==================== block 1
[config.mk]
export PLATFORM = sky130hd
export DESIGN_NAME = encoder_4to2_serial
export DESIGN_NICKNAME = d
export VERILOG_FILES = /design/src/rtl/encoder_4to2_serial.sv
export SDC_FILE = /design/constraint.sdc
export NUM_CORES = 1
export LEC_CHECK = 0
export ABC_CLOCK_PERIOD_IN_PS = 2180
export CORE_AREA = 3 3 40 42
export DETAILED_ROUTE_END_ITERATION = 7
export DIE_AREA = 0 0 43 45
export PLACE_DENSITY_LB_ADDON = 0.08
export SYNTH_ARGS = -nofsm -noshare
export SYNTH_HDL_FRONTEND = slang
export SYNTH_SLANG_ARGS = --single-unit
export TNS_END_PERCENT = 30
[constraint.sdc]
create_clock -name clk -period 2.18 [get_ports clk]
set_clock_uncertainty 0.15 [all_clocks]
set_input_delay 0.436 -clock clk [delete_from_list [all_inputs] [get_ports clk]]
set_output_delay 0.436 -clock clk [all_outputs]
set_load 0.1 [all_outputs]
[src/rtl/encoder_4to2_serial.sv]
// -----------------------------------------------------------------------------
// Module: encoder_4to2_serial
//
// Purpose
//   Serialising priority encoder.  The block accepts a multi-hot request word
//   and emits the binary index of each set bit as a separate token, one token
//   per output handshake, highest priority first.  It is the counterpart of a
//   2-to-4 one-hot decoder.  Valid/ready flow control is used on both sides.
//
// Configuration macro
//   ENC_LSB_FIRST_EN
//     undefined (default) : MSB-first order, the highest set bit leaves first
//     defined             : LSB-first order, the lowest set bit leaves first
//   The macro changes only the token order.  Ports, timing and handshake
//   behaviour are the same in both builds.
//
// Parameters
//   IN_W   width of the request vector (power of two, >= 2)
//   OUT_W  index width, must equal $clog2(IN_W)
//
// Ports
//   clk        in   1      rising-edge clock
//   rst        in   1      asynchronous, active-high reset
//   enable     in   1      global enable; low freezes the block and masks
//                          both handshakes
//   in_valid   in   1      request word valid
//   in_ready   out  1      block can accept a request word
//   in         in   IN_W   request vector; more than one bit may be set
//   out_valid  out  1      index token valid
//   out_ready  in   1      consumer accepts the token
//   out        out  OUT_W  index of the highest-priority pending bit
//   out_last   out  1      token is the last one for the current word
// -----------------------------------------------------------------------------
module encoder_4to2_serial #(
    parameter int IN_W  = 4,
    parameter int OUT_W = 2
) (
    input  logic             clk,
    input  logic             rst,
    input  logic             enable,
    input  logic             in_valid,
    output logic             in_ready,
    input  logic [IN_W-1:0]  in,
    output logic             out_valid,
    input  logic             out_ready,
    output logic [OUT_W-1:0] out,
    output logic             out_last
);

    // Stop elaboration when the parameters cannot describe a valid encoder.
    // A silent mismatch would truncate indices or leave index codes unused.
    if (OUT_W != $clog2(IN_W)) begin : g_bad_out_w
        $error("encoder_4to2_serial: OUT_W (%0d) must equal $clog2(IN_W) (%0d)",
               OUT_W, $clog2(IN_W));
    end

    if ((IN_W < 2) || ((IN_W & (IN_W - 1)) != 0)) begin : g_bad_in_w
        $error("encoder_4to2_serial: IN_W (%0d) must be a power of two >= 2",
               IN_W);
    end

    // IDLE waits for a request word.  EMIT drains the pending bits one
    // token at a time.
    typedef enum logic {
        IDLE = 1'b0,
        EMIT = 1'b1
    } state_t;

    state_t          state;
    state_t          state_nxt;
    logic [IN_W-1:0] pend;
    logic [IN_W-1:0] pend_nxt;

    logic [OUT_W-1:0] cur_idx;
    logic             cur_last;

    // Returns the index of the pending bit that leaves next.  The scan
    // runs so that the winning bit is the last one assigned.  With
    // MSB-first order the upward scan ends on the highest set bit.  With
    // LSB-first order the downward scan ends on the lowest set bit.
    function automatic logic [OUT_W-1:0] pick_index(input logic [IN_W-1:0] vec);
        logic [OUT_W-1:0] idx;
        idx = '0;
`ifdef ENC_LSB_FIRST_EN
        for (int i = IN_W - 1; i >= 0; i--) begin
            if (vec[i]) begin
                idx = OUT_W'(i);
            end
        end
`else
        for (int i = 0; i < IN_W; i++) begin
            if (vec[i]) begin
                idx = OUT_W'(i);
            end
        end
`endif
        return idx;
    endfunction

    // True when exactly one bit is set.  Clearing the lowest set bit of a
    // one-hot vector leaves zero.  The zero check excludes the empty vector.
    function automatic logic is_single_bit(input logic [IN_W-1:0] vec);
        return (vec != '0) && ((vec & (vec - IN_W'(1))) == '0);
    endfunction

    // The token fields depend only on the pending register.  They stay
    // stable while the consumer applies backpressure, because pend changes
    // only on a completed handshake.
    always_comb begin
        cur_idx  = pick_index(pend);
        cur_last = is_single_bit(pend);
    end

    // State register.  Reset discards any partially drained word.  When
    // enable is low, the next-state logic returns the current values, so
    // the registers hold and the interrupted token is presented again on
    // re-enable.
    always_ff @(posedge clk or posedge rst) begin
        if (rst) begin
            state <= IDLE;
            pend  <= '0;
        end else begin
            state <= state_nxt;
            pend  <= pend_nxt;
        end
    end

    // Next-state and output logic.  Every output is forced low while
    // enable is low, so neither handshake can complete.  in_ready is also
    // gated by rst, so no word is accepted while reset is held.
    always_comb begin
        state_nxt = state;
        pend_nxt  = pend;
        in_ready  = 1'b0;
        out_valid = 1'b0;
        out       = '0;
        out_last  = 1'b0;

        case (state)
            IDLE: begin
                in_ready = enable & ~rst;
                // An all-zero word is consumed and dropped.  It has no
                // bits to report, so the block stays ready for the next
                // word.
                if (in_ready && in_valid && (in != '0)) begin
                    pend_nxt  = in;
                    state_nxt = EMIT;
                end
            end

            EMIT: begin
                if (enable) begin
                    out_valid = 1'b1;
                    out       = cur_idx;
                    out_last  = cur_last;
                    if (out_ready) begin
                        pend_nxt = pend & ~(IN_W'(1) << cur_idx);
                        if (cur_last) begin
                            state_nxt = IDLE;
                        end
                    end
                end
                // Defensive recovery.  EMIT with nothing pending cannot be
                // reached through the handshakes, but if it occurs the
                // block returns to IDLE instead of stalling.
                if (pend == '0) begin
                    state_nxt = IDLE;
                end
            end

            default: begin
                state_nxt = IDLE;
                pend_nxt  = '0;
            end
        endcase
    end

endmodule
Fig. 1: block 1, metal 1
The bar under the picture is 10 um long. Supply wires on this layer in grey.
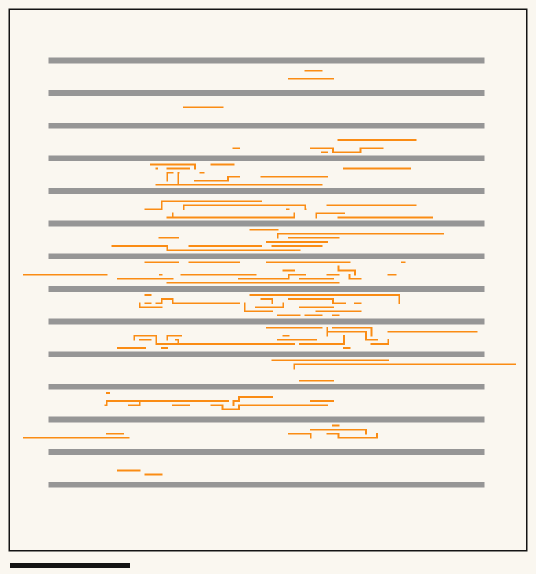
wire length on this layer: 410 um
main direction: horizontal
nets with wire on the layer: 50
Via Count: 340
met1 Use GR: 12.9%
routed wire length: 894 um

==> notes.md <==
Implementation status.

- The run finished with clean final reports.
- Of all the cell area in the finished design, non-clock buffers hold about a third.
- The tool warning count is 27.
- Entering global routing, the biggest net connects 9 pins.
- The final RePlAce weighted congestion is a little over 0.7.
- Along the critical path, the tally of buffer and inverter instances is 1.
- The iteration count recorded for the first detailed-route pass is 1.
- By area, the combinational part of the netlist is dominated by AND-OR/OR-AND gates.
- The final timing report counts setup violations totalling 0.
- Post-CTS timing repair inserted 0 buffers for setup.
- During placement, the flow inserted port buffers numbering 13.
- The area share of the largest cell type after synthesis is between 30% and 40%.
- Once placement completed, the tool counted placed cells totaling around 63.
- For the sequential group, total power comes out at between 0.2 and 0.25 mW.
- The clock insertion delay at the later pin of the skew report is roughly 0.24 ns.
- The delay of the slowest cell on the worst path is 0.45 ns.
- The max-slew violation count is 0.
- The worst voltage drop across the vdd grid is between 0.0003 and 0.0004 V.
Fig. 2: block 1, signal wires on met2
The bar under the picture is 10 um long.
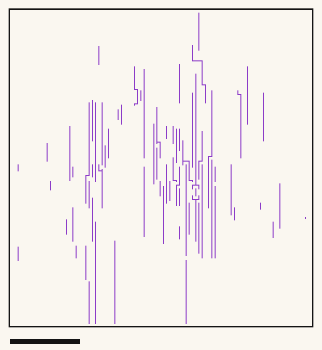
nets with wire on the layer: 53
wire length on this layer: 435 um
longest straight run: 15.8 um

[sequential cells by signal, indices dropped and copies added, names as in the netlist]
register / cells
state: 1
pend: 4
[cell usage after synthesis (all sizes together)]
master / instances
o41ai: 1
or4: 1
a21oi: 1
o211a: 1
and4bb: 1
dfrtp: 5
a22o: 1
o311a: 1
nor3b: 1
a221o: 3
a211oi: 2
nand2: 3
inv: 3
a32oi: 1
and3: 1
nor2: 5
o21ai: 2
clkbuf: 3
[worst max-delay path by stage]
stage                to  startpoint
2_1_floorplan    out[1]     pend[3]
3_3_place_gp    pend[1]       in[1]
3_5_place_dp    pend[1]       in[1]
4_1_cts        out_last     pend[2]
5_1_grt        out_last     pend[3]
6_report       out_last     pend[2]
[stage by stage]
step | setup WS [ns] | power, mW | util (%)
detailed placement | 0.0817 | 0.617 | 42.5
finish | 0.0771 | 0.715 | 44.5
global placement | 0.0894 | 0.610 | 42.5
global route | 0.00221 | 0.765 | 44.5
CTS | 0.0660 | 0.725 | 44.5
floorplan | -0.265 | 0.480 | -

==================== block 2
Fig. 3: block 2, metal 1
The bar under the picture is 20 um long. Supply wires on this layer in grey.
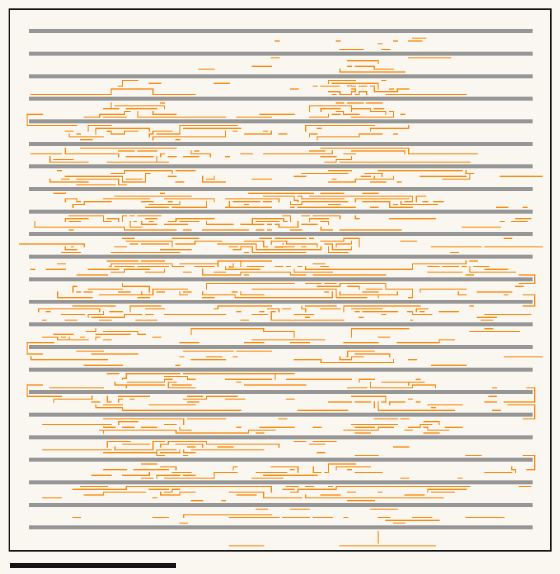
Fig. 4: block 2, signal wires on met2
The bar under the picture is 20 um long.
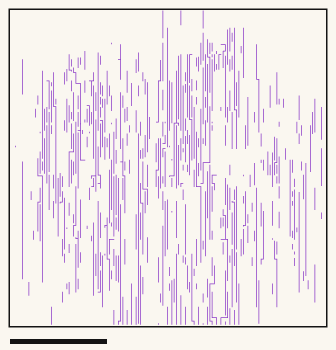
$ cat src/rtl/alarm_if.sv
// ============================================================================
// alarm_if : time-of-day, button and status bundle for alarm_controller
// Rev 1.0
// ============================================================================
`default_nettype none

interface alarm_if;
   logic        sec_tick;
   logic [10:0] hour;
   logic [10:0] minute;
   logic [10:0] second;
   logic        alarm_en;
   logic        set_hour_btn;
   logic        set_min_btn;
   logic        snooze_btn;
   logic        stop_btn;
   logic [4:0]  alarm_hour;
   logic [5:0]  alarm_minute;
   logic        ringing;
   logic        snoozed;
   logic        buzzer;

   modport master (
      output sec_tick, hour, minute, second, alarm_en,
             set_hour_btn, set_min_btn, snooze_btn, stop_btn,
      input  alarm_hour, alarm_minute, ringing, snoozed, buzzer
   );

   modport slave (
      input  sec_tick, hour, minute, second, alarm_en,
             set_hour_btn, set_min_btn, snooze_btn, stop_btn,
      output alarm_hour, alarm_minute, ringing, snoozed, buzzer
   );
endinterface

`default_nettype wire

$ cat src/rtl/alarm_controller.sv
// ============================================================================
// alarm_controller : alarm time storage, ring/snooze/stop sequencing, buzzer
// Rev 1.0
// ============================================================================
`default_nettype none

module alarm_controller #(
   parameter int RING_SECS      = 60,
   parameter int SNOOZE_MIN     = 5,
   parameter int RST_ALARM_HOUR = 7,
   parameter int RST_ALARM_MIN  = 0
) (
   input  wire logic clk,
   input  wire logic rst_n,
   alarm_if.slave    io
);

   localparam int c_SNZ_TICKS = SNOOZE_MIN * 60;
   localparam int c_RW        = $clog2(RING_SECS + 1);
   localparam int c_SW        = $clog2(c_SNZ_TICKS + 1);

   typedef enum logic [1:0] {
      S_IDLE    = 2'd0,
      S_ARMED   = 2'd1,
      S_RINGING = 2'd2,
      S_SNOOZE  = 2'd3
   } state_t;

   state_t            r_state,      w_state_nxt;
   logic [c_RW-1:0]   r_ring_cnt,   w_ring_cnt_nxt, w_ring_inc;
   logic [c_SW-1:0]   r_snz_cnt,    w_snz_cnt_nxt,  w_snz_inc;
   logic              r_buzzer,     w_buzzer_nxt;
   logic [4:0]        r_alarm_hour, w_hour_nxt;
   logic [5:0]        r_alarm_min,  w_min_nxt;
   logic              w_match;
   logic              w_set_ok;

   assign w_ring_inc = r_ring_cnt + c_RW'(1);
   assign w_snz_inc  = r_snz_cnt + c_SW'(1);

   // Compare against the stored (pre-update) alarm time on the full input width.
   assign w_match = io.sec_tick
                 && (io.hour   == {6'd0, r_alarm_hour})
                 && (io.minute == {5'd0, r_alarm_min})
                 && (io.second == 11'd0);

   assign w_set_ok = (r_state == S_IDLE) || (r_state == S_ARMED);

   always_ff @(posedge clk or negedge rst_n) begin
      if (!rst_n) begin
         r_state      <= S_IDLE;
         r_ring_cnt   <= '0;
         r_snz_cnt    <= '0;
         r_buzzer     <= 1'b0;
         r_alarm_hour <= 5'(RST_ALARM_HOUR);
         r_alarm_min  <= 6'(RST_ALARM_MIN);
      end else begin
         r_state      <= w_state_nxt;
         r_ring_cnt   <= w_ring_cnt_nxt;
         r_snz_cnt    <= w_snz_cnt_nxt;
         r_buzzer     <= w_buzzer_nxt;
         r_alarm_hour <= w_hour_nxt;
         r_alarm_min  <= w_min_nxt;
      end
   end

   always_comb begin
      w_state_nxt    = r_state;
      w_ring_cnt_nxt = r_ring_cnt;
      w_snz_cnt_nxt  = r_snz_cnt;
      w_buzzer_nxt   = r_buzzer;

      if (!io.alarm_en) begin
         w_state_nxt    = S_IDLE;
         w_ring_cnt_nxt = '0;
         w_snz_cnt_nxt  = '0;
         w_buzzer_nxt   = 1'b0;
      end else begin
         case (r_state)
            S_IDLE: begin
               w_state_nxt = S_ARMED;
            end
            S_ARMED: begin
               if (w_match) begin
                  w_state_nxt    = S_RINGING;
                  w_ring_cnt_nxt = '0;
                  w_buzzer_nxt   = 1'b1;
               end
            end
            S_RINGING: begin
               // Stop outranks snooze when both arrive together.
               if (io.stop_btn) begin
                  w_state_nxt    = S_ARMED;
                  w_ring_cnt_nxt = '0;
                  w_buzzer_nxt   = 1'b0;
               end else if (io.snooze_btn) begin
                  w_state_nxt    = S_SNOOZE;
                  w_ring_cnt_nxt = '0;
                  w_snz_cnt_nxt  = '0;
                  w_buzzer_nxt   = 1'b0;
               end else if (io.sec_tick) begin
                  if (w_ring_inc == c_RW'(RING_SECS)) begin
                     w_state_nxt    = S_ARMED;
                     w_ring_cnt_nxt = '0;
                     w_buzzer_nxt   = 1'b0;
                  end else begin
                     w_ring_cnt_nxt = w_ring_inc;
                     w_buzzer_nxt   = ~r_buzzer;
                  end
               end
            end
            S_SNOOZE: begin
               if (io.stop_btn) begin
                  w_state_nxt   = S_ARMED;
                  w_snz_cnt_nxt = '0;
               end else if (io.sec_tick) begin
                  if (w_snz_inc == c_SW'(c_SNZ_TICKS)) begin
                     w_state_nxt    = S_RINGING;
                     w_snz_cnt_nxt  = '0;
                     w_ring_cnt_nxt = '0;
                     w_buzzer_nxt   = 1'b1;
                  end else begin
                     w_snz_cnt_nxt = w_snz_inc;
                  end
               end
            end
            default: begin
               w_state_nxt = S_IDLE;
            end
         endcase
      end
   end

   always_comb begin
      w_hour_nxt = r_alarm_hour;
      w_min_nxt  = r_alarm_min;
      if (w_set_ok && io.set_hour_btn)
         w_hour_nxt = (r_alarm_hour == 5'd23) ? 5'd0 : r_alarm_hour + 5'd1;
      if (w_set_ok && io.set_min_btn)
         w_min_nxt = (r_alarm_min == 6'd59) ? 6'd0 : r_alarm_min + 6'd1;
   end

   assign io.alarm_hour   = r_alarm_hour;
   assign io.alarm_minute = r_alarm_min;
   assign io.ringing      = (r_state == S_RINGING);
   assign io.snoozed      = (r_state == S_SNOOZE);
   assign io.buzzer       = r_buzzer;

endmodule

`default_nettype wire

$ cat src/flat_wrapper.sv
// flat-port wrapper written by rule: the top's interface ports become plain ports
module alarm_controller_flat 
#(
   parameter int RING_SECS      = 60,
   parameter int SNOOZE_MIN     = 5,
   parameter int RST_ALARM_HOUR = 7,
   parameter int RST_ALARM_MIN  = 0
)
  (clk, rst_n, io_sec_tick, io_hour, io_minute, io_second, io_alarm_en, io_set_hour_btn, io_set_min_btn, io_snooze_btn, io_stop_btn, io_alarm_hour, io_alarm_minute, io_ringing, io_snoozed, io_buzzer);
  alarm_if io_i ();
  input  wire logic clk;
  input  wire logic rst_n;
  input wire logic [$bits(io_i.sec_tick)-1:0] io_sec_tick;
  input wire logic [$bits(io_i.hour)-1:0] io_hour;
  input wire logic [$bits(io_i.minute)-1:0] io_minute;
  input wire logic [$bits(io_i.second)-1:0] io_second;
  input wire logic [$bits(io_i.alarm_en)-1:0] io_alarm_en;
  input wire logic [$bits(io_i.set_hour_btn)-1:0] io_set_hour_btn;
  input wire logic [$bits(io_i.set_min_btn)-1:0] io_set_min_btn;
  input wire logic [$bits(io_i.snooze_btn)-1:0] io_snooze_btn;
  input wire logic [$bits(io_i.stop_btn)-1:0] io_stop_btn;
  output wire logic [$bits(io_i.alarm_hour)-1:0] io_alarm_hour;
  output wire logic [$bits(io_i.alarm_minute)-1:0] io_alarm_minute;
  output wire logic [$bits(io_i.ringing)-1:0] io_ringing;
  output wire logic [$bits(io_i.snoozed)-1:0] io_snoozed;
  output wire logic [$bits(io_i.buzzer)-1:0] io_buzzer;
  assign io_i.sec_tick = io_sec_tick;
  assign io_i.hour = io_hour;
  assign io_i.minute = io_minute;
  assign io_i.second = io_second;
  assign io_i.alarm_en = io_alarm_en;
  assign io_i.set_hour_btn = io_set_hour_btn;
  assign io_i.set_min_btn = io_set_min_btn;
  assign io_i.snooze_btn = io_snooze_btn;
  assign io_i.stop_btn = io_stop_btn;
  assign io_alarm_hour = io_i.alarm_hour;
  assign io_alarm_minute = io_i.alarm_minute;
  assign io_ringing = io_i.ringing;
  assign io_snoozed = io_i.snoozed;
  assign io_buzzer = io_i.buzzer;
  alarm_controller #(.RING_SECS(RING_SECS), .SNOOZE_MIN(SNOOZE_MIN), .RST_ALARM_HOUR(RST_ALARM_HOUR), .RST_ALARM_MIN(RST_ALARM_MIN)) u_core (.clk(clk), .rst_n(rst_n), .io(io_i));
endmodule
$ cat config.mk
export PLATFORM = sky130hd
export DESIGN_NAME = alarm_controller_flat
export DESIGN_NICKNAME = d
export VERILOG_FILES = /design/src/rtl/alarm_if.sv /design/src/rtl/alarm_controller.sv /design/src/flat_wrapper.sv
export SDC_FILE = /design/constraint.sdc
export NUM_CORES = 1
export LEC_CHECK = 0
export CORE_MARGIN = 2
export CORE_UTILIZATION = 51
export DETAILED_ROUTE_END_ITERATION = 8
export GPL_ROUTABILITY_DRIVEN = 0
export GPL_TIMING_DRIVEN = 1
export PLACE_DENSITY = 0.85
export REMOVE_ABC_BUFFERS = 1
export SETUP_SLACK_MARGIN = 0.5
export SLEW_MARGIN = 20
export SYNTH_ARGS = -nofsm -noshare
export SYNTH_HDL_FRONTEND = slang
export SYNTH_SLANG_ARGS = --single-unit
$ cat constraint.sdc
create_clock -name clk -period 3.1 [get_ports clk]
set_clock_uncertainty 0.05 [all_clocks]
set_input_delay 0.62 -clock clk [delete_from_list [all_inputs] [get_ports clk]]
set_output_delay 0.62 -clock clk [all_outputs]
set_load 0.02 [all_outputs]
==> notes.md <==
Implementation status.

- The flow ran to the end, and the final reports show no timing, DRC or antenna violations.
- In this design, the largest share of critical-path delay is due to buffers and inverters.
- In the post-route report, total wirelength is listed as 4700 um.
- For the pin with the worst max-slew slack, the measured transition is around 0.47 ns.
- The highest net fanout along the worst path is 10.
- In the power breakdown, the internal column shows 1.04 mW.
- Once routing completed, OpenROAD measured the worst setup slack at roughly 0.74 ns.
- Excluding fillers, the count of instances in the completed layout stands at ~320.
- The register with the most flip-flops in the layout has 9 of them.
- After synthesis the netlist holds a flip-flop and latch count of 29.
- The clock tree from TritonCTS is yes.
- The maximum clock frequency is 423 MHz.
- The chip occupies ~4200 um^2.
- The number of sinks on the clock net is 29.
- The clock-pin slew on the worst setup and hold paths is 0.07 ns.
- On the final layout, the worst hold slack is roughly 0.46 ns.
## Picture notes: Fig. 3
nets with wire on the layer: 278
longest straight run: 17.5 um

## Picture notes: Fig. 4
share of all routed wire: 49%
nets with wire on the layer: 260
main direction: vertical
wire length on this layer: 2,280 um

## layout by cell type (no fill, tap or decap), types with 4 or more instances in the layout
cell type                          n
sky130_fd_sc_hd__nor4_1            7
sky130_fd_sc_hd__nor2_1           13
sky130_fd_sc_hd__nand4_1           7
sky130_fd_sc_hd__inv_1             8
sky130_fd_sc_hd__or3_1             5
sky130_fd_sc_hd__clkbuf_8          6
sky130_fd_sc_hd__dfrtp_1          26
sky130_fd_sc_hd__o21ai_0          17
sky130_fd_sc_hd__nand2_1          24
sky130_fd_sc_hd__nand3_1          12
sky130_fd_sc_hd__nor3_1            5
sky130_fd_sc_hd__clkdlybuf4s50_1  54
sky130_fd_sc_hd__nand2b_1          4
sky130_fd_sc_hd__ha_1              4
sky130_fd_sc_hd__xnor2_1          13
## area by class of cell
| cell class | count | area (um^2) | share of cell area (%) |
|---|---|---|---|
| multi-input combinational | 168 | 1110 | 42.4 |
| sequential | 29 | 729 | 27.9 |
| timing repair buffer | 57 | 563 | 21.5 |
| clock buffer | 6 | 82.6 | 3.15 |
| tap | 48 | 60.1 | 2.29 |
| clock inverter | 2 | 37.5 | 1.43 |
| inverter | 9 | 35.0 | 1.34 |

==================== block 3
Fig. 5: block 3, metal 1
The bar under the picture is 20 um long. Supply wires on this layer in grey.
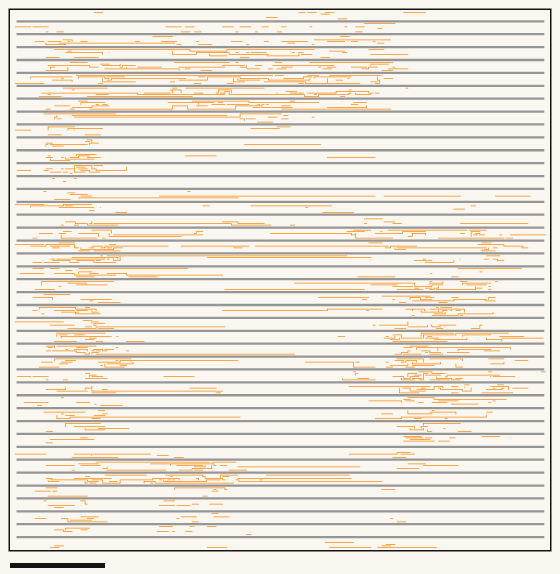
Fig. 6: block 3, M3 wires
Cells faint in the background.
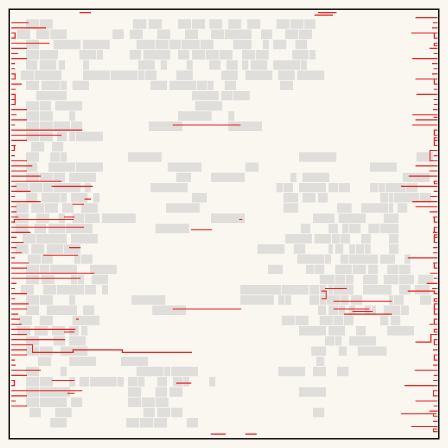
$ cat src/rtl/mem_port_arbiter_if.sv
// Cache-side and memory-side signals of the shared external memory port.
// The arbiter uses the master view; caches and memory together form the slave view.
interface mem_port_arbiter_if #(
    parameter int ADDR_WIDTH = 32,
    parameter int DATA_WIDTH = 32
);
    logic                  i_req;
    logic [ADDR_WIDTH-1:0] i_addr;
    logic [DATA_WIDTH-1:0] i_rdata;
    logic                  i_rvalid;
    logic                  i_done;

    logic                  d_req;
    logic                  d_we;
    logic [ADDR_WIDTH-1:0] d_addr;
    logic [DATA_WIDTH-1:0] d_wdata;
    logic                  d_wdata_ready;
    logic [DATA_WIDTH-1:0] d_rdata;
    logic                  d_rvalid;
    logic                  d_done;

    logic                  mem_req_valid;
    logic                  mem_req_ready;
    logic                  mem_req_we;
    logic [ADDR_WIDTH-1:0] mem_req_addr;
    logic [DATA_WIDTH-1:0] mem_wdata;
    logic                  mem_wdata_valid;
    logic                  mem_wdata_ready;
    logic [DATA_WIDTH-1:0] mem_rdata;
    logic                  mem_rdata_valid;

    modport master (
        input  i_req, i_addr,
        output i_rdata, i_rvalid, i_done,
        input  d_req, d_we, d_addr, d_wdata,
        output d_wdata_ready, d_rdata, d_rvalid, d_done,
        output mem_req_valid, mem_req_we, mem_req_addr,
        input  mem_req_ready,
        output mem_wdata, mem_wdata_valid,
        input  mem_wdata_ready, mem_rdata, mem_rdata_valid
    );

    modport slave (
        output i_req, i_addr,
        input  i_rdata, i_rvalid, i_done,
        output d_req, d_we, d_addr, d_wdata,
        input  d_wdata_ready, d_rdata, d_rvalid, d_done,
        input  mem_req_valid, mem_req_we, mem_req_addr,
        output mem_req_ready,
        input  mem_wdata, mem_wdata_valid,
        output mem_wdata_ready, mem_rdata, mem_rdata_valid
    );
endinterface

$ cat src/rtl/mem_port_arbiter.sv
// Shares one external memory port between I-cache refills and D-cache refills/writebacks.
// D side wins arbitration; an aging counter forces an I grant after MAX_I_WAIT D grants.
//
//   state    | meaning
//   ---------+------------------------------------------------------------
//   ST_IDLE  | no burst; arbitrate between i_req and d_req
//   ST_ADDR  | address phase: mem_req_valid high until mem_req_ready
//   ST_RDATA | forwarding LINE_WORDS read beats to the owner
//   ST_WDATA | streaming LINE_WORDS D-cache writeback beats to memory
//   ST_DONE  | one-cycle done pulse to the owner, then back to idle
module mem_port_arbiter #(
    parameter int ADDR_WIDTH = 32,
    parameter int DATA_WIDTH = 32,
    parameter int LINE_WORDS = 4,
    parameter int MAX_I_WAIT = 3
) (
    input  logic               clk,
    input  logic               rst,
    mem_port_arbiter_if.master bus
);

    localparam int BEAT_W = $clog2(LINE_WORDS);
    localparam int WAIT_W = (MAX_I_WAIT < 1) ? 1 : $clog2(MAX_I_WAIT + 1);
    localparam logic [BEAT_W-1:0] LAST_BEAT = BEAT_W'(LINE_WORDS - 1);
    localparam logic [WAIT_W-1:0] WAIT_MAX  = WAIT_W'(MAX_I_WAIT);

    if (LINE_WORDS < 2 || (LINE_WORDS & (LINE_WORDS - 1)) != 0) begin : g_bad_line_words
        $error("mem_port_arbiter: LINE_WORDS must be a power of two >= 2");
    end

    typedef enum logic [2:0] {
        ST_IDLE  = 3'd0,
        ST_ADDR  = 3'd1,
        ST_RDATA = 3'd2,
        ST_WDATA = 3'd3,
        ST_DONE  = 3'd4
    } state_t;

    typedef enum logic {
        OWN_I = 1'b0,
        OWN_D = 1'b1
    } owner_t;

    state_t                state;
    owner_t                owner;
    logic [BEAT_W-1:0]     beat_cnt;
    logic [WAIT_W-1:0]     wait_cnt;

    logic                  req_valid_q;
    logic                  req_we_q;
    logic [ADDR_WIDTH-1:0] req_addr_q;
    logic                  wdata_valid_q;
    logic                  i_done_q;
    logic                  d_done_q;

    logic                  grant_i;
    logic                  grant_d;
    logic [DATA_WIDTH-1:0] rdata_fwd;

    // I only wins a contested slot once it has watched MAX_I_WAIT D grants go by.
    always_comb begin
        grant_i = 1'b0;
        grant_d = 1'b0;
        if (bus.d_req && !(bus.i_req && (wait_cnt == WAIT_MAX))) begin
            grant_d = 1'b1;
        end else if (bus.i_req) begin
            grant_i = 1'b1;
        end
    end

    always_ff @(posedge clk) begin
        if (rst) begin
            state         <= ST_IDLE;
            owner         <= OWN_D;
            beat_cnt      <= '0;
            wait_cnt      <= '0;
            req_valid_q   <= 1'b0;
            req_we_q      <= 1'b0;
            req_addr_q    <= '0;
            wdata_valid_q <= 1'b0;
            i_done_q      <= 1'b0;
            d_done_q      <= 1'b0;
        end else begin
            case (state)
                ST_IDLE: begin
                    if (grant_d) begin
                        state       <= ST_ADDR;
                        owner       <= OWN_D;
                        req_valid_q <= 1'b1;
                        req_we_q    <= bus.d_we;
                        req_addr_q  <= bus.d_addr;
                        if (bus.i_req && (wait_cnt != WAIT_MAX)) begin
                            wait_cnt <= wait_cnt + 1'b1;
                        end
                    end else if (grant_i) begin
                        state       <= ST_ADDR;
                        owner       <= OWN_I;
                        req_valid_q <= 1'b1;
                        req_we_q    <= 1'b0;
                        req_addr_q  <= bus.i_addr;
                        wait_cnt    <= '0;
                    end
                end

                ST_ADDR: begin
                    if (bus.mem_req_ready) begin
                        req_valid_q <= 1'b0;
                        beat_cnt    <= '0;
                        if (req_we_q) begin
                            state         <= ST_WDATA;
                            wdata_valid_q <= 1'b1;
                        end else begin
                            state <= ST_RDATA;
                        end
                    end
                end

                ST_RDATA: begin
                    if (bus.mem_rdata_valid) begin
                        beat_cnt <= beat_cnt + 1'b1;
                        if (beat_cnt == LAST_BEAT) begin
                            state <= ST_DONE;
                            if (owner == OWN_I) begin
                                i_done_q <= 1'b1;
                            end else begin
                                d_done_q <= 1'b1;
                            end
                        end
                    end
                end

                ST_WDATA: begin
                    if (bus.mem_wdata_ready) begin
                        beat_cnt <= beat_cnt + 1'b1;
                        if (beat_cnt == LAST_BEAT) begin
                            state         <= ST_DONE;
                            wdata_valid_q <= 1'b0;
                            d_done_q      <= 1'b1;
                        end
                    end
                end

                ST_DONE: begin
                    i_done_q <= 1'b0;
                    d_done_q <= 1'b0;
                    state    <= ST_IDLE;
                end

                default: begin
                    state <= ST_IDLE;
                end
            endcase
        end
    end

    // Read beats pass straight through; only the owner sees rvalid.
    assign rdata_fwd         = bus.mem_rdata;
    assign bus.i_rdata       = rdata_fwd;
    assign bus.d_rdata       = rdata_fwd;
    assign bus.i_rvalid      = (state == ST_RDATA) && (owner == OWN_I) && bus.mem_rdata_valid;
    assign bus.d_rvalid      = (state == ST_RDATA) && (owner == OWN_D) && bus.mem_rdata_valid;
    assign bus.i_done        = i_done_q;
    assign bus.d_done        = d_done_q;

    assign bus.mem_req_valid   = req_valid_q;
    assign bus.mem_req_we      = req_we_q;
    assign bus.mem_req_addr    = req_addr_q;
    assign bus.mem_wdata       = bus.d_wdata;
    assign bus.mem_wdata_valid = wdata_valid_q;
    assign bus.d_wdata_ready   = wdata_valid_q && bus.mem_wdata_ready;

    a_rvalid_excl: assert property (@(posedge clk) disable iff (rst)
        !(bus.i_rvalid && bus.d_rvalid));
    a_done_excl: assert property (@(posedge clk) disable iff (rst)
        !(bus.i_done && bus.d_done));
    a_phase_excl: assert property (@(posedge clk) disable iff (rst)
        !(bus.mem_req_valid && bus.mem_wdata_valid));

endmodule

$ cat src/flat_wrapper.sv
// flat-port wrapper written by rule: the top's interface ports become plain ports
module mem_port_arbiter_flat 
#(
    parameter int ADDR_WIDTH = 32,
    parameter int DATA_WIDTH = 32,
    parameter int LINE_WORDS = 4,
    parameter int MAX_I_WAIT = 3
)
  (clk, rst, bus_i_req, bus_i_addr, bus_i_rdata, bus_i_rvalid, bus_i_done, bus_d_req, bus_d_we, bus_d_addr, bus_d_wdata, bus_d_wdata_ready, bus_d_rdata, bus_d_rvalid, bus_d_done, bus_mem_req_valid, bus_mem_req_we, bus_mem_req_addr, bus_mem_req_ready, bus_mem_wdata, bus_mem_wdata_valid, bus_mem_wdata_ready, bus_mem_rdata, bus_mem_rdata_valid);
  mem_port_arbiter_if #(.ADDR_WIDTH(ADDR_WIDTH), .DATA_WIDTH(DATA_WIDTH)) bus_i ();
  input  logic clk;
  input  logic rst;
  input wire logic [$bits(bus_i.i_req)-1:0] bus_i_req;
  input wire logic [$bits(bus_i.i_addr)-1:0] bus_i_addr;
  output wire logic [$bits(bus_i.i_rdata)-1:0] bus_i_rdata;
  output wire logic [$bits(bus_i.i_rvalid)-1:0] bus_i_rvalid;
  output wire logic [$bits(bus_i.i_done)-1:0] bus_i_done;
  input wire logic [$bits(bus_i.d_req)-1:0] bus_d_req;
  input wire logic [$bits(bus_i.d_we)-1:0] bus_d_we;
  input wire logic [$bits(bus_i.d_addr)-1:0] bus_d_addr;
  input wire logic [$bits(bus_i.d_wdata)-1:0] bus_d_wdata;
  output wire logic [$bits(bus_i.d_wdata_ready)-1:0] bus_d_wdata_ready;
  output wire logic [$bits(bus_i.d_rdata)-1:0] bus_d_rdata;
  output wire logic [$bits(bus_i.d_rvalid)-1:0] bus_d_rvalid;
  output wire logic [$bits(bus_i.d_done)-1:0] bus_d_done;
  output wire logic [$bits(bus_i.mem_req_valid)-1:0] bus_mem_req_valid;
  output wire logic [$bits(bus_i.mem_req_we)-1:0] bus_mem_req_we;
  output wire logic [$bits(bus_i.mem_req_addr)-1:0] bus_mem_req_addr;
  input wire logic [$bits(bus_i.mem_req_ready)-1:0] bus_mem_req_ready;
  output wire logic [$bits(bus_i.mem_wdata)-1:0] bus_mem_wdata;
  output wire logic [$bits(bus_i.mem_wdata_valid)-1:0] bus_mem_wdata_valid;
  input wire logic [$bits(bus_i.mem_wdata_ready)-1:0] bus_mem_wdata_ready;
  input wire logic [$bits(bus_i.mem_rdata)-1:0] bus_mem_rdata;
  input wire logic [$bits(bus_i.mem_rdata_valid)-1:0] bus_mem_rdata_valid;
  assign bus_i.i_req = bus_i_req;
  assign bus_i.i_addr = bus_i_addr;
  assign bus_i_rdata = bus_i.i_rdata;
  assign bus_i_rvalid = bus_i.i_rvalid;
  assign bus_i_done = bus_i.i_done;
  assign bus_i.d_req = bus_d_req;
  assign bus_i.d_we = bus_d_we;
  assign bus_i.d_addr = bus_d_addr;
  assign bus_i.d_wdata = bus_d_wdata;
  assign bus_d_wdata_ready = bus_i.d_wdata_ready;
  assign bus_d_rdata = bus_i.d_rdata;
  assign bus_d_rvalid = bus_i.d_rvalid;
  assign bus_d_done = bus_i.d_done;
  assign bus_mem_req_valid = bus_i.mem_req_valid;
  assign bus_mem_req_we = bus_i.mem_req_we;
  assign bus_mem_req_addr = bus_i.mem_req_addr;
  assign bus_i.mem_req_ready = bus_mem_req_ready;
  assign bus_mem_wdata = bus_i.mem_wdata;
  assign bus_mem_wdata_valid = bus_i.mem_wdata_valid;
  assign bus_i.mem_wdata_ready = bus_mem_wdata_ready;
  assign bus_i.mem_rdata = bus_mem_rdata;
  assign bus_i.mem_rdata_valid = bus_mem_rdata_valid;
  mem_port_arbiter #(.ADDR_WIDTH(ADDR_WIDTH), .DATA_WIDTH(DATA_WIDTH), .LINE_WORDS(LINE_WORDS), .MAX_I_WAIT(MAX_I_WAIT)) u_core (.clk(clk), .rst(rst), .bus(bus_i));
endmodule
$ cat config.mk
export PLATFORM = sky130hd
export DESIGN_NAME = mem_port_arbiter_flat
export DESIGN_NICKNAME = d
export VERILOG_FILES = /design/src/rtl/mem_port_arbiter_if.sv /design/src/rtl/mem_port_arbiter.sv /design/src/flat_wrapper.sv
export SDC_FILE = /design/constraint.sdc
export NUM_CORES = 1
export LEC_CHECK = 0
export CAP_MARGIN = 20
export CORE_UTILIZATION = 23
export DETAILED_ROUTE_END_ITERATION = 6
export PLACE_DENSITY = 0.63
export RECOVER_POWER = 25
export SLEW_MARGIN = 20
export SYNTH_ARGS = -nofsm -noshare
export SYNTH_HDL_FRONTEND = slang
export SYNTH_SLANG_ARGS = --single-unit
$ cat constraint.sdc
create_clock -name clk -period 1.46 [get_ports clk]
set_input_delay 0.292 -clock clk [delete_from_list [all_inputs] [get_ports clk]]
set_output_delay 0.292 -clock clk [all_outputs]
set_load 0.02 [all_outputs]
==> notes.md <==
Implementation status.

- The flow ran to the end, but the final reports show violations.
- The checks that failed: setup timing.
- During I/O placement, the number of pins put on the boundary was 272.
- The first global-routing pass estimated ~12,000 um of wire.
- The number of antenna diodes in the final layout is 0.
- The finished layout holds ~530 standard cells, fillers aside.
- The timing report gives the worst reg2reg path a setup slack of -0.05 ns.
- Once iteration 0 of detailed routing completed, the report listed ~96 DRC markers.
- The leakage power is roughly 1.8 nW.
- The number of rows created at floorplan is about 40.
- After layout the clock buffers and inverters come to 3.70% of cell area.
- The setup TNS is -0.774 ns.
- The worst register-to-register path has a depth of 4.
- The worst-case setup slack after placement is -0.569 ns.
- The final worst slack is -0.0467 ns.
- The worst path required time is approximately 1.7 ns.
- The library cells used most frequently in the layout, excluding fill and tap cells, are sky130_fd_sc_hd__clkdlybuf4s50_1 (67), sky130_fd_sc_hd__dfxtp_1 (42), sky130_fd_sc_hd__dlygate4sd2_1 (39), sky130_fd_sc_hd__a21oi_1 (37), sky130_fd_sc_hd__mux2i_1 (26).
- Endpoints with negative setup slack in the final report add up to 33.
- The final critical delay including setup and external delays is 1.51 ns.
- The layout report lists the multi-input gate area as approximately 1400 um^2.
- The count of plain and timing-repair buffers in the layout is approximately 160.
- After legalization and detailed placement, the total HPWL measured about 5600 um.
- The cell-mix breakdown from Yosys lists the compound-gate area share as 18.0%.
- Across every metal layer, demand over resource in global routing totals between 10% and 20%.
- The instance area after placement is roughly 3600 um^2.
- The end-of-flow core utilization is 35.8%.
- For reference, the final report shows the hold violation count at 0.
## Picture notes: Fig. 5
share of all routed wire: 39%
longest straight run: 50.6 um
met1 Use GR: 13.1%
Via Count: 2,470

## Picture notes: Fig. 6
longest straight run: 21.8 um
wire length on this layer: 794 um
nets with wire on the layer: 125
routed wire length: 9760 um
met3 Resource Use GR: 3.83%

how the worst max path moves through the flow:
| stage | from | to | cells after the start |
|---|---|---|---|
| 6_report | u_core.state[0] | u_core.wait_cnt[0] | 4 |
| 5_1_grt | u_core.state[2] | u_core.bus.mem_req_addr[3] | 7 |
| 4_1_cts | u_core.state[2] | u_core.wait_cnt[0] | 4 |
| 3_5_place_dp | bus_mem_rdata_valid | bus_d_rvalid | 4 |
| 3_3_place_gp | bus_mem_rdata_valid | bus_d_rvalid | 4 |
| 2_1_floorplan | u_core.wait_cnt[0] | u_core.bus.mem_req_addr[10] | 6 |
metal layers:
layer	track usage (%)	share of wire (%)	up-vias
met3	3.83	8.1	54
met4	8.31	5.1	0
met1	13.1	39	1160
li1	-	-	1120
met2	20.1	48	136
met5	0	0	-
report_power, final:
| group | switching (mW) | internal [mW] | total [mW] |
|---|---|---|---|
| logic | 1.11 | 1.13 | 2.23 |
| registers | 0.109 | 1.43 | 1.54 |
| clock network | 0.476 | 0.795 | 1.27 |
repair_timing:
action	CTS	global route
pin swaps	7	12
endpoints found under the setup margin	75	40
resized	68	50
buffers inserted	6	7
gates cloned	1	11

==================== block 4
Fig. 7: block 4, metal 1
The bar under the picture is 10 um long. Supply wires on this layer in grey.
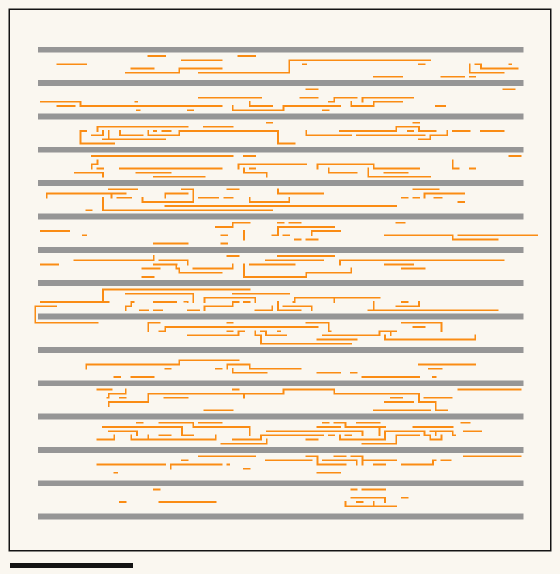
Fig. 8: block 4, signal wires on met2
The bar under the picture is 10 um long.
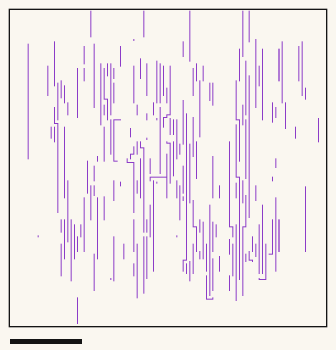
### config.mk
export PLATFORM = sky130hd
export DESIGN_NAME = sipo_deser
export DESIGN_NICKNAME = d
export VERILOG_FILES = /design/src/rtl/sipo_pkg.sv /design/src/rtl/sipo_deser.sv
export SDC_FILE = /design/constraint.sdc
export NUM_CORES = 1
export LEC_CHECK = 0
export ABC_AREA = 1
export CORE_MARGIN = 2
export CORE_UTILIZATION = 48
export CTS_CLUSTER_SIZE = 40
export DETAILED_ROUTE_END_ITERATION = 6
export MAX_ROUTING_LAYER = met4
export PLACE_DENSITY_LB_ADDON = 0.08
export SYNTH_ARGS = -nofsm -noshare
export SYNTH_HDL_FRONTEND = slang
export SYNTH_SLANG_ARGS = --single-unit
export TNS_END_PERCENT = 50
### constraint.sdc
create_clock -name clk -period 1.5 [get_ports clk]
set_input_delay 0.45 -clock clk [delete_from_list [all_inputs] [get_ports clk]]
set_output_delay 0.45 -clock clk [all_outputs]
set_load 0.02 [all_outputs]
### src/rtl/sipo_pkg.sv
// Shared types and constants for the serial-in/parallel-out deserializer.
package sipo_pkg;

  localparam int SIPO_N_DEFAULT = 4;

  typedef enum logic {
    IDLE  = 1'b0,
    SHIFT = 1'b1
  } state_t;

endpackage

### src/rtl/sipo_deser.sv
// Framed serial-in/parallel-out deserializer with a one-word output register,
// selectable bit order and sticky overrun / framing-error flags.
module sipo_deser
  import sipo_pkg::*;
#(
  parameter int N = SIPO_N_DEFAULT
) (
  input  logic         clk,
  input  logic         rst,
  input  logic         sin,
  input  logic         sin_valid,
  input  logic         frame,
  input  logic         msb_first,
  input  logic         clr_err,
  output logic [N-1:0] dout,
  output logic         dout_valid,
  input  logic         dout_ready,
  output logic         overrun,
  output logic         frame_err,
  output state_t       state_dbg
);

  localparam int CW = $clog2(N + 1);

  // Output handshake: a word transfers on a cycle where dout_valid && dout_ready;
  // while dout_valid is high and dout_ready low, dout and dout_valid hold steady.

  state_t         state, state_nxt;
  logic [CW-1:0]  cnt, cnt_nxt;
  logic [N-1:0]   sh, sh_nxt;
  logic           msb_l, msb_l_nxt;
  logic [N-1:0]   dout_nxt;
  logic           dout_valid_nxt;
  logic           overrun_nxt, frame_err_nxt;
  logic           done, set_ov, set_fe;

  always_ff @(posedge clk) begin
    if (rst) begin
      state      <= IDLE;
      cnt        <= '0;
      sh         <= '0;
      msb_l      <= 1'b0;
      dout       <= '0;
      dout_valid <= 1'b0;
      overrun    <= 1'b0;
      frame_err  <= 1'b0;
    end else begin
      state      <= state_nxt;
      cnt        <= cnt_nxt;
      sh         <= sh_nxt;
      msb_l      <= msb_l_nxt;
      dout       <= dout_nxt;
      dout_valid <= dout_valid_nxt;
      overrun    <= overrun_nxt;
      frame_err  <= frame_err_nxt;
    end
  end

  always_comb begin
    state_nxt      = state;
    cnt_nxt        = cnt;
    sh_nxt         = sh;
    msb_l_nxt      = msb_l;
    dout_nxt       = dout;
    dout_valid_nxt = dout_valid;
    done           = 1'b0;
    set_ov         = 1'b0;
    set_fe         = 1'b0;

    if (dout_valid && dout_ready) begin
      dout_valid_nxt = 1'b0;
    end

    if (sin_valid) begin
      if (frame) begin
        // The first bit lands where a shift of an all-zero register would put it,
        // so after N-1 further shifts it ends up at the MSB or LSB as required.
        set_fe    = (state == SHIFT);
        sh_nxt    = msb_first ? {{(N-1){1'b0}}, sin} : {sin, {(N-1){1'b0}}};
        cnt_nxt   = CW'(1);
        msb_l_nxt = msb_first;
        state_nxt = SHIFT;
      end else if (state == SHIFT) begin
        sh_nxt = msb_l ? {sh[N-2:0], sin} : {sin, sh[N-1:1]};
        if (cnt == CW'(N - 1)) begin
          done      = 1'b1;
          cnt_nxt   = '0;
          state_nxt = IDLE;
        end else begin
          cnt_nxt = cnt + CW'(1);
        end
      end
    end

    if (done) begin
      if (!dout_valid || dout_ready) begin
        dout_nxt       = sh_nxt;
        dout_valid_nxt = 1'b1;
      end else begin
        set_ov = 1'b1;
      end
    end

    overrun_nxt   = set_ov | (overrun & ~clr_err);
    frame_err_nxt = set_fe | (frame_err & ~clr_err);
  end

  assign state_dbg = state;

endmodule

==> notes.md <==
Implementation status.

- For this run, the total global-route usage over all layers was measured as approximately 22%.
- Warnings reported by Yosys during synthesis add up to 0.
- The via count is 787.
- The initialized floorplan defines 14 standard-cell rows.
- The stage logs contain a warning count of 26.
- In this run, the synthesized area fraction spent on xor and xnor cells is recorded as 0%.
- The flow ran to the end, and the final reports show no timing, DRC or antenna violations.
- The number of buffers inserted by port buffering is 15.
- The delay of the slowest cell on the worst path is ~0.36 ns.
- After synthesis, the design contains 112 cells according to Yosys.
- Summing the areas of all fa, ha and maj instances in the mapped netlist gives between 1.5 and 2% of the synthesized area.
- Summed over its instances, the top area cell type makes up between 40% and 50% of the synthesized netlist area.
- The number of buffers and inverters on the critical path is 1.
- The most common flop cell mapped by yosys is sky130_fd_sc_hd__dfxtp_1.
- The count of maximum capacitance violations is 0.
- The mapped netlist covers between 700 and 800 um^2.
- Counting flops with an async set or reset pin after synthesis yields a share of 0%.
- The share of the core area taken by cells at floorplan is about half.
- The number of buffers inserted during clock tree synthesis is 3.
- The number of top-level pins is 16.
- The final RePlAce weighted congestion is between 0.9 and 1.
- The end-of-flow core utilization is between 60% and 70%.
- Counting instances in the post-synthesis netlist gives the leading cell types as sky130_fd_sc_hd__nand2_1 (35), sky130_fd_sc_hd__inv_1 (17), sky130_fd_sc_hd__dfxtp_1 (16).
- The worst setup path endpoint is dout_valid.
- The worst hold path terminates at frame_err.
- The synthesis report lists the most area-consuming cells as sky130_fd_sc_hd__dfxtp_1 (42%), sky130_fd_sc_hd__nand2_1 (17%), sky130_fd_sc_hd__inv_1 (8.3%).
- The worst slack on hold paths is 0.470 ns.
- Setup slack on the worst reg-to-reg path comes out at between 0.2 and 0.3 ns.
- The number of standard cells in the layout, taps in and fillers out is 158.
- Summed over all layers, the global routing overflow is 0.
Notes on Fig. 7 above:
share of all routed wire: 45%
main direction: horizontal
nets with wire on the layer: 131

Notes on Fig. 8 above:
longest straight run: 20.4 um
wire length on this layer: 813 um

-- cell type report --
cell class / count / area (um^2) / share of cell area, %
Multi-Input combinational cell: 76 / 373 / 35.4
Inverter: 19 / 72.6 / 6.90
Sequential cell: 16 / 320 / 30.4
Tap cell: 16 / 20.0 / 1.90
Timing Repair Buffer: 27 / 230 / 21.9
Clock buffer: 4 / 36.3 / 3.45
-- flip-flops by register name, indices dropped and copies added, names as in the netlist --
register / flops
msb_l: 1
dout_valid: 1
sh: 4
overrun: 1
dout: 4
frame_err: 1
cnt: 3
state_dbg: 1
-- power by group --
group          switching [mW]  internal [mW]  total (mW)
registers             0.00944          0.438       0.447
logic                  0.0664         0.0620       0.128
clock network           0.153          0.148       0.301
total                   0.229          0.648       0.877
-- what timing repair did --
item | in CTS | in global routing
hold buffers | 0 | 0
setup endpoints to repair | 8 | 0
gates resized | 8 | 0
-- per-layer routing --
metal  part of all wire [%]  GRT usage [%]  vias up
met2                     47           36.8       23
li1                       -              -      413
met5                      0              -        -
met4                    2.2           11.5        0
met3                    6.2           5.71        5
met1                     45           24.7      346

==================== block 5
**src/rtl/sdr_xfer_sequencer.sv**
```systemverilog
// -----------------------------------------------------------------------------
// sdr_xfer_sequencer
//
// Steps one SDR private transfer through its frames: address byte, ACK slot,
// then N data bytes with a T-bit after each one. It drives the bit counter's
// enable and direction controls. It consumes the counter's byte-complete pulse
// and the SCL edge strobes. It reports progress, completion and error
// conditions to the controller top FSM.
//
// Ports
//   i_bits_cnt_clk    system clock, shared with the bit counter
//   i_rst_n           asynchronous active-low reset
//   i_seq_start       one-cycle start pulse, honoured only in IDLE
//   i_seq_rnw         1 = read (data bytes RX), 0 = write; latched at start
//   i_seq_len         number of data bytes (0 = address only); latched at start
//   i_seq_abort       synchronous abort, forces DONE from any busy state
//   i_scl_pos_edge    SCL rising-edge strobe
//   i_scl_neg_edge    SCL falling-edge strobe
//   i_cnt_done        bit counter byte-complete pulse
//   i_sda_in          sampled SDA (ACK slot and read T-bit slot)
//   i_data_byte       current TX byte, used to build the write T-bit
//   o_cnt_en          bit counter enable
//   o_ctrl_rx_cnt_en  bit counter RX enable
//   o_regf_rx_tx      bit counter direction, 0 = TX, 1 = RX
//   o_tbit_value      T-bit value to drive in a write T-bit slot
//   o_byte_done       one-cycle pulse per completed data byte
//   o_bytes_xfered    completed data-byte count (saturating)
//   o_seq_busy        high whenever the sequencer is not IDLE
//   o_seq_done        one-cycle completion pulse
//   o_nack_err        sticky: address was NACKed
//   o_tgt_end         sticky: target ended a read early
//   o_state           encoded state for debug
// -----------------------------------------------------------------------------
module sdr_xfer_sequencer #(
    parameter int BYTE_CNT_W = 8
) (
    input  logic                  i_bits_cnt_clk,
    input  logic                  i_rst_n,
    input  logic                  i_seq_start,
    input  logic                  i_seq_rnw,
    input  logic [BYTE_CNT_W-1:0] i_seq_len,
    input  logic                  i_seq_abort,
    input  logic                  i_scl_pos_edge,
    input  logic                  i_scl_neg_edge,
    input  logic                  i_cnt_done,
    input  logic                  i_sda_in,
    input  logic [7:0]            i_data_byte,
    output logic                  o_cnt_en,
    output logic                  o_ctrl_rx_cnt_en,
    output logic                  o_regf_rx_tx,
    output logic                  o_tbit_value,
    output logic                  o_byte_done,
    output logic [BYTE_CNT_W-1:0] o_bytes_xfered,
    output logic                  o_seq_busy,
    output logic                  o_seq_done,
    output logic                  o_nack_err,
    output logic                  o_tgt_end,
    output logic [2:0]            o_state
);

    typedef enum logic [2:0] {
        ST_IDLE = 3'd0,
        ST_ADDR = 3'd1,
        ST_ACK  = 3'd2,
        ST_DATA = 3'd3,
        ST_TBIT = 3'd4,
        ST_DONE = 3'd5
    } state_t;

    state_t state_q, state_d;

    // Transfer parameters captured at start
    logic                  rnw_q;
    logic [BYTE_CNT_W-1:0] len_q;
    logic [BYTE_CNT_W-1:0] count_q;

    // Single-bit slot tracking (ACK and T-bit): a neg edge only closes the
    // slot once a pos edge has been seen inside that same slot.
    logic slot_pos_q;
    logic slot_bit_q;

    logic byte_done_q;
    logic nack_q;
    logic tgt_end_q;
    logic tbit_value_q;

    // Decision signals from the next-state logic
    logic start_accept;
    logic abort_hit;
    logic slot_close;
    logic last_byte;
    logic len_zero;
    logic byte_evt;
    logic nack_set;
    logic tgt_set;
    logic cnt_en_d;
    logic rx_en_d;
    logic rx_tx_d;

    logic [BYTE_CNT_W:0] count_inc;

    assign start_accept = (state_q == ST_IDLE) && i_seq_start;
    // DONE already returns to IDLE next cycle; re-entering it would stretch
    // the completion pulse.
    assign abort_hit    = i_seq_abort && (state_q != ST_IDLE) && (state_q != ST_DONE);
    assign slot_close   = slot_pos_q && i_scl_neg_edge;
    // One bit wider than the counter so count+1 cannot wrap onto len.
    assign count_inc    = {1'b0, count_q} + {{BYTE_CNT_W{1'b0}}, 1'b1};
    assign last_byte    = (count_inc == {1'b0, len_q});
    assign len_zero     = (len_q == '0);

    // -------------------------------------------------------------------------
    // State register
    // -------------------------------------------------------------------------
    always_ff @(posedge i_bits_cnt_clk or negedge i_rst_n) begin
        if (!i_rst_n) begin
            state_q <= ST_IDLE;
        end else begin
            // NOTE: sequential state uses non-blocking assignments so every
            // flop samples pre-edge values regardless of block ordering.
            state_q <= state_d;
        end
    end

    // -------------------------------------------------------------------------
    // Next-state and counter-control decode
    // -------------------------------------------------------------------------
    always_comb begin
        // NOTE: every signal driven here gets a default first, so no path
        // through the case can leave one unassigned and infer a latch.
        state_d  = state_q;
        cnt_en_d = 1'b0;
        rx_en_d  = 1'b0;
        rx_tx_d  = 1'b0;
        byte_evt = 1'b0;
        nack_set = 1'b0;
        tgt_set  = 1'b0;

        unique case (state_q)
            ST_IDLE: begin
                if (i_seq_start) state_d = ST_ADDR;
            end

            ST_ADDR: begin
                cnt_en_d = 1'b1;
                // SCL strobes in this cycle are irrelevant: the slot logic
                // only watches them while in ACK or TBIT.
                if (i_cnt_done) state_d = ST_ACK;
            end

            ST_ACK: begin
                if (slot_close) begin
                    if (slot_bit_q) begin
                        nack_set = 1'b1;
                        state_d  = ST_DONE;
                    end else if (len_zero) begin
                        state_d  = ST_DONE;
                    end else begin
                        state_d  = ST_DATA;
                    end
                end
            end

            ST_DATA: begin
                cnt_en_d = 1'b1;
                rx_en_d  = rnw_q;
                rx_tx_d  = rnw_q;
                if (i_cnt_done) state_d = ST_TBIT;
            end

            ST_TBIT: begin
                if (slot_close) begin
                    byte_evt = 1'b1;
                    if (last_byte) begin
                        state_d = ST_DONE;
                    end else if (rnw_q && !slot_bit_q) begin
                        tgt_set = 1'b1;
                        state_d = ST_DONE;
                    end else begin
                        state_d = ST_DATA;
                    end
                end
            end

            ST_DONE: begin
                state_d = ST_IDLE;
            end

            default: begin
                state_d = ST_IDLE;
            end
        endcase

        // Abort overrides every other transition and kills the counter
        // enable in the same cycle it is seen.
        if (abort_hit) begin
            state_d  = ST_DONE;
            cnt_en_d = 1'b0;
            rx_en_d  = 1'b0;
            byte_evt = 1'b0;
            nack_set = 1'b0;
            tgt_set  = 1'b0;
        end
    end

    // -------------------------------------------------------------------------
    // Transfer datapath: latched request, byte count, slot samples, flags
    // -------------------------------------------------------------------------
    always_ff @(posedge i_bits_cnt_clk or negedge i_rst_n) begin
        if (!i_rst_n) begin
            rnw_q        <= 1'b0;
            len_q        <= '0;
            count_q      <= '0;
            slot_pos_q   <= 1'b0;
            slot_bit_q   <= 1'b0;
            byte_done_q  <= 1'b0;
            nack_q       <= 1'b0;
            tgt_end_q    <= 1'b0;
            tbit_value_q <= 1'b0;
        end else begin
            byte_done_q <= byte_evt;

            if (start_accept) begin
                rnw_q     <= i_seq_rnw;
                len_q     <= i_seq_len;
                count_q   <= '0;
                nack_q    <= 1'b0;
                tgt_end_q <= 1'b0;
            end

            if (byte_evt && (count_q != '1)) begin
                count_q <= count_inc[BYTE_CNT_W-1:0];
            end

            if (nack_set) nack_q    <= 1'b1;
            if (tgt_set)  tgt_end_q <= 1'b1;

            // Any state change ends the current slot; otherwise the first
            // pos edge inside ACK/TBIT arms it and captures SDA.
            if (state_d != state_q) begin
                slot_pos_q <= 1'b0;
            end else if (((state_q == ST_ACK) || (state_q == ST_TBIT)) &&
                         i_scl_pos_edge && !slot_pos_q) begin
                slot_pos_q <= 1'b1;
                slot_bit_q <= i_sda_in;
            end

            // Odd parity over the byte just shifted out, held through TBIT.
            if ((state_q == ST_DATA) && i_cnt_done && !rnw_q && !abort_hit) begin
                tbit_value_q <= ~^i_data_byte;
            end
        end
    end

    // -------------------------------------------------------------------------
    // Outputs
    // -------------------------------------------------------------------------
    assign o_cnt_en         = cnt_en_d;
    assign o_ctrl_rx_cnt_en = rx_en_d;
    assign o_regf_rx_tx     = rx_tx_d;
    assign o_tbit_value     = tbit_value_q;
    assign o_byte_done      = byte_done_q;
    assign o_bytes_xfered   = count_q;
    assign o_seq_busy       = (state_q != ST_IDLE);
    assign o_seq_done       = (state_q == ST_DONE);
    assign o_nack_err       = nack_q;
    assign o_tgt_end        = tgt_end_q;
    assign o_state          = state_q;

endmodule

```
**config.mk**
```make
export PLATFORM = sky130hd
export DESIGN_NAME = sdr_xfer_sequencer
export DESIGN_NICKNAME = d
export VERILOG_FILES = /design/src/rtl/sdr_xfer_sequencer.sv
export SDC_FILE = /design/constraint.sdc
export NUM_CORES = 1
export LEC_CHECK = 0
export CAP_MARGIN = 20
export CORE_UTILIZATION = 56
export DETAILED_ROUTE_END_ITERATION = 8
export DONT_BUFFER_PORTS = 1
export GPL_ROUTABILITY_DRIVEN = 0
export PLACE_DENSITY = 0.74
export SLEW_MARGIN = 0
export SYNTH_ARGS = -nofsm -noshare
export SYNTH_HDL_FRONTEND = slang
export SYNTH_SLANG_ARGS = --single-unit
```
**constraint.sdc**
```tcl
create_clock -name i_bits_cnt_clk -period 1.6 [get_ports i_bits_cnt_clk]
set_input_delay 0.48 -clock i_bits_cnt_clk [delete_from_list [all_inputs] [get_ports i_bits_cnt_clk]]
set_output_delay 0.48 -clock i_bits_cnt_clk [all_outputs]
set_load 0.02 [all_outputs]
```
Fig. 9: block 5, metal 1
The bar under the picture is 20 um long. Supply wires on this layer in grey.
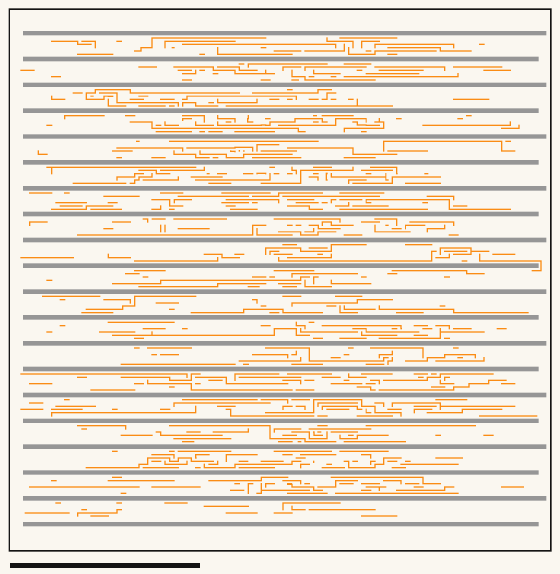
share of all routed wire: 39%
wire length on this layer: 1,880 um
nets with wire on the layer: 235
main direction: horizontal
longest straight run: 18.4 um
Via Count: 1,707
met1 Use GR: 38.4%
routed wire length: 4820 um

==> notes.md <==
Implementation status.

- Summing every instance area after synthesis gives 1680 um^2.
- The checks that failed: DRC, setup timing.
- Overall routing resource usage recorded by global route was roughly 30%.
- Setup violations remaining at the end of the flow were counted as 21.
- The worst setup path endpoint is o_seq_busy.
- The number of buffers inserted during clock tree synthesis is 3.
- The critical path launch point is o_state[1].
- The count of buffers added on input and output ports is 0.
- For this run, the detailed router's first-pass iteration total came to 7.
- The remaining design rule violation count is 6.
- The flow ran to the end, but the final reports show violations.
- The non-clock inverters instantiated in the layout total 5.
- The synthesized area per cell is between 9 and 10 um^2.
- The final hold violation count is 0.
- The type recorded for the worst min-delay path is in -> reg.
- In this run, synthesis inferred 0 flip-flops with an integrated enable.
- The initial antenna violation count came to 0.
- The root buffer cell is sky130_fd_sc_hd__clkbuf_4.
- The most common flop cell mapped by yosys is sky130_fd_sc_hd__dfrtp_1.
- Yosys reports that the most numerous cell types are sky130_fd_sc_hd__dfrtp_1 (26), sky130_fd_sc_hd__nand2_1 (19), sky130_fd_sc_hd__o21ai_0 (16).
- The critical path maximum fanout is 6.
- Across all setup checks in the final design, the least slack found is -0.267 ns.
- Counting both buffers and inverters, the worst setup path holds a total of 1.
- The clock buffer count is 3.
- The tool warning count is 29.
- The number of sinks on the clock net is 26.
- The power group with the largest share is combinational cells.
==> routing by layer <==
layer / GRT usage, % / part of all wire, % / vias up
met2: 47.3 / 46 / 134
met5: 0 / 0 / -
li1: - / - / 767
met4: 13.9 / 4.3 / 0
met3: 5.99 / 11 / 29
met1: 38.4 / 39 / 777
==> cell families after synthesis <==
kind of cell,synth area share (%)
AND-OR/OR-AND,18.7
XOR/XNOR,8.84
adder cells (fa/ha/maj),0.743
buffers and inverters,4.46
flip-flops,38.6
multiplexers,7.95
AND/OR/NAND/NOR,20.7
==> cell usage in the layout, fill, tap and decap left out, drive strengths merged, types with 4 or more instances in the layout <==
cell type,instances
o31ai,6
xnor2,14
nor2,14
nor2b,4
dfrtp,26
mux2,11
a21oi,8
buf,54
o21ai,16
nand3,8
and3,5
inv,5
nand2,19
==> registers in the layout, summed over array words and instances (netlist names) <==
signal          cells
len_q               8
o_bytes_xfered      8
o_state             3
o_byte_done         1
o_nack_err          1
o_tbit_value        1
o_tgt_end           1
rnw_q               1
slot_bit_q          1
slot_pos_q          1

==================== block 6
Fig. 10: block 6, metal 1
The bar under the picture is 50 um long. Supply wires on this layer in grey.
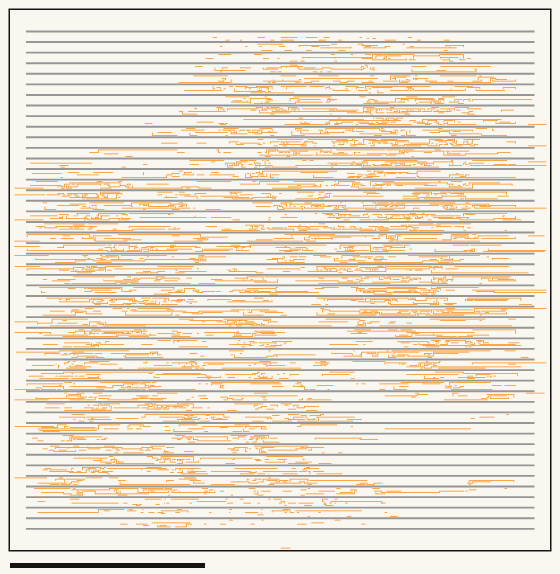
Fig. 11: block 6, signal wires on met2
The bar under the picture is 50 um long.
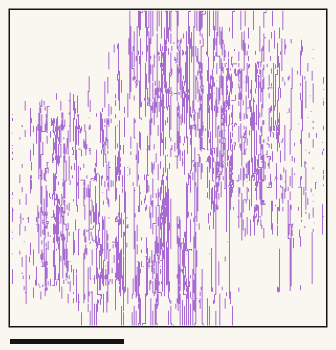
Fig. 12: block 6, M3 wires
Cells faint in the background.
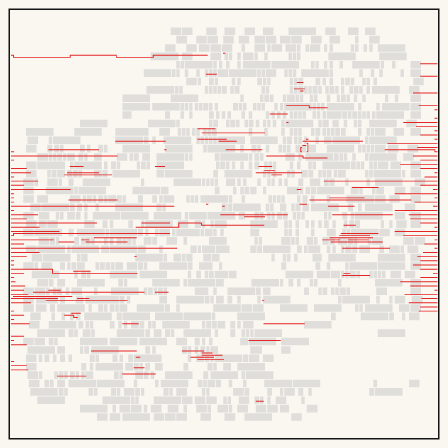
File: src/rtl/fetch_unit_if.sv
// Instruction-memory request/response bus between fetch and imem.
// One-cycle request strobe, single-strobe response per request.
interface fetch_unit_if;
  logic        imem_req;
  logic [31:0] imem_addr;
  logic        imem_rvalid;
  logic [31:0] imem_rdata;

  modport master (
    output imem_req,
    output imem_addr,
    input  imem_rvalid,
    input  imem_rdata
  );

  modport slave (
    input  imem_req,
    input  imem_addr,
    output imem_rvalid,
    output imem_rdata
  );
endinterface

File: src/rtl/fetch_unit.sv
// Fetch stage: PC, single-outstanding imem request FSM, IF/ID register.
// Redirects drop in-flight responses; a stalled response parks in HOLD.
module fetch_unit (
  input  logic                clk,
  input  logic                reset,
  input  logic                stallF,
  input  logic                stallD,
  input  logic                pcsrcD,
  input  logic [31:0]         pcbranchD,
  fetch_unit_if.master        imem,
  output logic [31:0]         instrD,
  output logic [31:0]         pcplus4D,
  output logic                validD,
  output logic                imissF
);

  typedef enum logic [1:0] {
    S_REQ,
    S_WAIT,
    S_HOLD,
    S_DISC
  } state_e;

  state_e      state_q, state_d;
  logic [31:0] pc_q, pc_d;
  logic [31:0] buf_q, buf_d;
  logic [31:0] instr_q, instr_d;
  logic [31:0] pcp4_q, pcp4_d;
  logic        valid_q, valid_d;
  logic        redir;
  logic [31:0] pcplus4F;

  assign redir    = pcsrcD & ~stallD;
  assign pcplus4F = pc_q + 32'd4;

  // Gated by reset so the strobe drops without waiting for a clock.
  assign imem.imem_req  = (state_q == S_REQ) & ~stallF & ~reset;
  assign imem.imem_addr = pc_q;

  assign imissF = (state_q == S_REQ) | (state_q == S_DISC) |
                  ((state_q == S_WAIT) & ~imem.imem_rvalid);

  assign instrD   = instr_q;
  assign pcplus4D = pcp4_q;
  assign validD   = valid_q;

  always_comb begin
    state_d = state_q;
    pc_d    = pc_q;
    buf_d   = buf_q;
    instr_d = instr_q;
    pcp4_d  = pcp4_q;
    valid_d = valid_q;
    if (!stallD) begin
      instr_d = 32'h0;
      valid_d = 1'b0;
    end
    unique case (state_q)
      S_REQ: begin
        if (!stallF) state_d = redir ? S_DISC : S_WAIT;
      end
      S_WAIT: begin
        if (imem.imem_rvalid) begin
          if (redir) begin
            state_d = S_REQ;
          end else if (stallD) begin
            buf_d   = imem.imem_rdata;
            state_d = S_HOLD;
          end else begin
            instr_d = imem.imem_rdata;
            valid_d = 1'b1;
            pcp4_d  = pcplus4F;
            pc_d    = pcplus4F;
            state_d = S_REQ;
          end
        end else if (redir) begin
          state_d = S_DISC;
        end
      end
      S_HOLD: begin
        if (redir) begin
          state_d = S_REQ;
        end else if (!stallD) begin
          instr_d = buf_q;
          valid_d = 1'b1;
          pcp4_d  = pcplus4F;
          pc_d    = pcplus4F;
          state_d = S_REQ;
        end
      end
      S_DISC: begin
        if (imem.imem_rvalid) state_d = S_REQ;
      end
      default: state_d = S_REQ;
    endcase
    if (redir) pc_d = pcbranchD;
  end

  always_ff @(posedge clk or posedge reset) begin
    if (reset) begin
      state_q <= S_REQ;
      pc_q    <= 32'h0;
      buf_q   <= 32'h0;
      instr_q <= 32'h0;
      pcp4_q  <= 32'h0;
      valid_q <= 1'b0;
    end else begin
      state_q <= state_d;
      pc_q    <= pc_d;
      buf_q   <= buf_d;
      instr_q <= instr_d;
      pcp4_q  <= pcp4_d;
      valid_q <= valid_d;
    end
  end

endmodule

File: src/flat_wrapper.sv
// flat-port wrapper written by rule: the top's interface ports become plain ports
module fetch_unit_flat 
  (clk, reset, stallF, stallD, pcsrcD, pcbranchD, instrD, pcplus4D, validD, imissF, imem_imem_req, imem_imem_addr, imem_imem_rvalid, imem_imem_rdata);
  fetch_unit_if imem_i ();
  input  logic clk;
  input  logic reset;
  input  logic stallF;
  input  logic stallD;
  input  logic pcsrcD;
  input  logic [31:0] pcbranchD;
  output logic [31:0] instrD;
  output logic [31:0] pcplus4D;
  output logic validD;
  output logic imissF;
  output wire logic [$bits(imem_i.imem_req)-1:0] imem_imem_req;
  output wire logic [$bits(imem_i.imem_addr)-1:0] imem_imem_addr;
  input wire logic [$bits(imem_i.imem_rvalid)-1:0] imem_imem_rvalid;
  input wire logic [$bits(imem_i.imem_rdata)-1:0] imem_imem_rdata;
  assign imem_imem_req = imem_i.imem_req;
  assign imem_imem_addr = imem_i.imem_addr;
  assign imem_i.imem_rvalid = imem_imem_rvalid;
  assign imem_i.imem_rdata = imem_imem_rdata;
  fetch_unit u_core (.clk(clk), .reset(reset), .stallF(stallF), .stallD(stallD), .pcsrcD(pcsrcD), .pcbranchD(pcbranchD), .imem(imem_i), .instrD(instrD), .pcplus4D(pcplus4D), .validD(validD), .imissF(imissF));
endmodule
File: config.mk
export PLATFORM = sky130hd
export DESIGN_NAME = fetch_unit_flat
export DESIGN_NICKNAME = d
export VERILOG_FILES = /design/src/rtl/fetch_unit_if.sv /design/src/rtl/fetch_unit.sv /design/src/flat_wrapper.sv
export SDC_FILE = /design/constraint.sdc
export NUM_CORES = 1
export LEC_CHECK = 0
export ABC_AREA = 1
export CAP_MARGIN = 20
export CORE_MARGIN = 4
export CORE_UTILIZATION = 40
export DETAILED_ROUTE_END_ITERATION = 12
export HOLD_SLACK_MARGIN = 0.06
export PLACE_DENSITY = 0.72
export SLEW_MARGIN = 20
export SYNTH_ARGS = -nofsm -noshare
export SYNTH_HDL_FRONTEND = slang
export SYNTH_SLANG_ARGS = --single-unit
File: constraint.sdc
create_clock -name clk -period 11.7 [get_ports clk]
set_input_delay 2.34 -clock clk [delete_from_list [all_inputs] [get_ports clk]]
set_output_delay 2.34 -clock clk [all_outputs]
set_load 0.02 [all_outputs]
==> notes.md <==
Implementation status.

- Counting along the longest clock path gives a buffer depth of 2.
- For this run, design rule violations remaining after detail routing come to 0.
- For this design the static power due to leakage is 4.15 nW.
- The post-route antenna net violation count is 0.
- Post-CTS timing repair inserted 0 buffers for setup.
- Per the placement log, port buffering inserted between 150 and 200 buffers.
- After global routing the overflow that remains totals 0.
- The cell count after synthesis is between 900 and 1,000.
- The overall die area is approximately 19,000 um^2.
- The CTS log lists the clock sinks for this run as 131.
- The synthesized design contains between 100 and 150 register bits.
- The critical path class is in -> out.
- After its last routability iteration, the placer logged a weighted congestion of 0.843.
- IR analysis of the VDD net gives a maximum drop of ~0.00012 V.
- By area the synthesized netlist is led by sky130_fd_sc_hd__dfrtp_1 (48%), sky130_fd_sc_hd__nand2_1 (18%), sky130_fd_sc_hd__o21ai_0 (6.2%).
- The maximum number of pins on one net before global-route repair is ~80.
- The final layout reports a setup TNS of 0 ns.
- The report lists the number of standard-cell rows as 47.
- On the final layout, the worst hold slack is approximately 0.48 ns.
- Pins over their slew limit in the final report were tallied at 0.
- The run finished with clean final reports.
- The share of total power consumed by net switching is 41.4%.
- The switching component of the power was reported as approximately 0.94 mW.
- The library cell contributing the largest single delay on the critical path is sky130_fd_sc_hd__clkdlybuf4s50_1.
Notes on Fig. 10 above:
main direction: horizontal
share of all routed wire: 45%
wire length on this layer: 8,740 um
routed wire length: 19,500 um
Via Count: 6,444
met1 Use GR: 27.5%

Notes on Fig. 11 above:
main direction: vertical
wire length on this layer: 8,870 um
nets with wire on the layer: 847

Notes on Fig. 12 above:
share of all routed wire: 8.2%
wire length on this layer: 1,600 um
main direction: horizontal
longest straight run: 53.6 um
nets with wire on the layer: 151

## layout make-up
type	instances	area, um^2
multi-input combinational	659	3030
clock buffer	19	443
tap	220	275
inverter	81	309
fill	1590	7500
sequential	131	3280
timing repair buffer	174	1730
clock inverter	12	134
## power groups by stage
stage / Clock, mW / Sequential, mW / Combinational [mW]
2_1_floorplan: 0 / 0.891 / 0.451
3_3_place_gp: 0 / 0.784 / 0.951
3_5_place_dp: 0 / 0.791 / 0.966
4_1_cts: 0.534 / 0.786 / 0.971
5_1_grt: 0.556 / 0.810 / 1.06
6_report: 0.524 / 0.788 / 0.962
## layout by cell type, fill, tap and decap left out, drive strengths merged
cell type      instances
nor2                  88
clkbuf                19
a21oi                 34
inv                   81
nor3                   2
and2                   4
o21ai                108
xor2                   6
buf                    6
a22oi                  1
nand3                 32
o21a                   4
nand2                335
clkinvlp               5
clkdlybuf4s50        168
ha                     6
xnor2                  1
o22ai                  2
a31oi                  3
clkinv                 5
bufinv                 2
o211ai                33
dfrtp                131
## kinds of logic after synthesis
logic type,share of synthesized area [%]
and+or+nand+nor,26.9
adders and majority gates,1.10
buffers and inverters,7.95
AOI/OAI and AO/OA,15.2
DFF,47.9
xor gates and xnor gates,0.896

==================== block 7
## src/rtl/lu_rr_scheduler.sv

```systemverilog
// rtl/lu_rr_scheduler.sv - round-robin scheduler sharing one combinational logical unit among N_REQ requesters
// Optional feature macro: LU_OPCNT_EN (adds saturating op_count[15:0] of completed responses)
module lu_rr_scheduler #(
    parameter int N_REQ = 4,
    parameter int ID_W  = 2
) (
    input  logic                 clk,
    input  logic                 rst,
    input  logic [N_REQ-1:0]     req,
    input  logic [N_REQ-1:0]     a_bus,
    input  logic [N_REQ-1:0]     b_bus,
    input  logic [4*N_REQ-1:0]   func_bus,
    output logic [N_REQ-1:0]     grant,
    output logic                 lu_a,
    output logic                 lu_b,
    output logic [3:0]           lu_func,
    input  logic                 lu_out,
    output logic                 rsp_valid,
    output logic [ID_W-1:0]      rsp_id,
    output logic                 rsp_data,
    input  logic                 rsp_ready,
`ifdef LU_OPCNT_EN
    output logic [15:0]          op_count,
`endif
    output logic                 busy
);

    typedef enum logic [1:0] {
        IDLE  = 2'd0,
        ISSUE = 2'd1,
        CAPT  = 2'd2,
        RESP  = 2'd3
    } state_t;

    state_t          state;
    logic [ID_W-1:0] rr_ptr;
    logic [ID_W-1:0] win;
    logic [ID_W-1:0] next_ptr;
    logic [ID_W-1:0] cand;
    logic            found;
    int              idx;

    // Round-robin search: first active request at or above the pointer, wrapping modulo N_REQ
    always_comb begin
        win   = '0;
        found = 1'b0;
        idx   = 0;
        cand  = '0;
        for (int i = 0; i < N_REQ; i++) begin
            idx  = (int'(rr_ptr) + i) % N_REQ;
            cand = idx[ID_W-1:0];
            if (!found && req[cand]) begin
                found = 1'b1;
                win   = cand;
            end
        end
        next_ptr = (win == ID_W'(N_REQ - 1)) ? '0 : win + 1'b1;
    end

    // Main FSM: arbitrate, issue operands, capture the result, hold the response until accepted
    always_ff @(posedge clk or posedge rst) begin
        if (rst) begin
            state     <= IDLE;
            rr_ptr    <= '0;
            grant     <= '0;
            lu_a      <= 1'b0;
            lu_b      <= 1'b0;
            lu_func   <= 4'd0;
            rsp_valid <= 1'b0;
            rsp_id    <= '0;
            rsp_data  <= 1'b0;
            busy      <= 1'b0;
        end else begin
            case (state)
                IDLE: begin
                    if (|req) begin
                        lu_a    <= a_bus[win];
                        lu_b    <= b_bus[win];
                        lu_func <= func_bus[{win, 2'b00} +: 4];
                        grant   <= N_REQ'(1) << win;
                        rsp_id  <= win;
                        rr_ptr  <= next_ptr;
                        busy    <= 1'b1;
                        state   <= ISSUE;
                    end
                end
                ISSUE: begin
                    // lu_* have been stable for a full cycle by the next edge
                    grant <= '0;
                    state <= CAPT;
                end
                CAPT: begin
                    rsp_data  <= lu_out;
                    rsp_valid <= 1'b1;
                    state     <= RESP;
                end
                RESP: begin
                    if (rsp_ready) begin
                        rsp_valid <= 1'b0;
                        busy      <= 1'b0;
                        state     <= IDLE;
                    end
                end
                default: begin
                    grant     <= '0;
                    rsp_valid <= 1'b0;
                    busy      <= 1'b0;
                    state     <= IDLE;
                end
            endcase
        end
    end

`ifdef LU_OPCNT_EN
    // Count completed response handshakes, sticking at all-ones
    always_ff @(posedge clk or posedge rst) begin
        if (rst) begin
            op_count <= 16'd0;
        end else if (rsp_valid && rsp_ready && (op_count != 16'hFFFF)) begin
            op_count <= op_count + 16'd1;
        end
    end
`endif

endmodule

```

## config.mk

```make
export PLATFORM = sky130hd
export DESIGN_NAME = lu_rr_scheduler
export DESIGN_NICKNAME = d
export VERILOG_FILES = /design/src/rtl/lu_rr_scheduler.sv
export SDC_FILE = /design/constraint.sdc
export NUM_CORES = 1
export LEC_CHECK = 0
export CAP_MARGIN = 0
export CORE_MARGIN = 2
export CORE_UTILIZATION = 41
export DETAILED_ROUTE_END_ITERATION = 10
export PLACE_DENSITY = 0.85
export RECOVER_POWER = 50
export SLEW_MARGIN = 20
export SYNTH_ARGS = -nofsm -noshare
export SYNTH_HDL_FRONTEND = slang
export SYNTH_SLANG_ARGS = --single-unit
```

## constraint.sdc

```tcl
create_clock -name clk -period 2 [get_ports clk]
set_input_delay 0.4 -clock clk [delete_from_list [all_inputs] [get_ports clk]]
set_output_delay 0.4 -clock clk [all_outputs]
set_load 0.02 [all_outputs]
```

==> notes.md <==
Implementation status.

- In this build the clock could be raised as far as ~560 MHz.
- The number of buffers inserted for hold repair after clock tree synthesis is 0.
- The remaining design rule violation count is 0.
- The clock-pin slew on the worst setup and hold paths is 0.11 ns.
- Once detail routing completed, the nets flagged for antenna violations numbered 0.
- The setup TNS is 0 ns.
- The flow ran to the end, and the final reports show no timing, DRC or antenna violations.
- The register bit count reported by yosys is 19.
- CTS added clock buffers totalling 3.
- The repair_antennas step left the layout with diodes totalling 0.
- The adder-cell area share of the yosys netlist is under 10%.
- The worst slack on hold paths is between 0.4 and 0.5 ns.
- The cell type contributing the most total cell area after synthesis is sky130_fd_sc_hd__dfrtp_1.
- The final period utilization is 89.5%.
- The synthesized area per cell is ~10 um^2.
- The clock insertion delay at the later pin of the skew report is 0.30 ns.
- The basic-gate share of the synthesized area counting and, or, nand and nor cells is 13.6%.
- Cells fill 66.9% of the core in the end.
- The iteration count recorded for the first detailed-route pass is 4.
- The core outline area is 2450 um^2.
- TritonCTS built the clock tree.
- After layout the clock buffers and inverters come to ~1.6% of cell area.
- The final instance area is between 1500 and 2000 um^2.
- The worst hold-check path type is reg -> reg.
- The initial antenna violation count was 0.
- The launching element type of the critical path is an input port.
- Summed over its instances, the top area cell type makes up around 45% of the synthesized netlist area.
- The worst hold path terminates at lu_func[0].
- The total placed cells including tap cells is about 190.
- The warning count from the yosys run is 0.
==> state kept, by name, indices dropped and copies added (netlist names) <==
name	flops
rr_ptr	2
lu_a	1
rsp_valid	1
lu_b	1
grant	4
rsp_data	1
state	2
rsp_id	2
busy	1
lu_func	4
==> where the power goes <==
group / switching, mW / total [mW] / internal [mW]
Sequential: 0.123 / 0.697 / 0.574
Clock: 0.120 / 0.197 / 0.0777
Combinational: 0.704 / 1.37 / 0.662
Total: 0.946 / 2.26 / 1.31
==> per-layer routing <==
layer  global-route usage (%)  up-vias
li1                         -      481
met1                     24.8      471
met2                     34.7       21
met3                     5.19        2
met4                     3.75        0
met5                        0        -
==> worst max-delay path: stages <==
cell,delay [ns]
sky130_fd_sc_hd__clkdlybuf4s50_1,0.50
sky130_fd_sc_hd__nand2b_1,0.15
sky130_fd_sc_hd__a21oi_1,0.05
sky130_fd_sc_hd__o32a_1,0.39
sky130_fd_sc_hd__buf_12,0.17
sky130_fd_sc_hd__mux2i_1,0.16
sky130_fd_sc_hd__o221ai_1,0.14
Fig. 13: block 7, signal wires on met2
The bar under the picture is 20 um long.
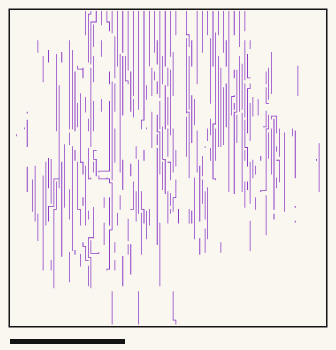
share of all routed wire: 53%
wire length on this layer: 1,480 um
nets with wire on the layer: 171
longest straight run: 31.2 um
main direction: vertical

Fig. 14: block 7, routed clock nets over the placement
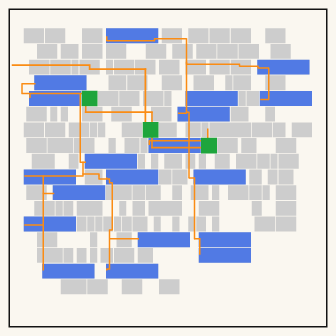
legend:
  clock wires:
    colour: orange
    length: 246 um
  flip-flops:
    colour: blue
    count: 19
  cells driving clock nets:
    colour: green
    count: 3
routed clock nets: 4
power drawn by the clock network: 0.197 mW
part of the power in the clock network: 8.7%


==================== block 8
Fig. 15: block 8, congestion heat map
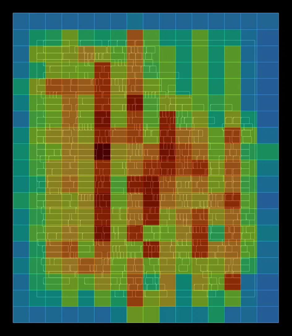
## src/rtl/fib_dispatcher.sv

```systemverilog
// fib_dispatcher: queues Fibonacci index requests and feeds them one at a
// time to the engine over its level-held start/done handshake, returning
// each result tagged with its index on a valid/ready response port.
//
// state   | meaning
// --------+-------------------------------------------------------------
// IDLE    | no job outstanding; pops the FIFO head when one is queued
// ISSUE   | start raised for one cycle; engine done may be stale, ignored
// WAIT    | start held; waiting for engine done or for the timeout
// RELEASE | start dropped; response held until the consumer accepts it
// HALT    | engine presumed hung; error response delivered, reset only exit
module fib_dispatcher #(
    parameter int DEPTH   = 4,
    parameter int TIMEOUT = 70000
) (
    input  logic                       clk,
    input  logic                       reset_n,
    input  logic                       req_valid,
    output logic                       req_ready,
    input  logic [15:0]                req_n,
    output logic                       rsp_valid,
    input  logic                       rsp_ready,
    output logic [15:0]                rsp_n,
    output logic [15:0]                rsp_fib,
    output logic                       rsp_err,
    output logic                       fib_start,
    output logic [15:0]                fib_din,
    input  logic [15:0]                fib_dout,
    input  logic                       fib_done,
    output logic                       busy,
    output logic [$clog2(DEPTH+1)-1:0] fifo_count
);

    localparam int AW = $clog2(DEPTH);
    localparam int CW = $clog2(DEPTH + 1);
    localparam int TW = (TIMEOUT > 1) ? $clog2(TIMEOUT) : 1;
    localparam logic [CW-1:0] FULL_COUNT = CW'(DEPTH);
    // The timer counts down from TIMEOUT-1; reaching zero in WAIT is the
    // same cycle an up-counter would hit TIMEOUT-1.
    localparam logic [TW-1:0] TIMER_LOAD = TW'(TIMEOUT - 1);

    typedef enum logic [2:0] {
        S_IDLE,
        S_ISSUE,
        S_WAIT,
        S_RELEASE,
        S_HALT
    } state_t;

    state_t        state;
    state_t        state_nxt;

    logic [15:0]   mem [DEPTH];
    logic [AW-1:0] wr_ptr;
    logic [AW-1:0] rd_ptr;
    logic          push;
    logic          pop;
    logic [15:0]   head;

    logic [TW-1:0] timer;
    logic [TW-1:0] timer_nxt;
    logic          fib_start_nxt;
    logic [15:0]   fib_din_nxt;
    logic [15:0]   rsp_n_nxt;
    logic [15:0]   rsp_fib_nxt;
    logic          rsp_err_nxt;
    logic          rsp_valid_nxt;

    // A full FIFO refuses pushes even in a cycle that also pops.
    assign req_ready = (fifo_count < FULL_COUNT);
    assign push      = req_valid && req_ready;
    assign head      = mem[rd_ptr];
    assign busy      = (state != S_IDLE);

    // Request storage; contents need no reset since count gates every read.
    always_ff @(posedge clk) begin
        if (push) begin
            mem[wr_ptr] <= req_n;
        end
    end

    // FIFO pointers and occupancy; pointers wrap naturally at DEPTH.
    always_ff @(posedge clk or negedge reset_n) begin
        if (!reset_n) begin
            wr_ptr     <= '0;
            rd_ptr     <= '0;
            fifo_count <= '0;
        end else begin
            if (push) begin
                wr_ptr <= wr_ptr + 1'b1;
            end
            if (pop) begin
                rd_ptr <= rd_ptr + 1'b1;
            end
            case ({push, pop})
                2'b10:   fifo_count <= fifo_count + 1'b1;
                2'b01:   fifo_count <= fifo_count - 1'b1;
                default: fifo_count <= fifo_count;
            endcase
        end
    end

    // State register plus every registered engine and response output.
    always_ff @(posedge clk or negedge reset_n) begin
        if (!reset_n) begin
            state     <= S_IDLE;
            timer     <= '0;
            fib_start <= 1'b0;
            fib_din   <= '0;
            rsp_n     <= '0;
            rsp_fib   <= '0;
            rsp_err   <= 1'b0;
            rsp_valid <= 1'b0;
        end else begin
            state     <= state_nxt;
            timer     <= timer_nxt;
            fib_start <= fib_start_nxt;
            fib_din   <= fib_din_nxt;
            rsp_n     <= rsp_n_nxt;
            rsp_fib   <= rsp_fib_nxt;
            rsp_err   <= rsp_err_nxt;
            rsp_valid <= rsp_valid_nxt;
        end
    end

    // Next-state and next-output decode; everything holds unless changed.
    always_comb begin
        state_nxt     = state;
        pop           = 1'b0;
        timer_nxt     = timer;
        fib_start_nxt = fib_start;
        fib_din_nxt   = fib_din;
        rsp_n_nxt     = rsp_n;
        rsp_fib_nxt   = rsp_fib;
        rsp_err_nxt   = rsp_err;
        rsp_valid_nxt = rsp_valid;

        case (state)
            S_IDLE: begin
                if (fifo_count != '0) begin
                    pop           = 1'b1;
                    fib_din_nxt   = head;
                    rsp_n_nxt     = head;
                    fib_start_nxt = 1'b1;
                    timer_nxt     = TIMER_LOAD;
                    state_nxt     = S_ISSUE;
                end
            end

            S_ISSUE: begin
                // done here can be left over from the previous job; the
                // engine only clears it once it has seen the new start.
                fib_start_nxt = 1'b1;
                state_nxt     = S_WAIT;
            end

            S_WAIT: begin
                fib_start_nxt = 1'b1;
                if (fib_done) begin
                    rsp_fib_nxt   = fib_dout;
                    rsp_err_nxt   = 1'b0;
                    rsp_valid_nxt = 1'b1;
                    state_nxt     = S_RELEASE;
                end else if (timer == '0) begin
                    rsp_fib_nxt   = '0;
                    rsp_err_nxt   = 1'b1;
                    rsp_valid_nxt = 1'b1;
                    state_nxt     = S_HALT;
                end else begin
                    timer_nxt = timer - 1'b1;
                end
            end

            S_RELEASE: begin
                // Dropping start here guarantees at least one low cycle so
                // the engine returns to idle before the next issue.
                fib_start_nxt = 1'b0;
                if (rsp_valid && rsp_ready) begin
                    rsp_valid_nxt = 1'b0;
                    state_nxt     = S_IDLE;
                end
            end

            S_HALT: begin
                // A hung engine cannot be aborted; a late done would land on
                // a later job, so nothing more is issued until reset.
                fib_start_nxt = 1'b0;
                if (rsp_valid && rsp_ready) begin
                    rsp_valid_nxt = 1'b0;
                end
            end

            default: begin
                state_nxt = S_IDLE;
            end
        endcase
    end

endmodule

```

## config.mk

```make
export PLATFORM = sky130hd
export DESIGN_NAME = fib_dispatcher
export DESIGN_NICKNAME = d
export VERILOG_FILES = /design/src/rtl/fib_dispatcher.sv
export SDC_FILE = /design/constraint.sdc
export NUM_CORES = 1
export LEC_CHECK = 0
export ABC_AREA = 0
export ABC_CLOCK_PERIOD_IN_PS = 3120
export CAP_MARGIN = 25
export CORE_ASPECT_RATIO = 1.2
export CORE_MARGIN = 10
export CORE_UTILIZATION = 53
export DETAILED_ROUTE_END_ITERATION = 10
export GPL_TIMING_DRIVEN = 0
export PLACE_DENSITY = 0.89
export SETUP_SLACK_MARGIN = 0.02
export SLEW_MARGIN = 40
export SYNTH_ARGS = -nofsm -noshare
export SYNTH_HDL_FRONTEND = slang
export SYNTH_SLANG_ARGS = --single-unit
```

## constraint.sdc

```tcl
create_clock -name clk -period 3.12 [get_ports clk]
set_input_delay 0.936 -clock clk [delete_from_list [all_inputs] [get_ports clk]]
set_output_delay 0.936 -clock clk [all_outputs]
set_load 0.01 [all_outputs]
```

==> notes.md <==
Implementation status.

- The proportion of layout cells with a drive suffix above 1 is 15.5%.
- Synthesis produced between 400 and 500 cells.
- The final max-slew violation count recorded for this run is 0.
- Leaving out fill and tap cells, the most frequent cells in the layout are sky130_fd_sc_hd__clkdlybuf4s50_1 (91), sky130_fd_sc_hd__edfxtp_1 (64), sky130_fd_sc_hd__dfrtp_1 (62), sky130_fd_sc_hd__nand2_1 (60).
- The root buffer cell is sky130_fd_sc_hd__clkbuf_16.
- The worst setup path is of the reg -> reg kind.
- Entering global routing, the biggest net connects 35 pins.
- After synthesis, the cell types taking the most area are sky130_fd_sc_hd__edfxtp_1 (35%), sky130_fd_sc_hd__dfrtp_1 (28%), sky130_fd_sc_hd__mux4_2 (6.6%).
- Counting both buffers and inverters, the worst setup path holds a total of 4.
- The deepest level of the CTS H-tree is 4.
- The number of global-route vias before repair is 4,057.
- The core outline area is slightly above 10,000 um^2.
- The run finished with clean final reports.
- The measured slew at the worst slew-check pin is 0.649 ns.
- The adder-cell area share of the yosys netlist is 1.74%.
- In this run, the synthesized area fraction spent on xor and xnor cells is recorded as less than 1%.
- The mean routed wirelength per cell is approximately 19 um.
## Picture notes: Fig. 15
GR peak layer: met2
fin util: 71.1%
met3 Resource Use GR: 5.69%
total routing resource utilization after global routing: 17.1%

## power by group
| group | internal (mW) | total [mW] | switching [mW] | leakage [nW] |
|---|---|---|---|---|
| Combinational | 1.38 | 2.54 | 1.16 | 1.25 |
| Sequential | 2.20 | 2.51 | 0.309 | 1.31 |
| Clock | 1.27 | 1.96 | 0.694 | 0.284 |
| Total | 4.85 | 7.01 | 2.16 | 2.85 |
## routing by layer
| metal | GRT usage (%) | share of wire (%) | up-vias |
|---|---|---|---|
| met2 | 29.7 | 53 | 173 |
| li1 | - | - | 1708 |
| met1 | 19.3 | 38 | 1879 |
| met3 | 5.69 | 7.5 | 30 |
| met4 | 5.37 | 1.6 | 0 |
| met5 | 0 | 0 | - |
## cell type report
| type | count | area [um^2] | share of cell area [%] |
|---|---|---|---|
| buffer | 35 | 206 | 2.89 |
| clock inverter | 11 | 141 | 1.98 |
| sequential | 126 | 3470 | 48.5 |
| inverter | 13 | 48.8 | 0.682 |
| timing repair buffer | 93 | 938 | 13.1 |
| clock buffer | 21 | 450 | 6.29 |
| tap | 126 | 158 | 2.20 |
| multi-input combinational | 229 | 1740 | 24.3 |

==================== block 9
## config.mk

```make
export PLATFORM = sky130hd
export DESIGN_NAME = core_csr_regfile
export DESIGN_NICKNAME = d
export VERILOG_FILES = /design/src/rtl/core_csr_regfile_pkg.sv /design/src/rtl/core_csr_regfile_counter64.sv /design/src/rtl/core_csr_regfile.sv
export SDC_FILE = /design/constraint.sdc
export NUM_CORES = 1
export LEC_CHECK = 0
export ABC_AREA = 1
export CORE_ASPECT_RATIO = 0.8
export CORE_UTILIZATION = 36
export CTS_CLUSTER_DIAMETER = 40
export DETAILED_ROUTE_END_ITERATION = 7
export MAX_ROUTING_LAYER = met4
export PLACE_DENSITY = 0.59
export SLEW_MARGIN = 30
export SYNTH_ARGS = -nofsm -noshare
export SYNTH_HDL_FRONTEND = slang
export SYNTH_SLANG_ARGS = --single-unit
```

## constraint.sdc

```tcl
create_clock -name clk -period 5.6 [get_ports clk]
set_clock_uncertainty 0.15 [all_clocks]
set_input_delay 1.12 -clock clk [delete_from_list [all_inputs] [get_ports clk]]
set_output_delay 1.12 -clock clk [all_outputs]
set_load 0.05 [all_outputs]
```

## src/rtl/core_csr_regfile_pkg.sv

```systemverilog
// Shared definitions for the machine-mode CSR file: addresses, op encodings,
// constant CSR values and small value-legalising helpers.
package core_csr_regfile_pkg;

  localparam int unsigned CSR_DW = 32;

  typedef enum logic [1:0] {
    CSR_OP_RW   = 2'b00,
    CSR_OP_RS   = 2'b01,
    CSR_OP_RC   = 2'b10,
    CSR_OP_RSVD = 2'b11
  } csr_op_e;

  localparam logic [11:0] CSR_MSTATUS   = 12'h300;
  localparam logic [11:0] CSR_MISA      = 12'h301;
  localparam logic [11:0] CSR_MTVEC     = 12'h305;
  localparam logic [11:0] CSR_MSCRATCH  = 12'h340;
  localparam logic [11:0] CSR_MEPC      = 12'h341;
  localparam logic [11:0] CSR_MCAUSE    = 12'h342;
  localparam logic [11:0] CSR_MCYCLE    = 12'hB00;
  localparam logic [11:0] CSR_MINSTRET  = 12'hB02;
  localparam logic [11:0] CSR_MCYCLEH   = 12'hB80;
  localparam logic [11:0] CSR_MINSTRETH = 12'hB82;
  localparam logic [11:0] CSR_CYCLE     = 12'hC00;
  localparam logic [11:0] CSR_INSTRET   = 12'hC02;
  localparam logic [11:0] CSR_CYCLEH    = 12'hC80;
  localparam logic [11:0] CSR_INSTRETH  = 12'hC82;
  localparam logic [11:0] CSR_MVENDORID = 12'hF11;
  localparam logic [11:0] CSR_MARCHID   = 12'hF12;
  localparam logic [11:0] CSR_MIMPID    = 12'hF13;
  localparam logic [11:0] CSR_MHARTID   = 12'hF14;

  localparam logic [CSR_DW-1:0] CSR_MISA_VAL    = 32'h4000_0100;
  localparam logic [CSR_DW-1:0] MSTATUS_RST     = 32'h0000_1800;
  localparam logic [CSR_DW-1:0] MSTATUS_WR_MASK = 32'h0000_0088;
  localparam logic [CSR_DW-1:0] ALIGN4_MASK     = 32'hFFFF_FFFC;

  function automatic logic [CSR_DW-1:0] csr_alu(input csr_op_e op,
                                                input logic [CSR_DW-1:0] old_v,
                                                input logic [CSR_DW-1:0] wdat);
    logic [CSR_DW-1:0] res;
    case (op)
      CSR_OP_RW: res = wdat;
      CSR_OP_RS: res = old_v | wdat;
      CSR_OP_RC: res = old_v & ~wdat;
      default:   res = old_v;
    endcase
    return res;
  endfunction

  // Only MIE/MPIE are stored; MPP reads back as machine mode.
  function automatic logic [CSR_DW-1:0] mstatus_legal(input logic [CSR_DW-1:0] v);
    return (v & MSTATUS_WR_MASK) | MSTATUS_RST;
  endfunction

  function automatic logic [CSR_DW-1:0] mstatus_pack(input logic mie, input logic mpie);
    logic [CSR_DW-1:0] res;
    res    = MSTATUS_RST;
    res[3] = mie;
    res[7] = mpie;
    return res;
  endfunction

endpackage

```

## src/rtl/core_csr_regfile_counter64.sv

```systemverilog
// 64-bit free-running counter with per-half overwrite; a write to either half
// takes precedence over the increment for that cycle.
module core_csr_counter64
  import core_csr_regfile_pkg::*;
(
  input  logic              clk,
  input  logic              rst_n,
  input  logic              inc_en_i,
  input  logic              wr_lo_i,
  input  logic              wr_hi_i,
  input  logic [CSR_DW-1:0] wdat_i,
  output logic [63:0]       cnt_o
);

  logic [63:0] cnt_q;
  logic [63:0] cnt_d;

  // Next count: half writes replace the increment, otherwise count up with full carry.
  always_comb begin
    cnt_d = cnt_q;
    if (wr_lo_i || wr_hi_i) begin
      if (wr_lo_i) begin
        cnt_d[31:0] = wdat_i;
      end else begin
        cnt_d[31:0] = cnt_q[31:0];
      end
      if (wr_hi_i) begin
        cnt_d[63:32] = wdat_i;
      end else begin
        cnt_d[63:32] = cnt_q[63:32];
      end
    end else if (inc_en_i) begin
      cnt_d = cnt_q + 64'd1;
    end else begin
      cnt_d = cnt_q;
    end
  end

  // Count register.
  always_ff @(posedge clk or negedge rst_n) begin
    if (!rst_n) begin
      cnt_q <= 64'd0;
    end else begin
      cnt_q <= cnt_d;
    end
  end

  assign cnt_o = cnt_q;

endmodule

```

## src/rtl/core_csr_regfile.sv

```systemverilog
// Machine-mode CSR file: CSR instruction execution, trap-commit writes with
// MIE/MPIE stacking, mret unstacking, and the mcycle/minstret counters.
module core_csr_regfile
  import core_csr_regfile_pkg::*;
#(
  parameter int unsigned       XLEN        = 32,
  parameter logic [XLEN-1:0]   MTVEC_RESET = 32'h0000_0000
) (
  input  logic            clk,
  input  logic            rst_n,
  input  logic            csr_ena,
  input  logic            csr_wr_en,
  input  logic [1:0]      csr_op,
  input  logic [11:0]     csr_idx,
  input  logic [XLEN-1:0] csr_wdat,
  output logic [XLEN-1:0] csr_rdat,
  output logic            csr_illegal,
  input  logic            cmt_mstatus_en,
  input  logic            cmt_mcause_en,
  input  logic            cmt_mepc_en,
  input  logic [XLEN-1:0] cmt_mstatus,
  input  logic [XLEN-1:0] cmt_mcause,
  input  logic [XLEN-1:0] cmt_mepc,
  input  logic            cmt_mret_ena,
  input  logic            cmt_instret,
  output logic [XLEN-1:0] csr_mtvec,
  output logic [XLEN-1:0] csr_mepc,
  output logic            csr_mie
);

  logic [XLEN-1:0] mstatus_q, mstatus_d;
  logic [XLEN-1:0] mtvec_q, mtvec_d;
  logic [XLEN-1:0] mscratch_q, mscratch_d;
  logic [XLEN-1:0] mepc_q, mepc_d;
  logic [XLEN-1:0] mcause_q, mcause_d;
  logic [63:0]     mcycle_s, minstret_s;
  logic [XLEN-1:0] rd_val_s, new_val_s;
  logic            known_s, ena_s, illegal_s, csr_we_s;

  // Reset forces the read port quiet even if EX happens to hold a CSR op.
  assign ena_s = csr_ena & rst_n;

  // Old-value read mux and address decode.
  always_comb begin
    rd_val_s = '0;
    known_s  = 1'b1;
    case (csr_idx)
      CSR_MSTATUS:                 rd_val_s = mstatus_q;
      CSR_MISA:                    rd_val_s = CSR_MISA_VAL;
      CSR_MTVEC:                   rd_val_s = mtvec_q;
      CSR_MSCRATCH:                rd_val_s = mscratch_q;
      CSR_MEPC:                    rd_val_s = mepc_q;
      CSR_MCAUSE:                  rd_val_s = mcause_q;
      CSR_MCYCLE,   CSR_CYCLE:     rd_val_s = mcycle_s[31:0];
      CSR_MCYCLEH,  CSR_CYCLEH:    rd_val_s = mcycle_s[63:32];
      CSR_MINSTRET, CSR_INSTRET:   rd_val_s = minstret_s[31:0];
      CSR_MINSTRETH, CSR_INSTRETH: rd_val_s = minstret_s[63:32];
      CSR_MVENDORID, CSR_MARCHID,
      CSR_MIMPID,   CSR_MHARTID:   rd_val_s = '0;
      default: begin
        rd_val_s = '0;
        known_s  = 1'b0;
      end
    endcase
  end

  assign illegal_s = ena_s & (~known_s | (csr_op == CSR_OP_RSVD) |
                              (csr_wr_en & (csr_idx[11:10] == 2'b11)));
  assign csr_we_s  = ena_s & csr_wr_en & ~illegal_s;
  assign new_val_s = csr_alu(csr_op_e'(csr_op), rd_val_s, csr_wdat);

  // Next state: trap commit beats mret, which beats the CSR instruction write.
  always_comb begin
    mstatus_d  = mstatus_q;
    mtvec_d    = mtvec_q;
    mscratch_d = mscratch_q;
    mepc_d     = mepc_q;
    mcause_d   = mcause_q;

    if (cmt_mstatus_en) begin
      mstatus_d = mstatus_legal(cmt_mstatus);
    end else if (cmt_mcause_en) begin
      mstatus_d = mstatus_pack(1'b0, mstatus_q[3]);
    end else if (cmt_mret_ena) begin
      mstatus_d = mstatus_pack(mstatus_q[7], 1'b1);
    end else if (csr_we_s && (csr_idx == CSR_MSTATUS)) begin
      mstatus_d = mstatus_legal(new_val_s);
    end else begin
      mstatus_d = mstatus_q;
    end

    if (cmt_mcause_en) begin
      mcause_d = cmt_mcause;
    end else if (csr_we_s && (csr_idx == CSR_MCAUSE)) begin
      mcause_d = new_val_s;
    end else begin
      mcause_d = mcause_q;
    end

    if (cmt_mepc_en) begin
      mepc_d = cmt_mepc & ALIGN4_MASK;
    end else if (csr_we_s && (csr_idx == CSR_MEPC)) begin
      mepc_d = new_val_s & ALIGN4_MASK;
    end else begin
      mepc_d = mepc_q;
    end

    if (csr_we_s && (csr_idx == CSR_MTVEC)) begin
      mtvec_d = new_val_s & ALIGN4_MASK;
    end else begin
      mtvec_d = mtvec_q;
    end

    if (csr_we_s && (csr_idx == CSR_MSCRATCH)) begin
      mscratch_d = new_val_s;
    end else begin
      mscratch_d = mscratch_q;
    end
  end

  // CSR state registers.
  always_ff @(posedge clk or negedge rst_n) begin
    if (!rst_n) begin
      mstatus_q  <= MSTATUS_RST;
      mtvec_q    <= {MTVEC_RESET[XLEN-1:2], 2'b00};
      mscratch_q <= '0;
      mepc_q     <= '0;
      mcause_q   <= '0;
    end else begin
      mstatus_q  <= mstatus_d;
      mtvec_q    <= mtvec_d;
      mscratch_q <= mscratch_d;
      mepc_q     <= mepc_d;
      mcause_q   <= mcause_d;
    end
  end

  core_csr_counter64 u_mcycle (
    .clk      (clk),
    .rst_n    (rst_n),
    .inc_en_i (1'b1),
    .wr_lo_i  (csr_we_s && (csr_idx == CSR_MCYCLE)),
    .wr_hi_i  (csr_we_s && (csr_idx == CSR_MCYCLEH)),
    .wdat_i   (new_val_s),
    .cnt_o    (mcycle_s)
  );

  core_csr_counter64 u_minstret (
    .clk      (clk),
    .rst_n    (rst_n),
    .inc_en_i (cmt_instret),
    .wr_lo_i  (csr_we_s && (csr_idx == CSR_MINSTRET)),
    .wr_hi_i  (csr_we_s && (csr_idx == CSR_MINSTRETH)),
    .wdat_i   (new_val_s),
    .cnt_o    (minstret_s)
  );

  assign csr_rdat    = ena_s ? rd_val_s : '0;
  assign csr_illegal = illegal_s;
  assign csr_mtvec   = {mtvec_q[XLEN-1:2], 2'b00};
  assign csr_mepc    = mepc_q;
  assign csr_mie     = mstatus_q[3];

endmodule

```

Fig. 16: block 9, metal 1
The bar under the picture is 100 um long. Supply wires on this layer in grey.
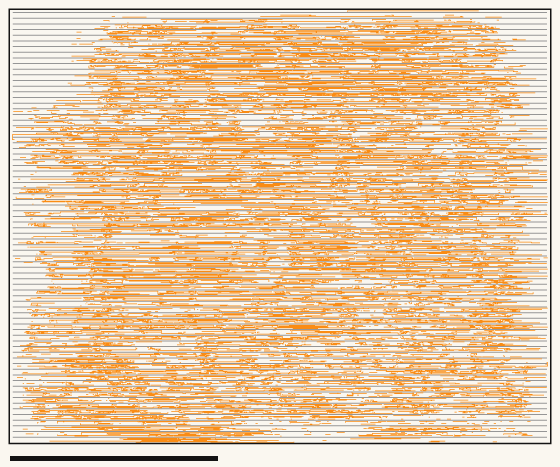
nets with wire on the layer: 3,072
longest straight run: 95.2 um

Fig. 17: block 9, signal wires on met2
The bar under the picture is 100 um long.
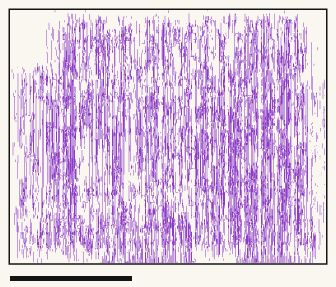
longest straight run: 120 um
main direction: vertical
share of all routed wire: 40%
wire length on this layer: 40.3 mm

==> notes.md <==
Implementation status.

- The adder-cell area share of the yosys netlist is 0.131%.
- Subtracting the final worst setup slack from the clock period gives between 5 and 6 ns.
- Detailed placement finished with a half-perimeter wire length of ~78,000 um.
- The flow ran to the end, and the final reports show no timing, DRC or antenna violations.
- Setup repair after global routing left no endpoint under its margin.
- The flow reports power dissipated in sequential cells as roughly 2.0 mW.
- Per STA, the library cell used most along the worst path is sky130_fd_sc_hd__nand2_2.
- The share of total power consumed by net switching is between 20% and 30%.
- The initial antenna violation count is 0.
- Between the synthesized netlist and the finished layout, the area growth was recorded as 26.5%.
- The tool warning count is roughly 59.
- Cells fill between 40% and 50% of the core in the end.
- The buffer depth of the longest clock path is 3.
- The run reported a max-capacitance violation count of 0.
- The count of buffers added on input and output ports is around 210.
- The final instance area is roughly 24,000 um^2.
- Counting endpoints that fail hold in the final report gives 0.
- The final period utilization is between 90% and 100%.
- The via count is 22,400.
- Per the placement report, the placed cell count is slightly below 4,000.
Fig. 18: block 9, M3 wires
Cells faint in the background.
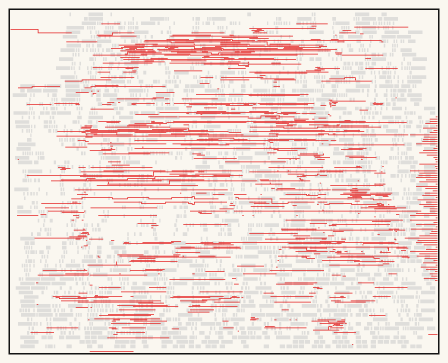
longest straight run: 116 um
main direction: horizontal

layout make-up:
cell class / instances / area, um^2
Timing Repair Buffer: 266 / 2960
Sequential cell: 254 / 6360
Clock inverter: 33 / 404
Fill cell: 5473 / 28200
Clock buffer: 66 / 1490
Tap cell: 693 / 867
Multi-Input combinational cell: 2461 / 11400
Inverter: 184 / 691
cells in the mapped netlist, drive strengths merged:
cell type / instances / share of area [%]
nand2: 1334 / 27
nand3: 286 / 7.8
nor2: 263 / 5.5
dfrtp: 254 / 33
o21ai: 215 / 5.7
inv: 183 / 3.6
buf: 85 / 2.4
xor2: 82 / 3.8
clkbuf: 67 / 1.3
nor3: 66 / 1.7
nand4: 57 / 1.9
o2111ai: 46 / 2.1
xnor2: 39 / 1.8
a21oi: 31 / 0.97
nor4: 15 / 0.49
o211ai: 6 / 0.33
and2: 4 / 0.13
ha: 2 / 0.13
o21bai: 2 / 0.079
or2: 2 / 0.066
a21boi: 1 / 0.039
and3: 1 / 0.033
clkinv: 1 / 0.020
conb: 1 / 0.020
nand3b: 1 / 0.039
nor2b: 1 / 0.033
o21a: 1 / 0.039
o22ai: 1 / 0.033
o31ai: 1 / 0.039

==================== block 10
Fig. 19: block 10, metal 1
The bar under the picture is 20 um long. Supply wires on this layer in grey.
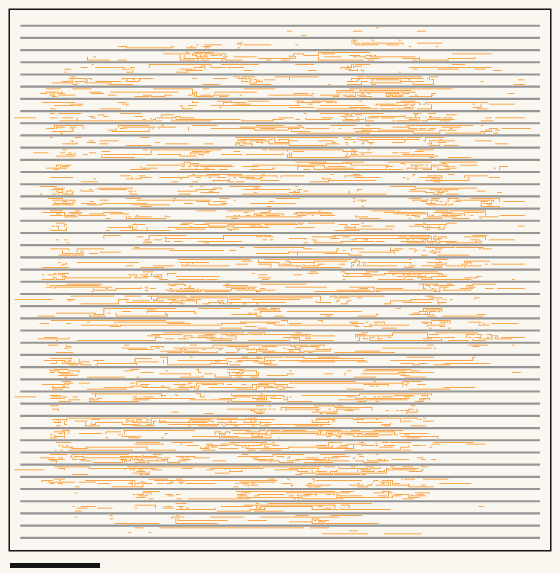
Fig. 20: block 10, signal wires on met2
The bar under the picture is 20 um long.
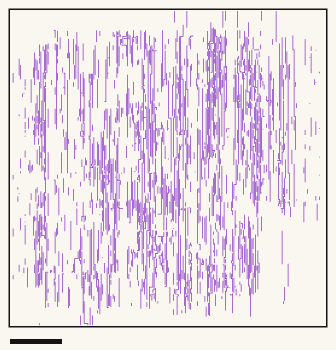
**src/rtl/fxp_pkg.sv**
```systemverilog
// Shared fixed-point definitions for the divider and the multiplier.
package fxp_pkg;

    localparam int FXP_DATA_WIDTH = 16;
    localparam int FXP_BIN_POS    = 8;

    typedef enum logic [1:0] {
        ST_IDLE = 2'd0,
        ST_RUN  = 2'd1,
        ST_FIX  = 2'd2
    } fxp_state_t;

    // Largest positive value of a w-bit two's complement word, zero-extended to 64 bits.
    function automatic logic [63:0] fxp_max(input int w);
        return (64'd1 << (w - 1)) - 64'd1;
    endfunction

    // Bit pattern of the most negative w-bit value (also its magnitude), zero-extended.
    function automatic logic [63:0] fxp_min(input int w);
        return 64'd1 << (w - 1);
    endfunction

endpackage

```
**src/rtl/fxp_sat_sign.sv**
```systemverilog
// Unsigned magnitude plus sign to saturated signed DATA_WIDTH result.
module fxp_sat_sign
    import fxp_pkg::*;
#(
    parameter int DATA_WIDTH = FXP_DATA_WIDTH,
    parameter int MAG_WIDTH  = FXP_DATA_WIDTH + FXP_BIN_POS
) (
    input  logic [MAG_WIDTH-1:0]  mag,
    input  logic                  neg,
    output logic [DATA_WIDTH-1:0] result
);

    localparam logic [DATA_WIDTH-1:0] MAX_VAL = DATA_WIDTH'(fxp_max(DATA_WIDTH));
    localparam logic [DATA_WIDTH-1:0] MIN_VAL = DATA_WIDTH'(fxp_min(DATA_WIDTH));
    localparam logic [MAG_WIDTH-1:0]  MAX_MAG = MAG_WIDTH'(fxp_max(DATA_WIDTH));
    localparam logic [MAG_WIDTH-1:0]  MIN_MAG = MAG_WIDTH'(fxp_min(DATA_WIDTH));

    // Zero never becomes -0; negative side may reach exactly 2^(W-1) before clipping.
    always_comb begin
        result = '0;
        if (mag == '0) begin
            result = '0;
        end else if (!neg) begin
            result = (mag > MAX_MAG) ? MAX_VAL : mag[DATA_WIDTH-1:0];
        end else begin
            result = (mag > MIN_MAG) ? MIN_VAL : (~mag[DATA_WIDTH-1:0] + 1'b1);
        end
    end

endmodule

```
**src/rtl/fxp_div.sv**
```systemverilog
// Signed fixed-point restoring divider: quot = (a << BIN_POS) / b, one bit per clock.
//
// state   | meaning
// --------+-------------------------------------------------------------
// ST_IDLE | waiting for start; operands captured on accept
// ST_RUN  | one shift/trial-subtract per clock, N clocks
// ST_FIX  | apply sign and saturation, register result, pulse done
module fxp_div
    import fxp_pkg::*;
#(
    parameter int DATA_WIDTH = FXP_DATA_WIDTH,
    parameter int BIN_POS    = FXP_BIN_POS
) (
    input  logic                  clk,
    input  logic                  rst_n,
    input  logic                  start,
    input  logic [DATA_WIDTH-1:0] a,
    input  logic [DATA_WIDTH-1:0] b,
    output logic                  busy,
    output logic                  done,
    output logic [DATA_WIDTH-1:0] quot,
    output logic                  div_by_zero
);

    localparam int N     = DATA_WIDTH + BIN_POS;
    localparam int CNT_W = $clog2(N + 1);

    localparam logic [DATA_WIDTH-1:0] MAX_VAL = DATA_WIDTH'(fxp_max(DATA_WIDTH));
    localparam logic [DATA_WIDTH-1:0] MIN_VAL = DATA_WIDTH'(fxp_min(DATA_WIDTH));

    fxp_state_t state_q, state_d;

    logic [N-1:0]          num_q;
    logic [DATA_WIDTH:0]   rem_q;
    logic [N-1:0]          quo_q;
    logic [DATA_WIDTH-1:0] den_q;
    logic [CNT_W-1:0]      cnt_q;
    logic                  neg_q;
    logic                  dz_q;

    logic                  accept;
    logic                  step;
    logic                  finish;
    logic [DATA_WIDTH-1:0] a_mag;
    logic [DATA_WIDTH-1:0] b_mag;
    logic                  b_zero;
    logic [DATA_WIDTH:0]   rem_shift;
    logic [DATA_WIDTH:0]   rem_trial;
    logic                  fits;
    logic [DATA_WIDTH-1:0] sat_q;

    // Operand magnitudes; |MIN| lands exactly on 2^(W-1) as an unsigned value.
    always_comb begin
        a_mag  = a[DATA_WIDTH-1] ? (~a + 1'b1) : a;
        b_mag  = b[DATA_WIDTH-1] ? (~b + 1'b1) : b;
        b_zero = (b == '0);
    end

    // One restoring step: bring in the next numerator bit and try to subtract |b|.
    always_comb begin
        rem_shift = {rem_q[DATA_WIDTH-1:0], num_q[N-1]};
        fits      = (rem_shift >= {1'b0, den_q});
        rem_trial = rem_shift - {1'b0, den_q};
    end

    fxp_sat_sign #(
        .DATA_WIDTH (DATA_WIDTH),
        .MAG_WIDTH  (N)
    ) u_sat (
        .mag    (quo_q),
        .neg    (neg_q),
        .result (sat_q)
    );

    // State register.
    always_ff @(posedge clk or negedge rst_n) begin
        if (!rst_n) state_q <= ST_IDLE;
        else        state_q <= state_d;
    end

    // Next-state logic and datapath strobes.
    always_comb begin
        state_d = state_q;
        accept  = 1'b0;
        step    = 1'b0;
        finish  = 1'b0;
        case (state_q)
            ST_IDLE: begin
                if (start) begin
                    accept  = 1'b1;
                    state_d = b_zero ? ST_FIX : ST_RUN;
                end
            end
            ST_RUN: begin
                step = 1'b1;
                if (cnt_q == CNT_W'(1)) state_d = ST_FIX;
            end
            ST_FIX: begin
                finish  = 1'b1;
                state_d = ST_IDLE;
            end
            default: state_d = ST_IDLE;
        endcase
    end

    // Datapath and registered outputs; done is a single-cycle pulse.
    always_ff @(posedge clk or negedge rst_n) begin
        if (!rst_n) begin
            num_q       <= '0;
            rem_q       <= '0;
            quo_q       <= '0;
            den_q       <= '0;
            cnt_q       <= '0;
            neg_q       <= 1'b0;
            dz_q        <= 1'b0;
            busy        <= 1'b0;
            done        <= 1'b0;
            quot        <= '0;
            div_by_zero <= 1'b0;
        end else begin
            done <= 1'b0;
            if (accept) begin
                num_q <= N'(a_mag) << BIN_POS;
                rem_q <= '0;
                quo_q <= '0;
                den_q <= b_mag;
                cnt_q <= CNT_W'(N);
                dz_q  <= b_zero;
                // For divide-by-zero only the dividend sign picks MAX or MIN.
                neg_q <= b_zero ? a[DATA_WIDTH-1] : (a[DATA_WIDTH-1] ^ b[DATA_WIDTH-1]);
                busy  <= 1'b1;
            end
            if (step) begin
                num_q <= num_q << 1;
                rem_q <= fits ? rem_trial : rem_shift;
                quo_q <= {quo_q[N-2:0], fits};
                cnt_q <= cnt_q - 1'b1;
            end
            if (finish) begin
                quot        <= dz_q ? (neg_q ? MIN_VAL : MAX_VAL) : sat_q;
                div_by_zero <= dz_q;
                done        <= 1'b1;
                busy        <= 1'b0;
            end
        end
    end

endmodule

```
**config.mk**
```make
export PLATFORM = sky130hd
export DESIGN_NAME = fxp_div
export DESIGN_NICKNAME = d
export VERILOG_FILES = /design/src/rtl/fxp_pkg.sv /design/src/rtl/fxp_sat_sign.sv /design/src/rtl/fxp_div.sv
export SDC_FILE = /design/constraint.sdc
export NUM_CORES = 1
export LEC_CHECK = 0
export CELL_PAD_IN_SITES_DETAIL_PLACEMENT = 0
export CELL_PAD_IN_SITES_GLOBAL_PLACEMENT = 1
export CORE_MARGIN = 2
export CORE_UTILIZATION = 44
export CTS_CLUSTER_DIAMETER = 50
export CTS_CLUSTER_SIZE = 40
export DETAILED_ROUTE_END_ITERATION = 16
export GPL_ROUTABILITY_DRIVEN = 0
export GPL_TIMING_DRIVEN = 0
export PLACE_DENSITY = 0.8
export SETUP_SLACK_MARGIN = 0.02
export SKIP_LAST_GASP = 1
export SLEW_MARGIN = 20
export SYNTH_ARGS = -nofsm -noshare
export SYNTH_HDL_FRONTEND = slang
export SYNTH_SLANG_ARGS = --single-unit
```
**constraint.sdc**
```tcl
create_clock -name clk -period 2.9 [get_ports clk]
set_input_delay 0.58 -clock clk [delete_from_list [all_inputs] [get_ports clk]]
set_output_delay 0.58 -clock clk [all_outputs]
set_load 0.02 [all_outputs]
```
==> notes.md <==
Implementation status.

- The flow ran to the end, and the final reports show no timing, DRC or antenna violations.
- The worst voltage drop across the vdd grid is around 0.00052 V.
- In this run the most used layer during global routing was met2.
- The remaining design rule violation count is 0.
- Once layout is done, the placed cells without fillers occupy 7070 um^2.
- The flow measured a signed area growth from synthesis to layout of 18.4%.
- For the worst setup path, the data required time is between 3 and 4 ns.
- STA lists the endpoint of the worst register-to-register path as rem_q[5].
- The power report lists cell-internal power as 4.65 mW.
- The share of power burned in combinational logic is between 50% and 60%.
- The number of top-level pins is around 54.
- The worst-case setup slack after placement is -0.283 ns.
- Synthesis produced a netlist with a net count of 754.
- The routed wire length on met2 is between 7000 and 8000 um.
- In this run the worst hold path is classified as in -> async.
- The total overflow left after global routing is 0.
- The root buffer cell is sky130_fd_sc_hd__clkbuf_16.
- The power consumed by combinational cells is between 4 and 5 mW.
- The mean routed wirelength per cell is ~16 um.
- Routed signal wires occupy layers up through met4.
- The number of setup violations in the final report is 0.
- The antenna diode instance count is 0.
- The slew check shows that the tightest pin keeps a relative margin of between 50% and 60%.
- The HPWL after detailed placement is about 11,000 um.
- The initial antenna violation count was 0.
Notes on Fig. 19 above:
longest straight run: 48.8 um
main direction: horizontal
share of all routed wire: 47%
met1 Use GR: 30.2%
Via Count: 5,339

Notes on Fig. 20 above:
share of all routed wire: 48%
longest straight run: 49.3 um
main direction: vertical

metrics by stage:
stage               power (mW)  TNS (ns)  instances
floorplan                 5.84         0        697
global placement          7.00   -249.69        926
detailed placement        7.13     -2.09        927
CTS                       8.45         0        942
global route              9.22         0        942
finish                    8.46         0        942
critical path: stages (launching register included):
cell                        delay, ns
sky130_fd_sc_hd__dfrtp_1         0.40
sky130_fd_sc_hd__ha_1            0.39
sky130_fd_sc_hd__a21oi_2         0.29
sky130_fd_sc_hd__o21ai_1         0.13
sky130_fd_sc_hd__a41o_1          0.26
sky130_fd_sc_hd__a2111oi_4       0.34
sky130_fd_sc_hd__a21oi_1         0.16
sky130_fd_sc_hd__buf_4           0.22
sky130_fd_sc_hd__mux2i_1         0.18
sky130_fd_sc_hd__o21ai_0         0.10
area by class of cell:
type / instances / area (um^2) / area share, %
Multi-Input combinational cell: 523 / 3190 / 45.1
Sequential cell: 100 / 2500 / 35.4
Timing Repair Buffer: 54 / 559 / 7.92
Clock buffer: 9 / 225 / 3.19
Tap cell: 176 / 220 / 3.12
Inverter: 39 / 146 / 2.07
Buffer: 35 / 139 / 1.97
Clock inverter: 6 / 87.6 / 1.24


==> screenshots <==
Signal wires on met2.
The bar under the picture is 20 um long.
(a)
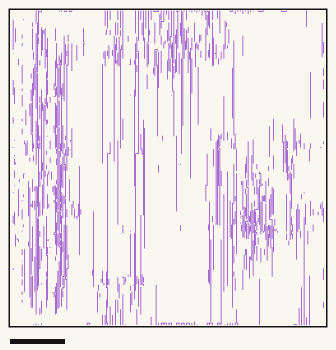
(b)
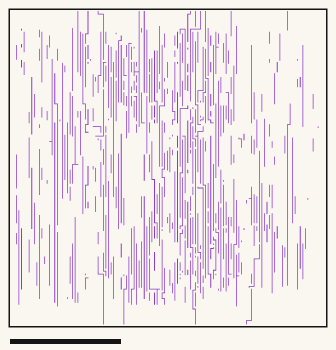
(c)
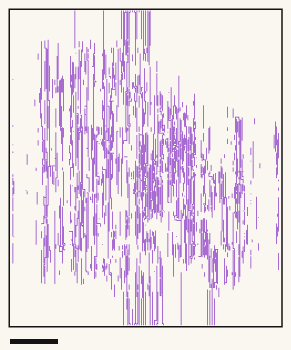
(a) -> block 3
(b) -> block 5
(c) -> block 8
Of these, smallest die: (b)

Key to (a):
wire length on this layer: 4,660 um
nets with wire on the layer: 433
main direction: vertical
share of all routed wire: 48%
longest straight run: 52.4 um


==> gallery <==
M3 wires.
Cells faint in the background.
picture 1
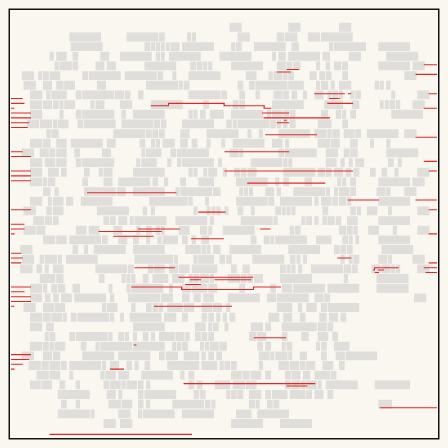
picture 2
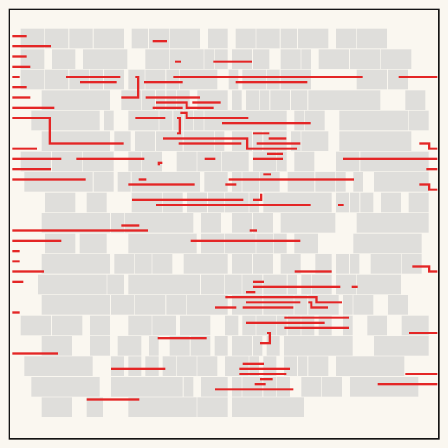
picture 3
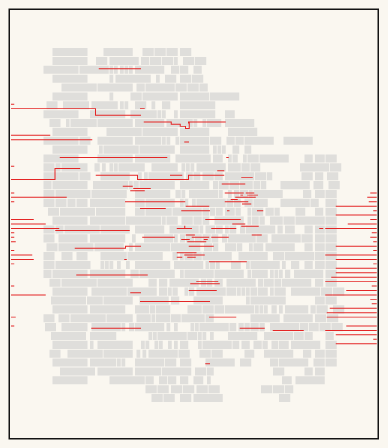
picture 4
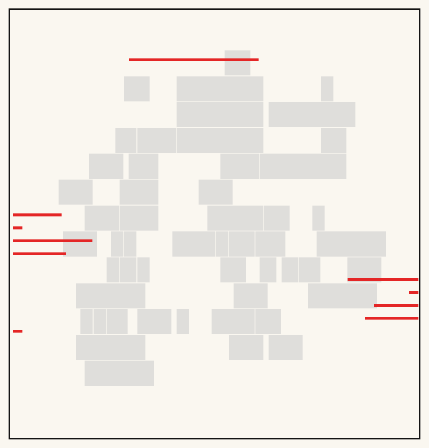
picture 5
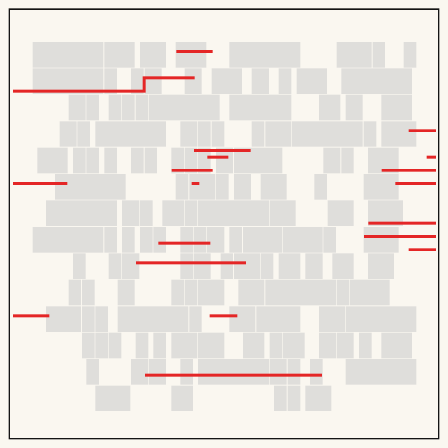
picture 6
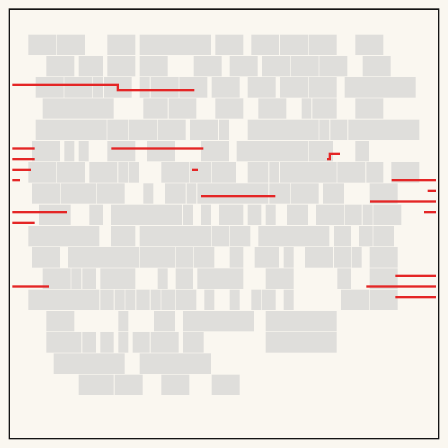
| picture | from |
|---|---|
| picture 6 | block 7 |
| picture 2 | block 5 |
| picture 1 | block 10 |
| picture 3 | block 8 |
| picture 4 | block 1 |
| picture 5 | block 4 |

Power figures rest on the tool's default switching activity, not on a simulated workload.
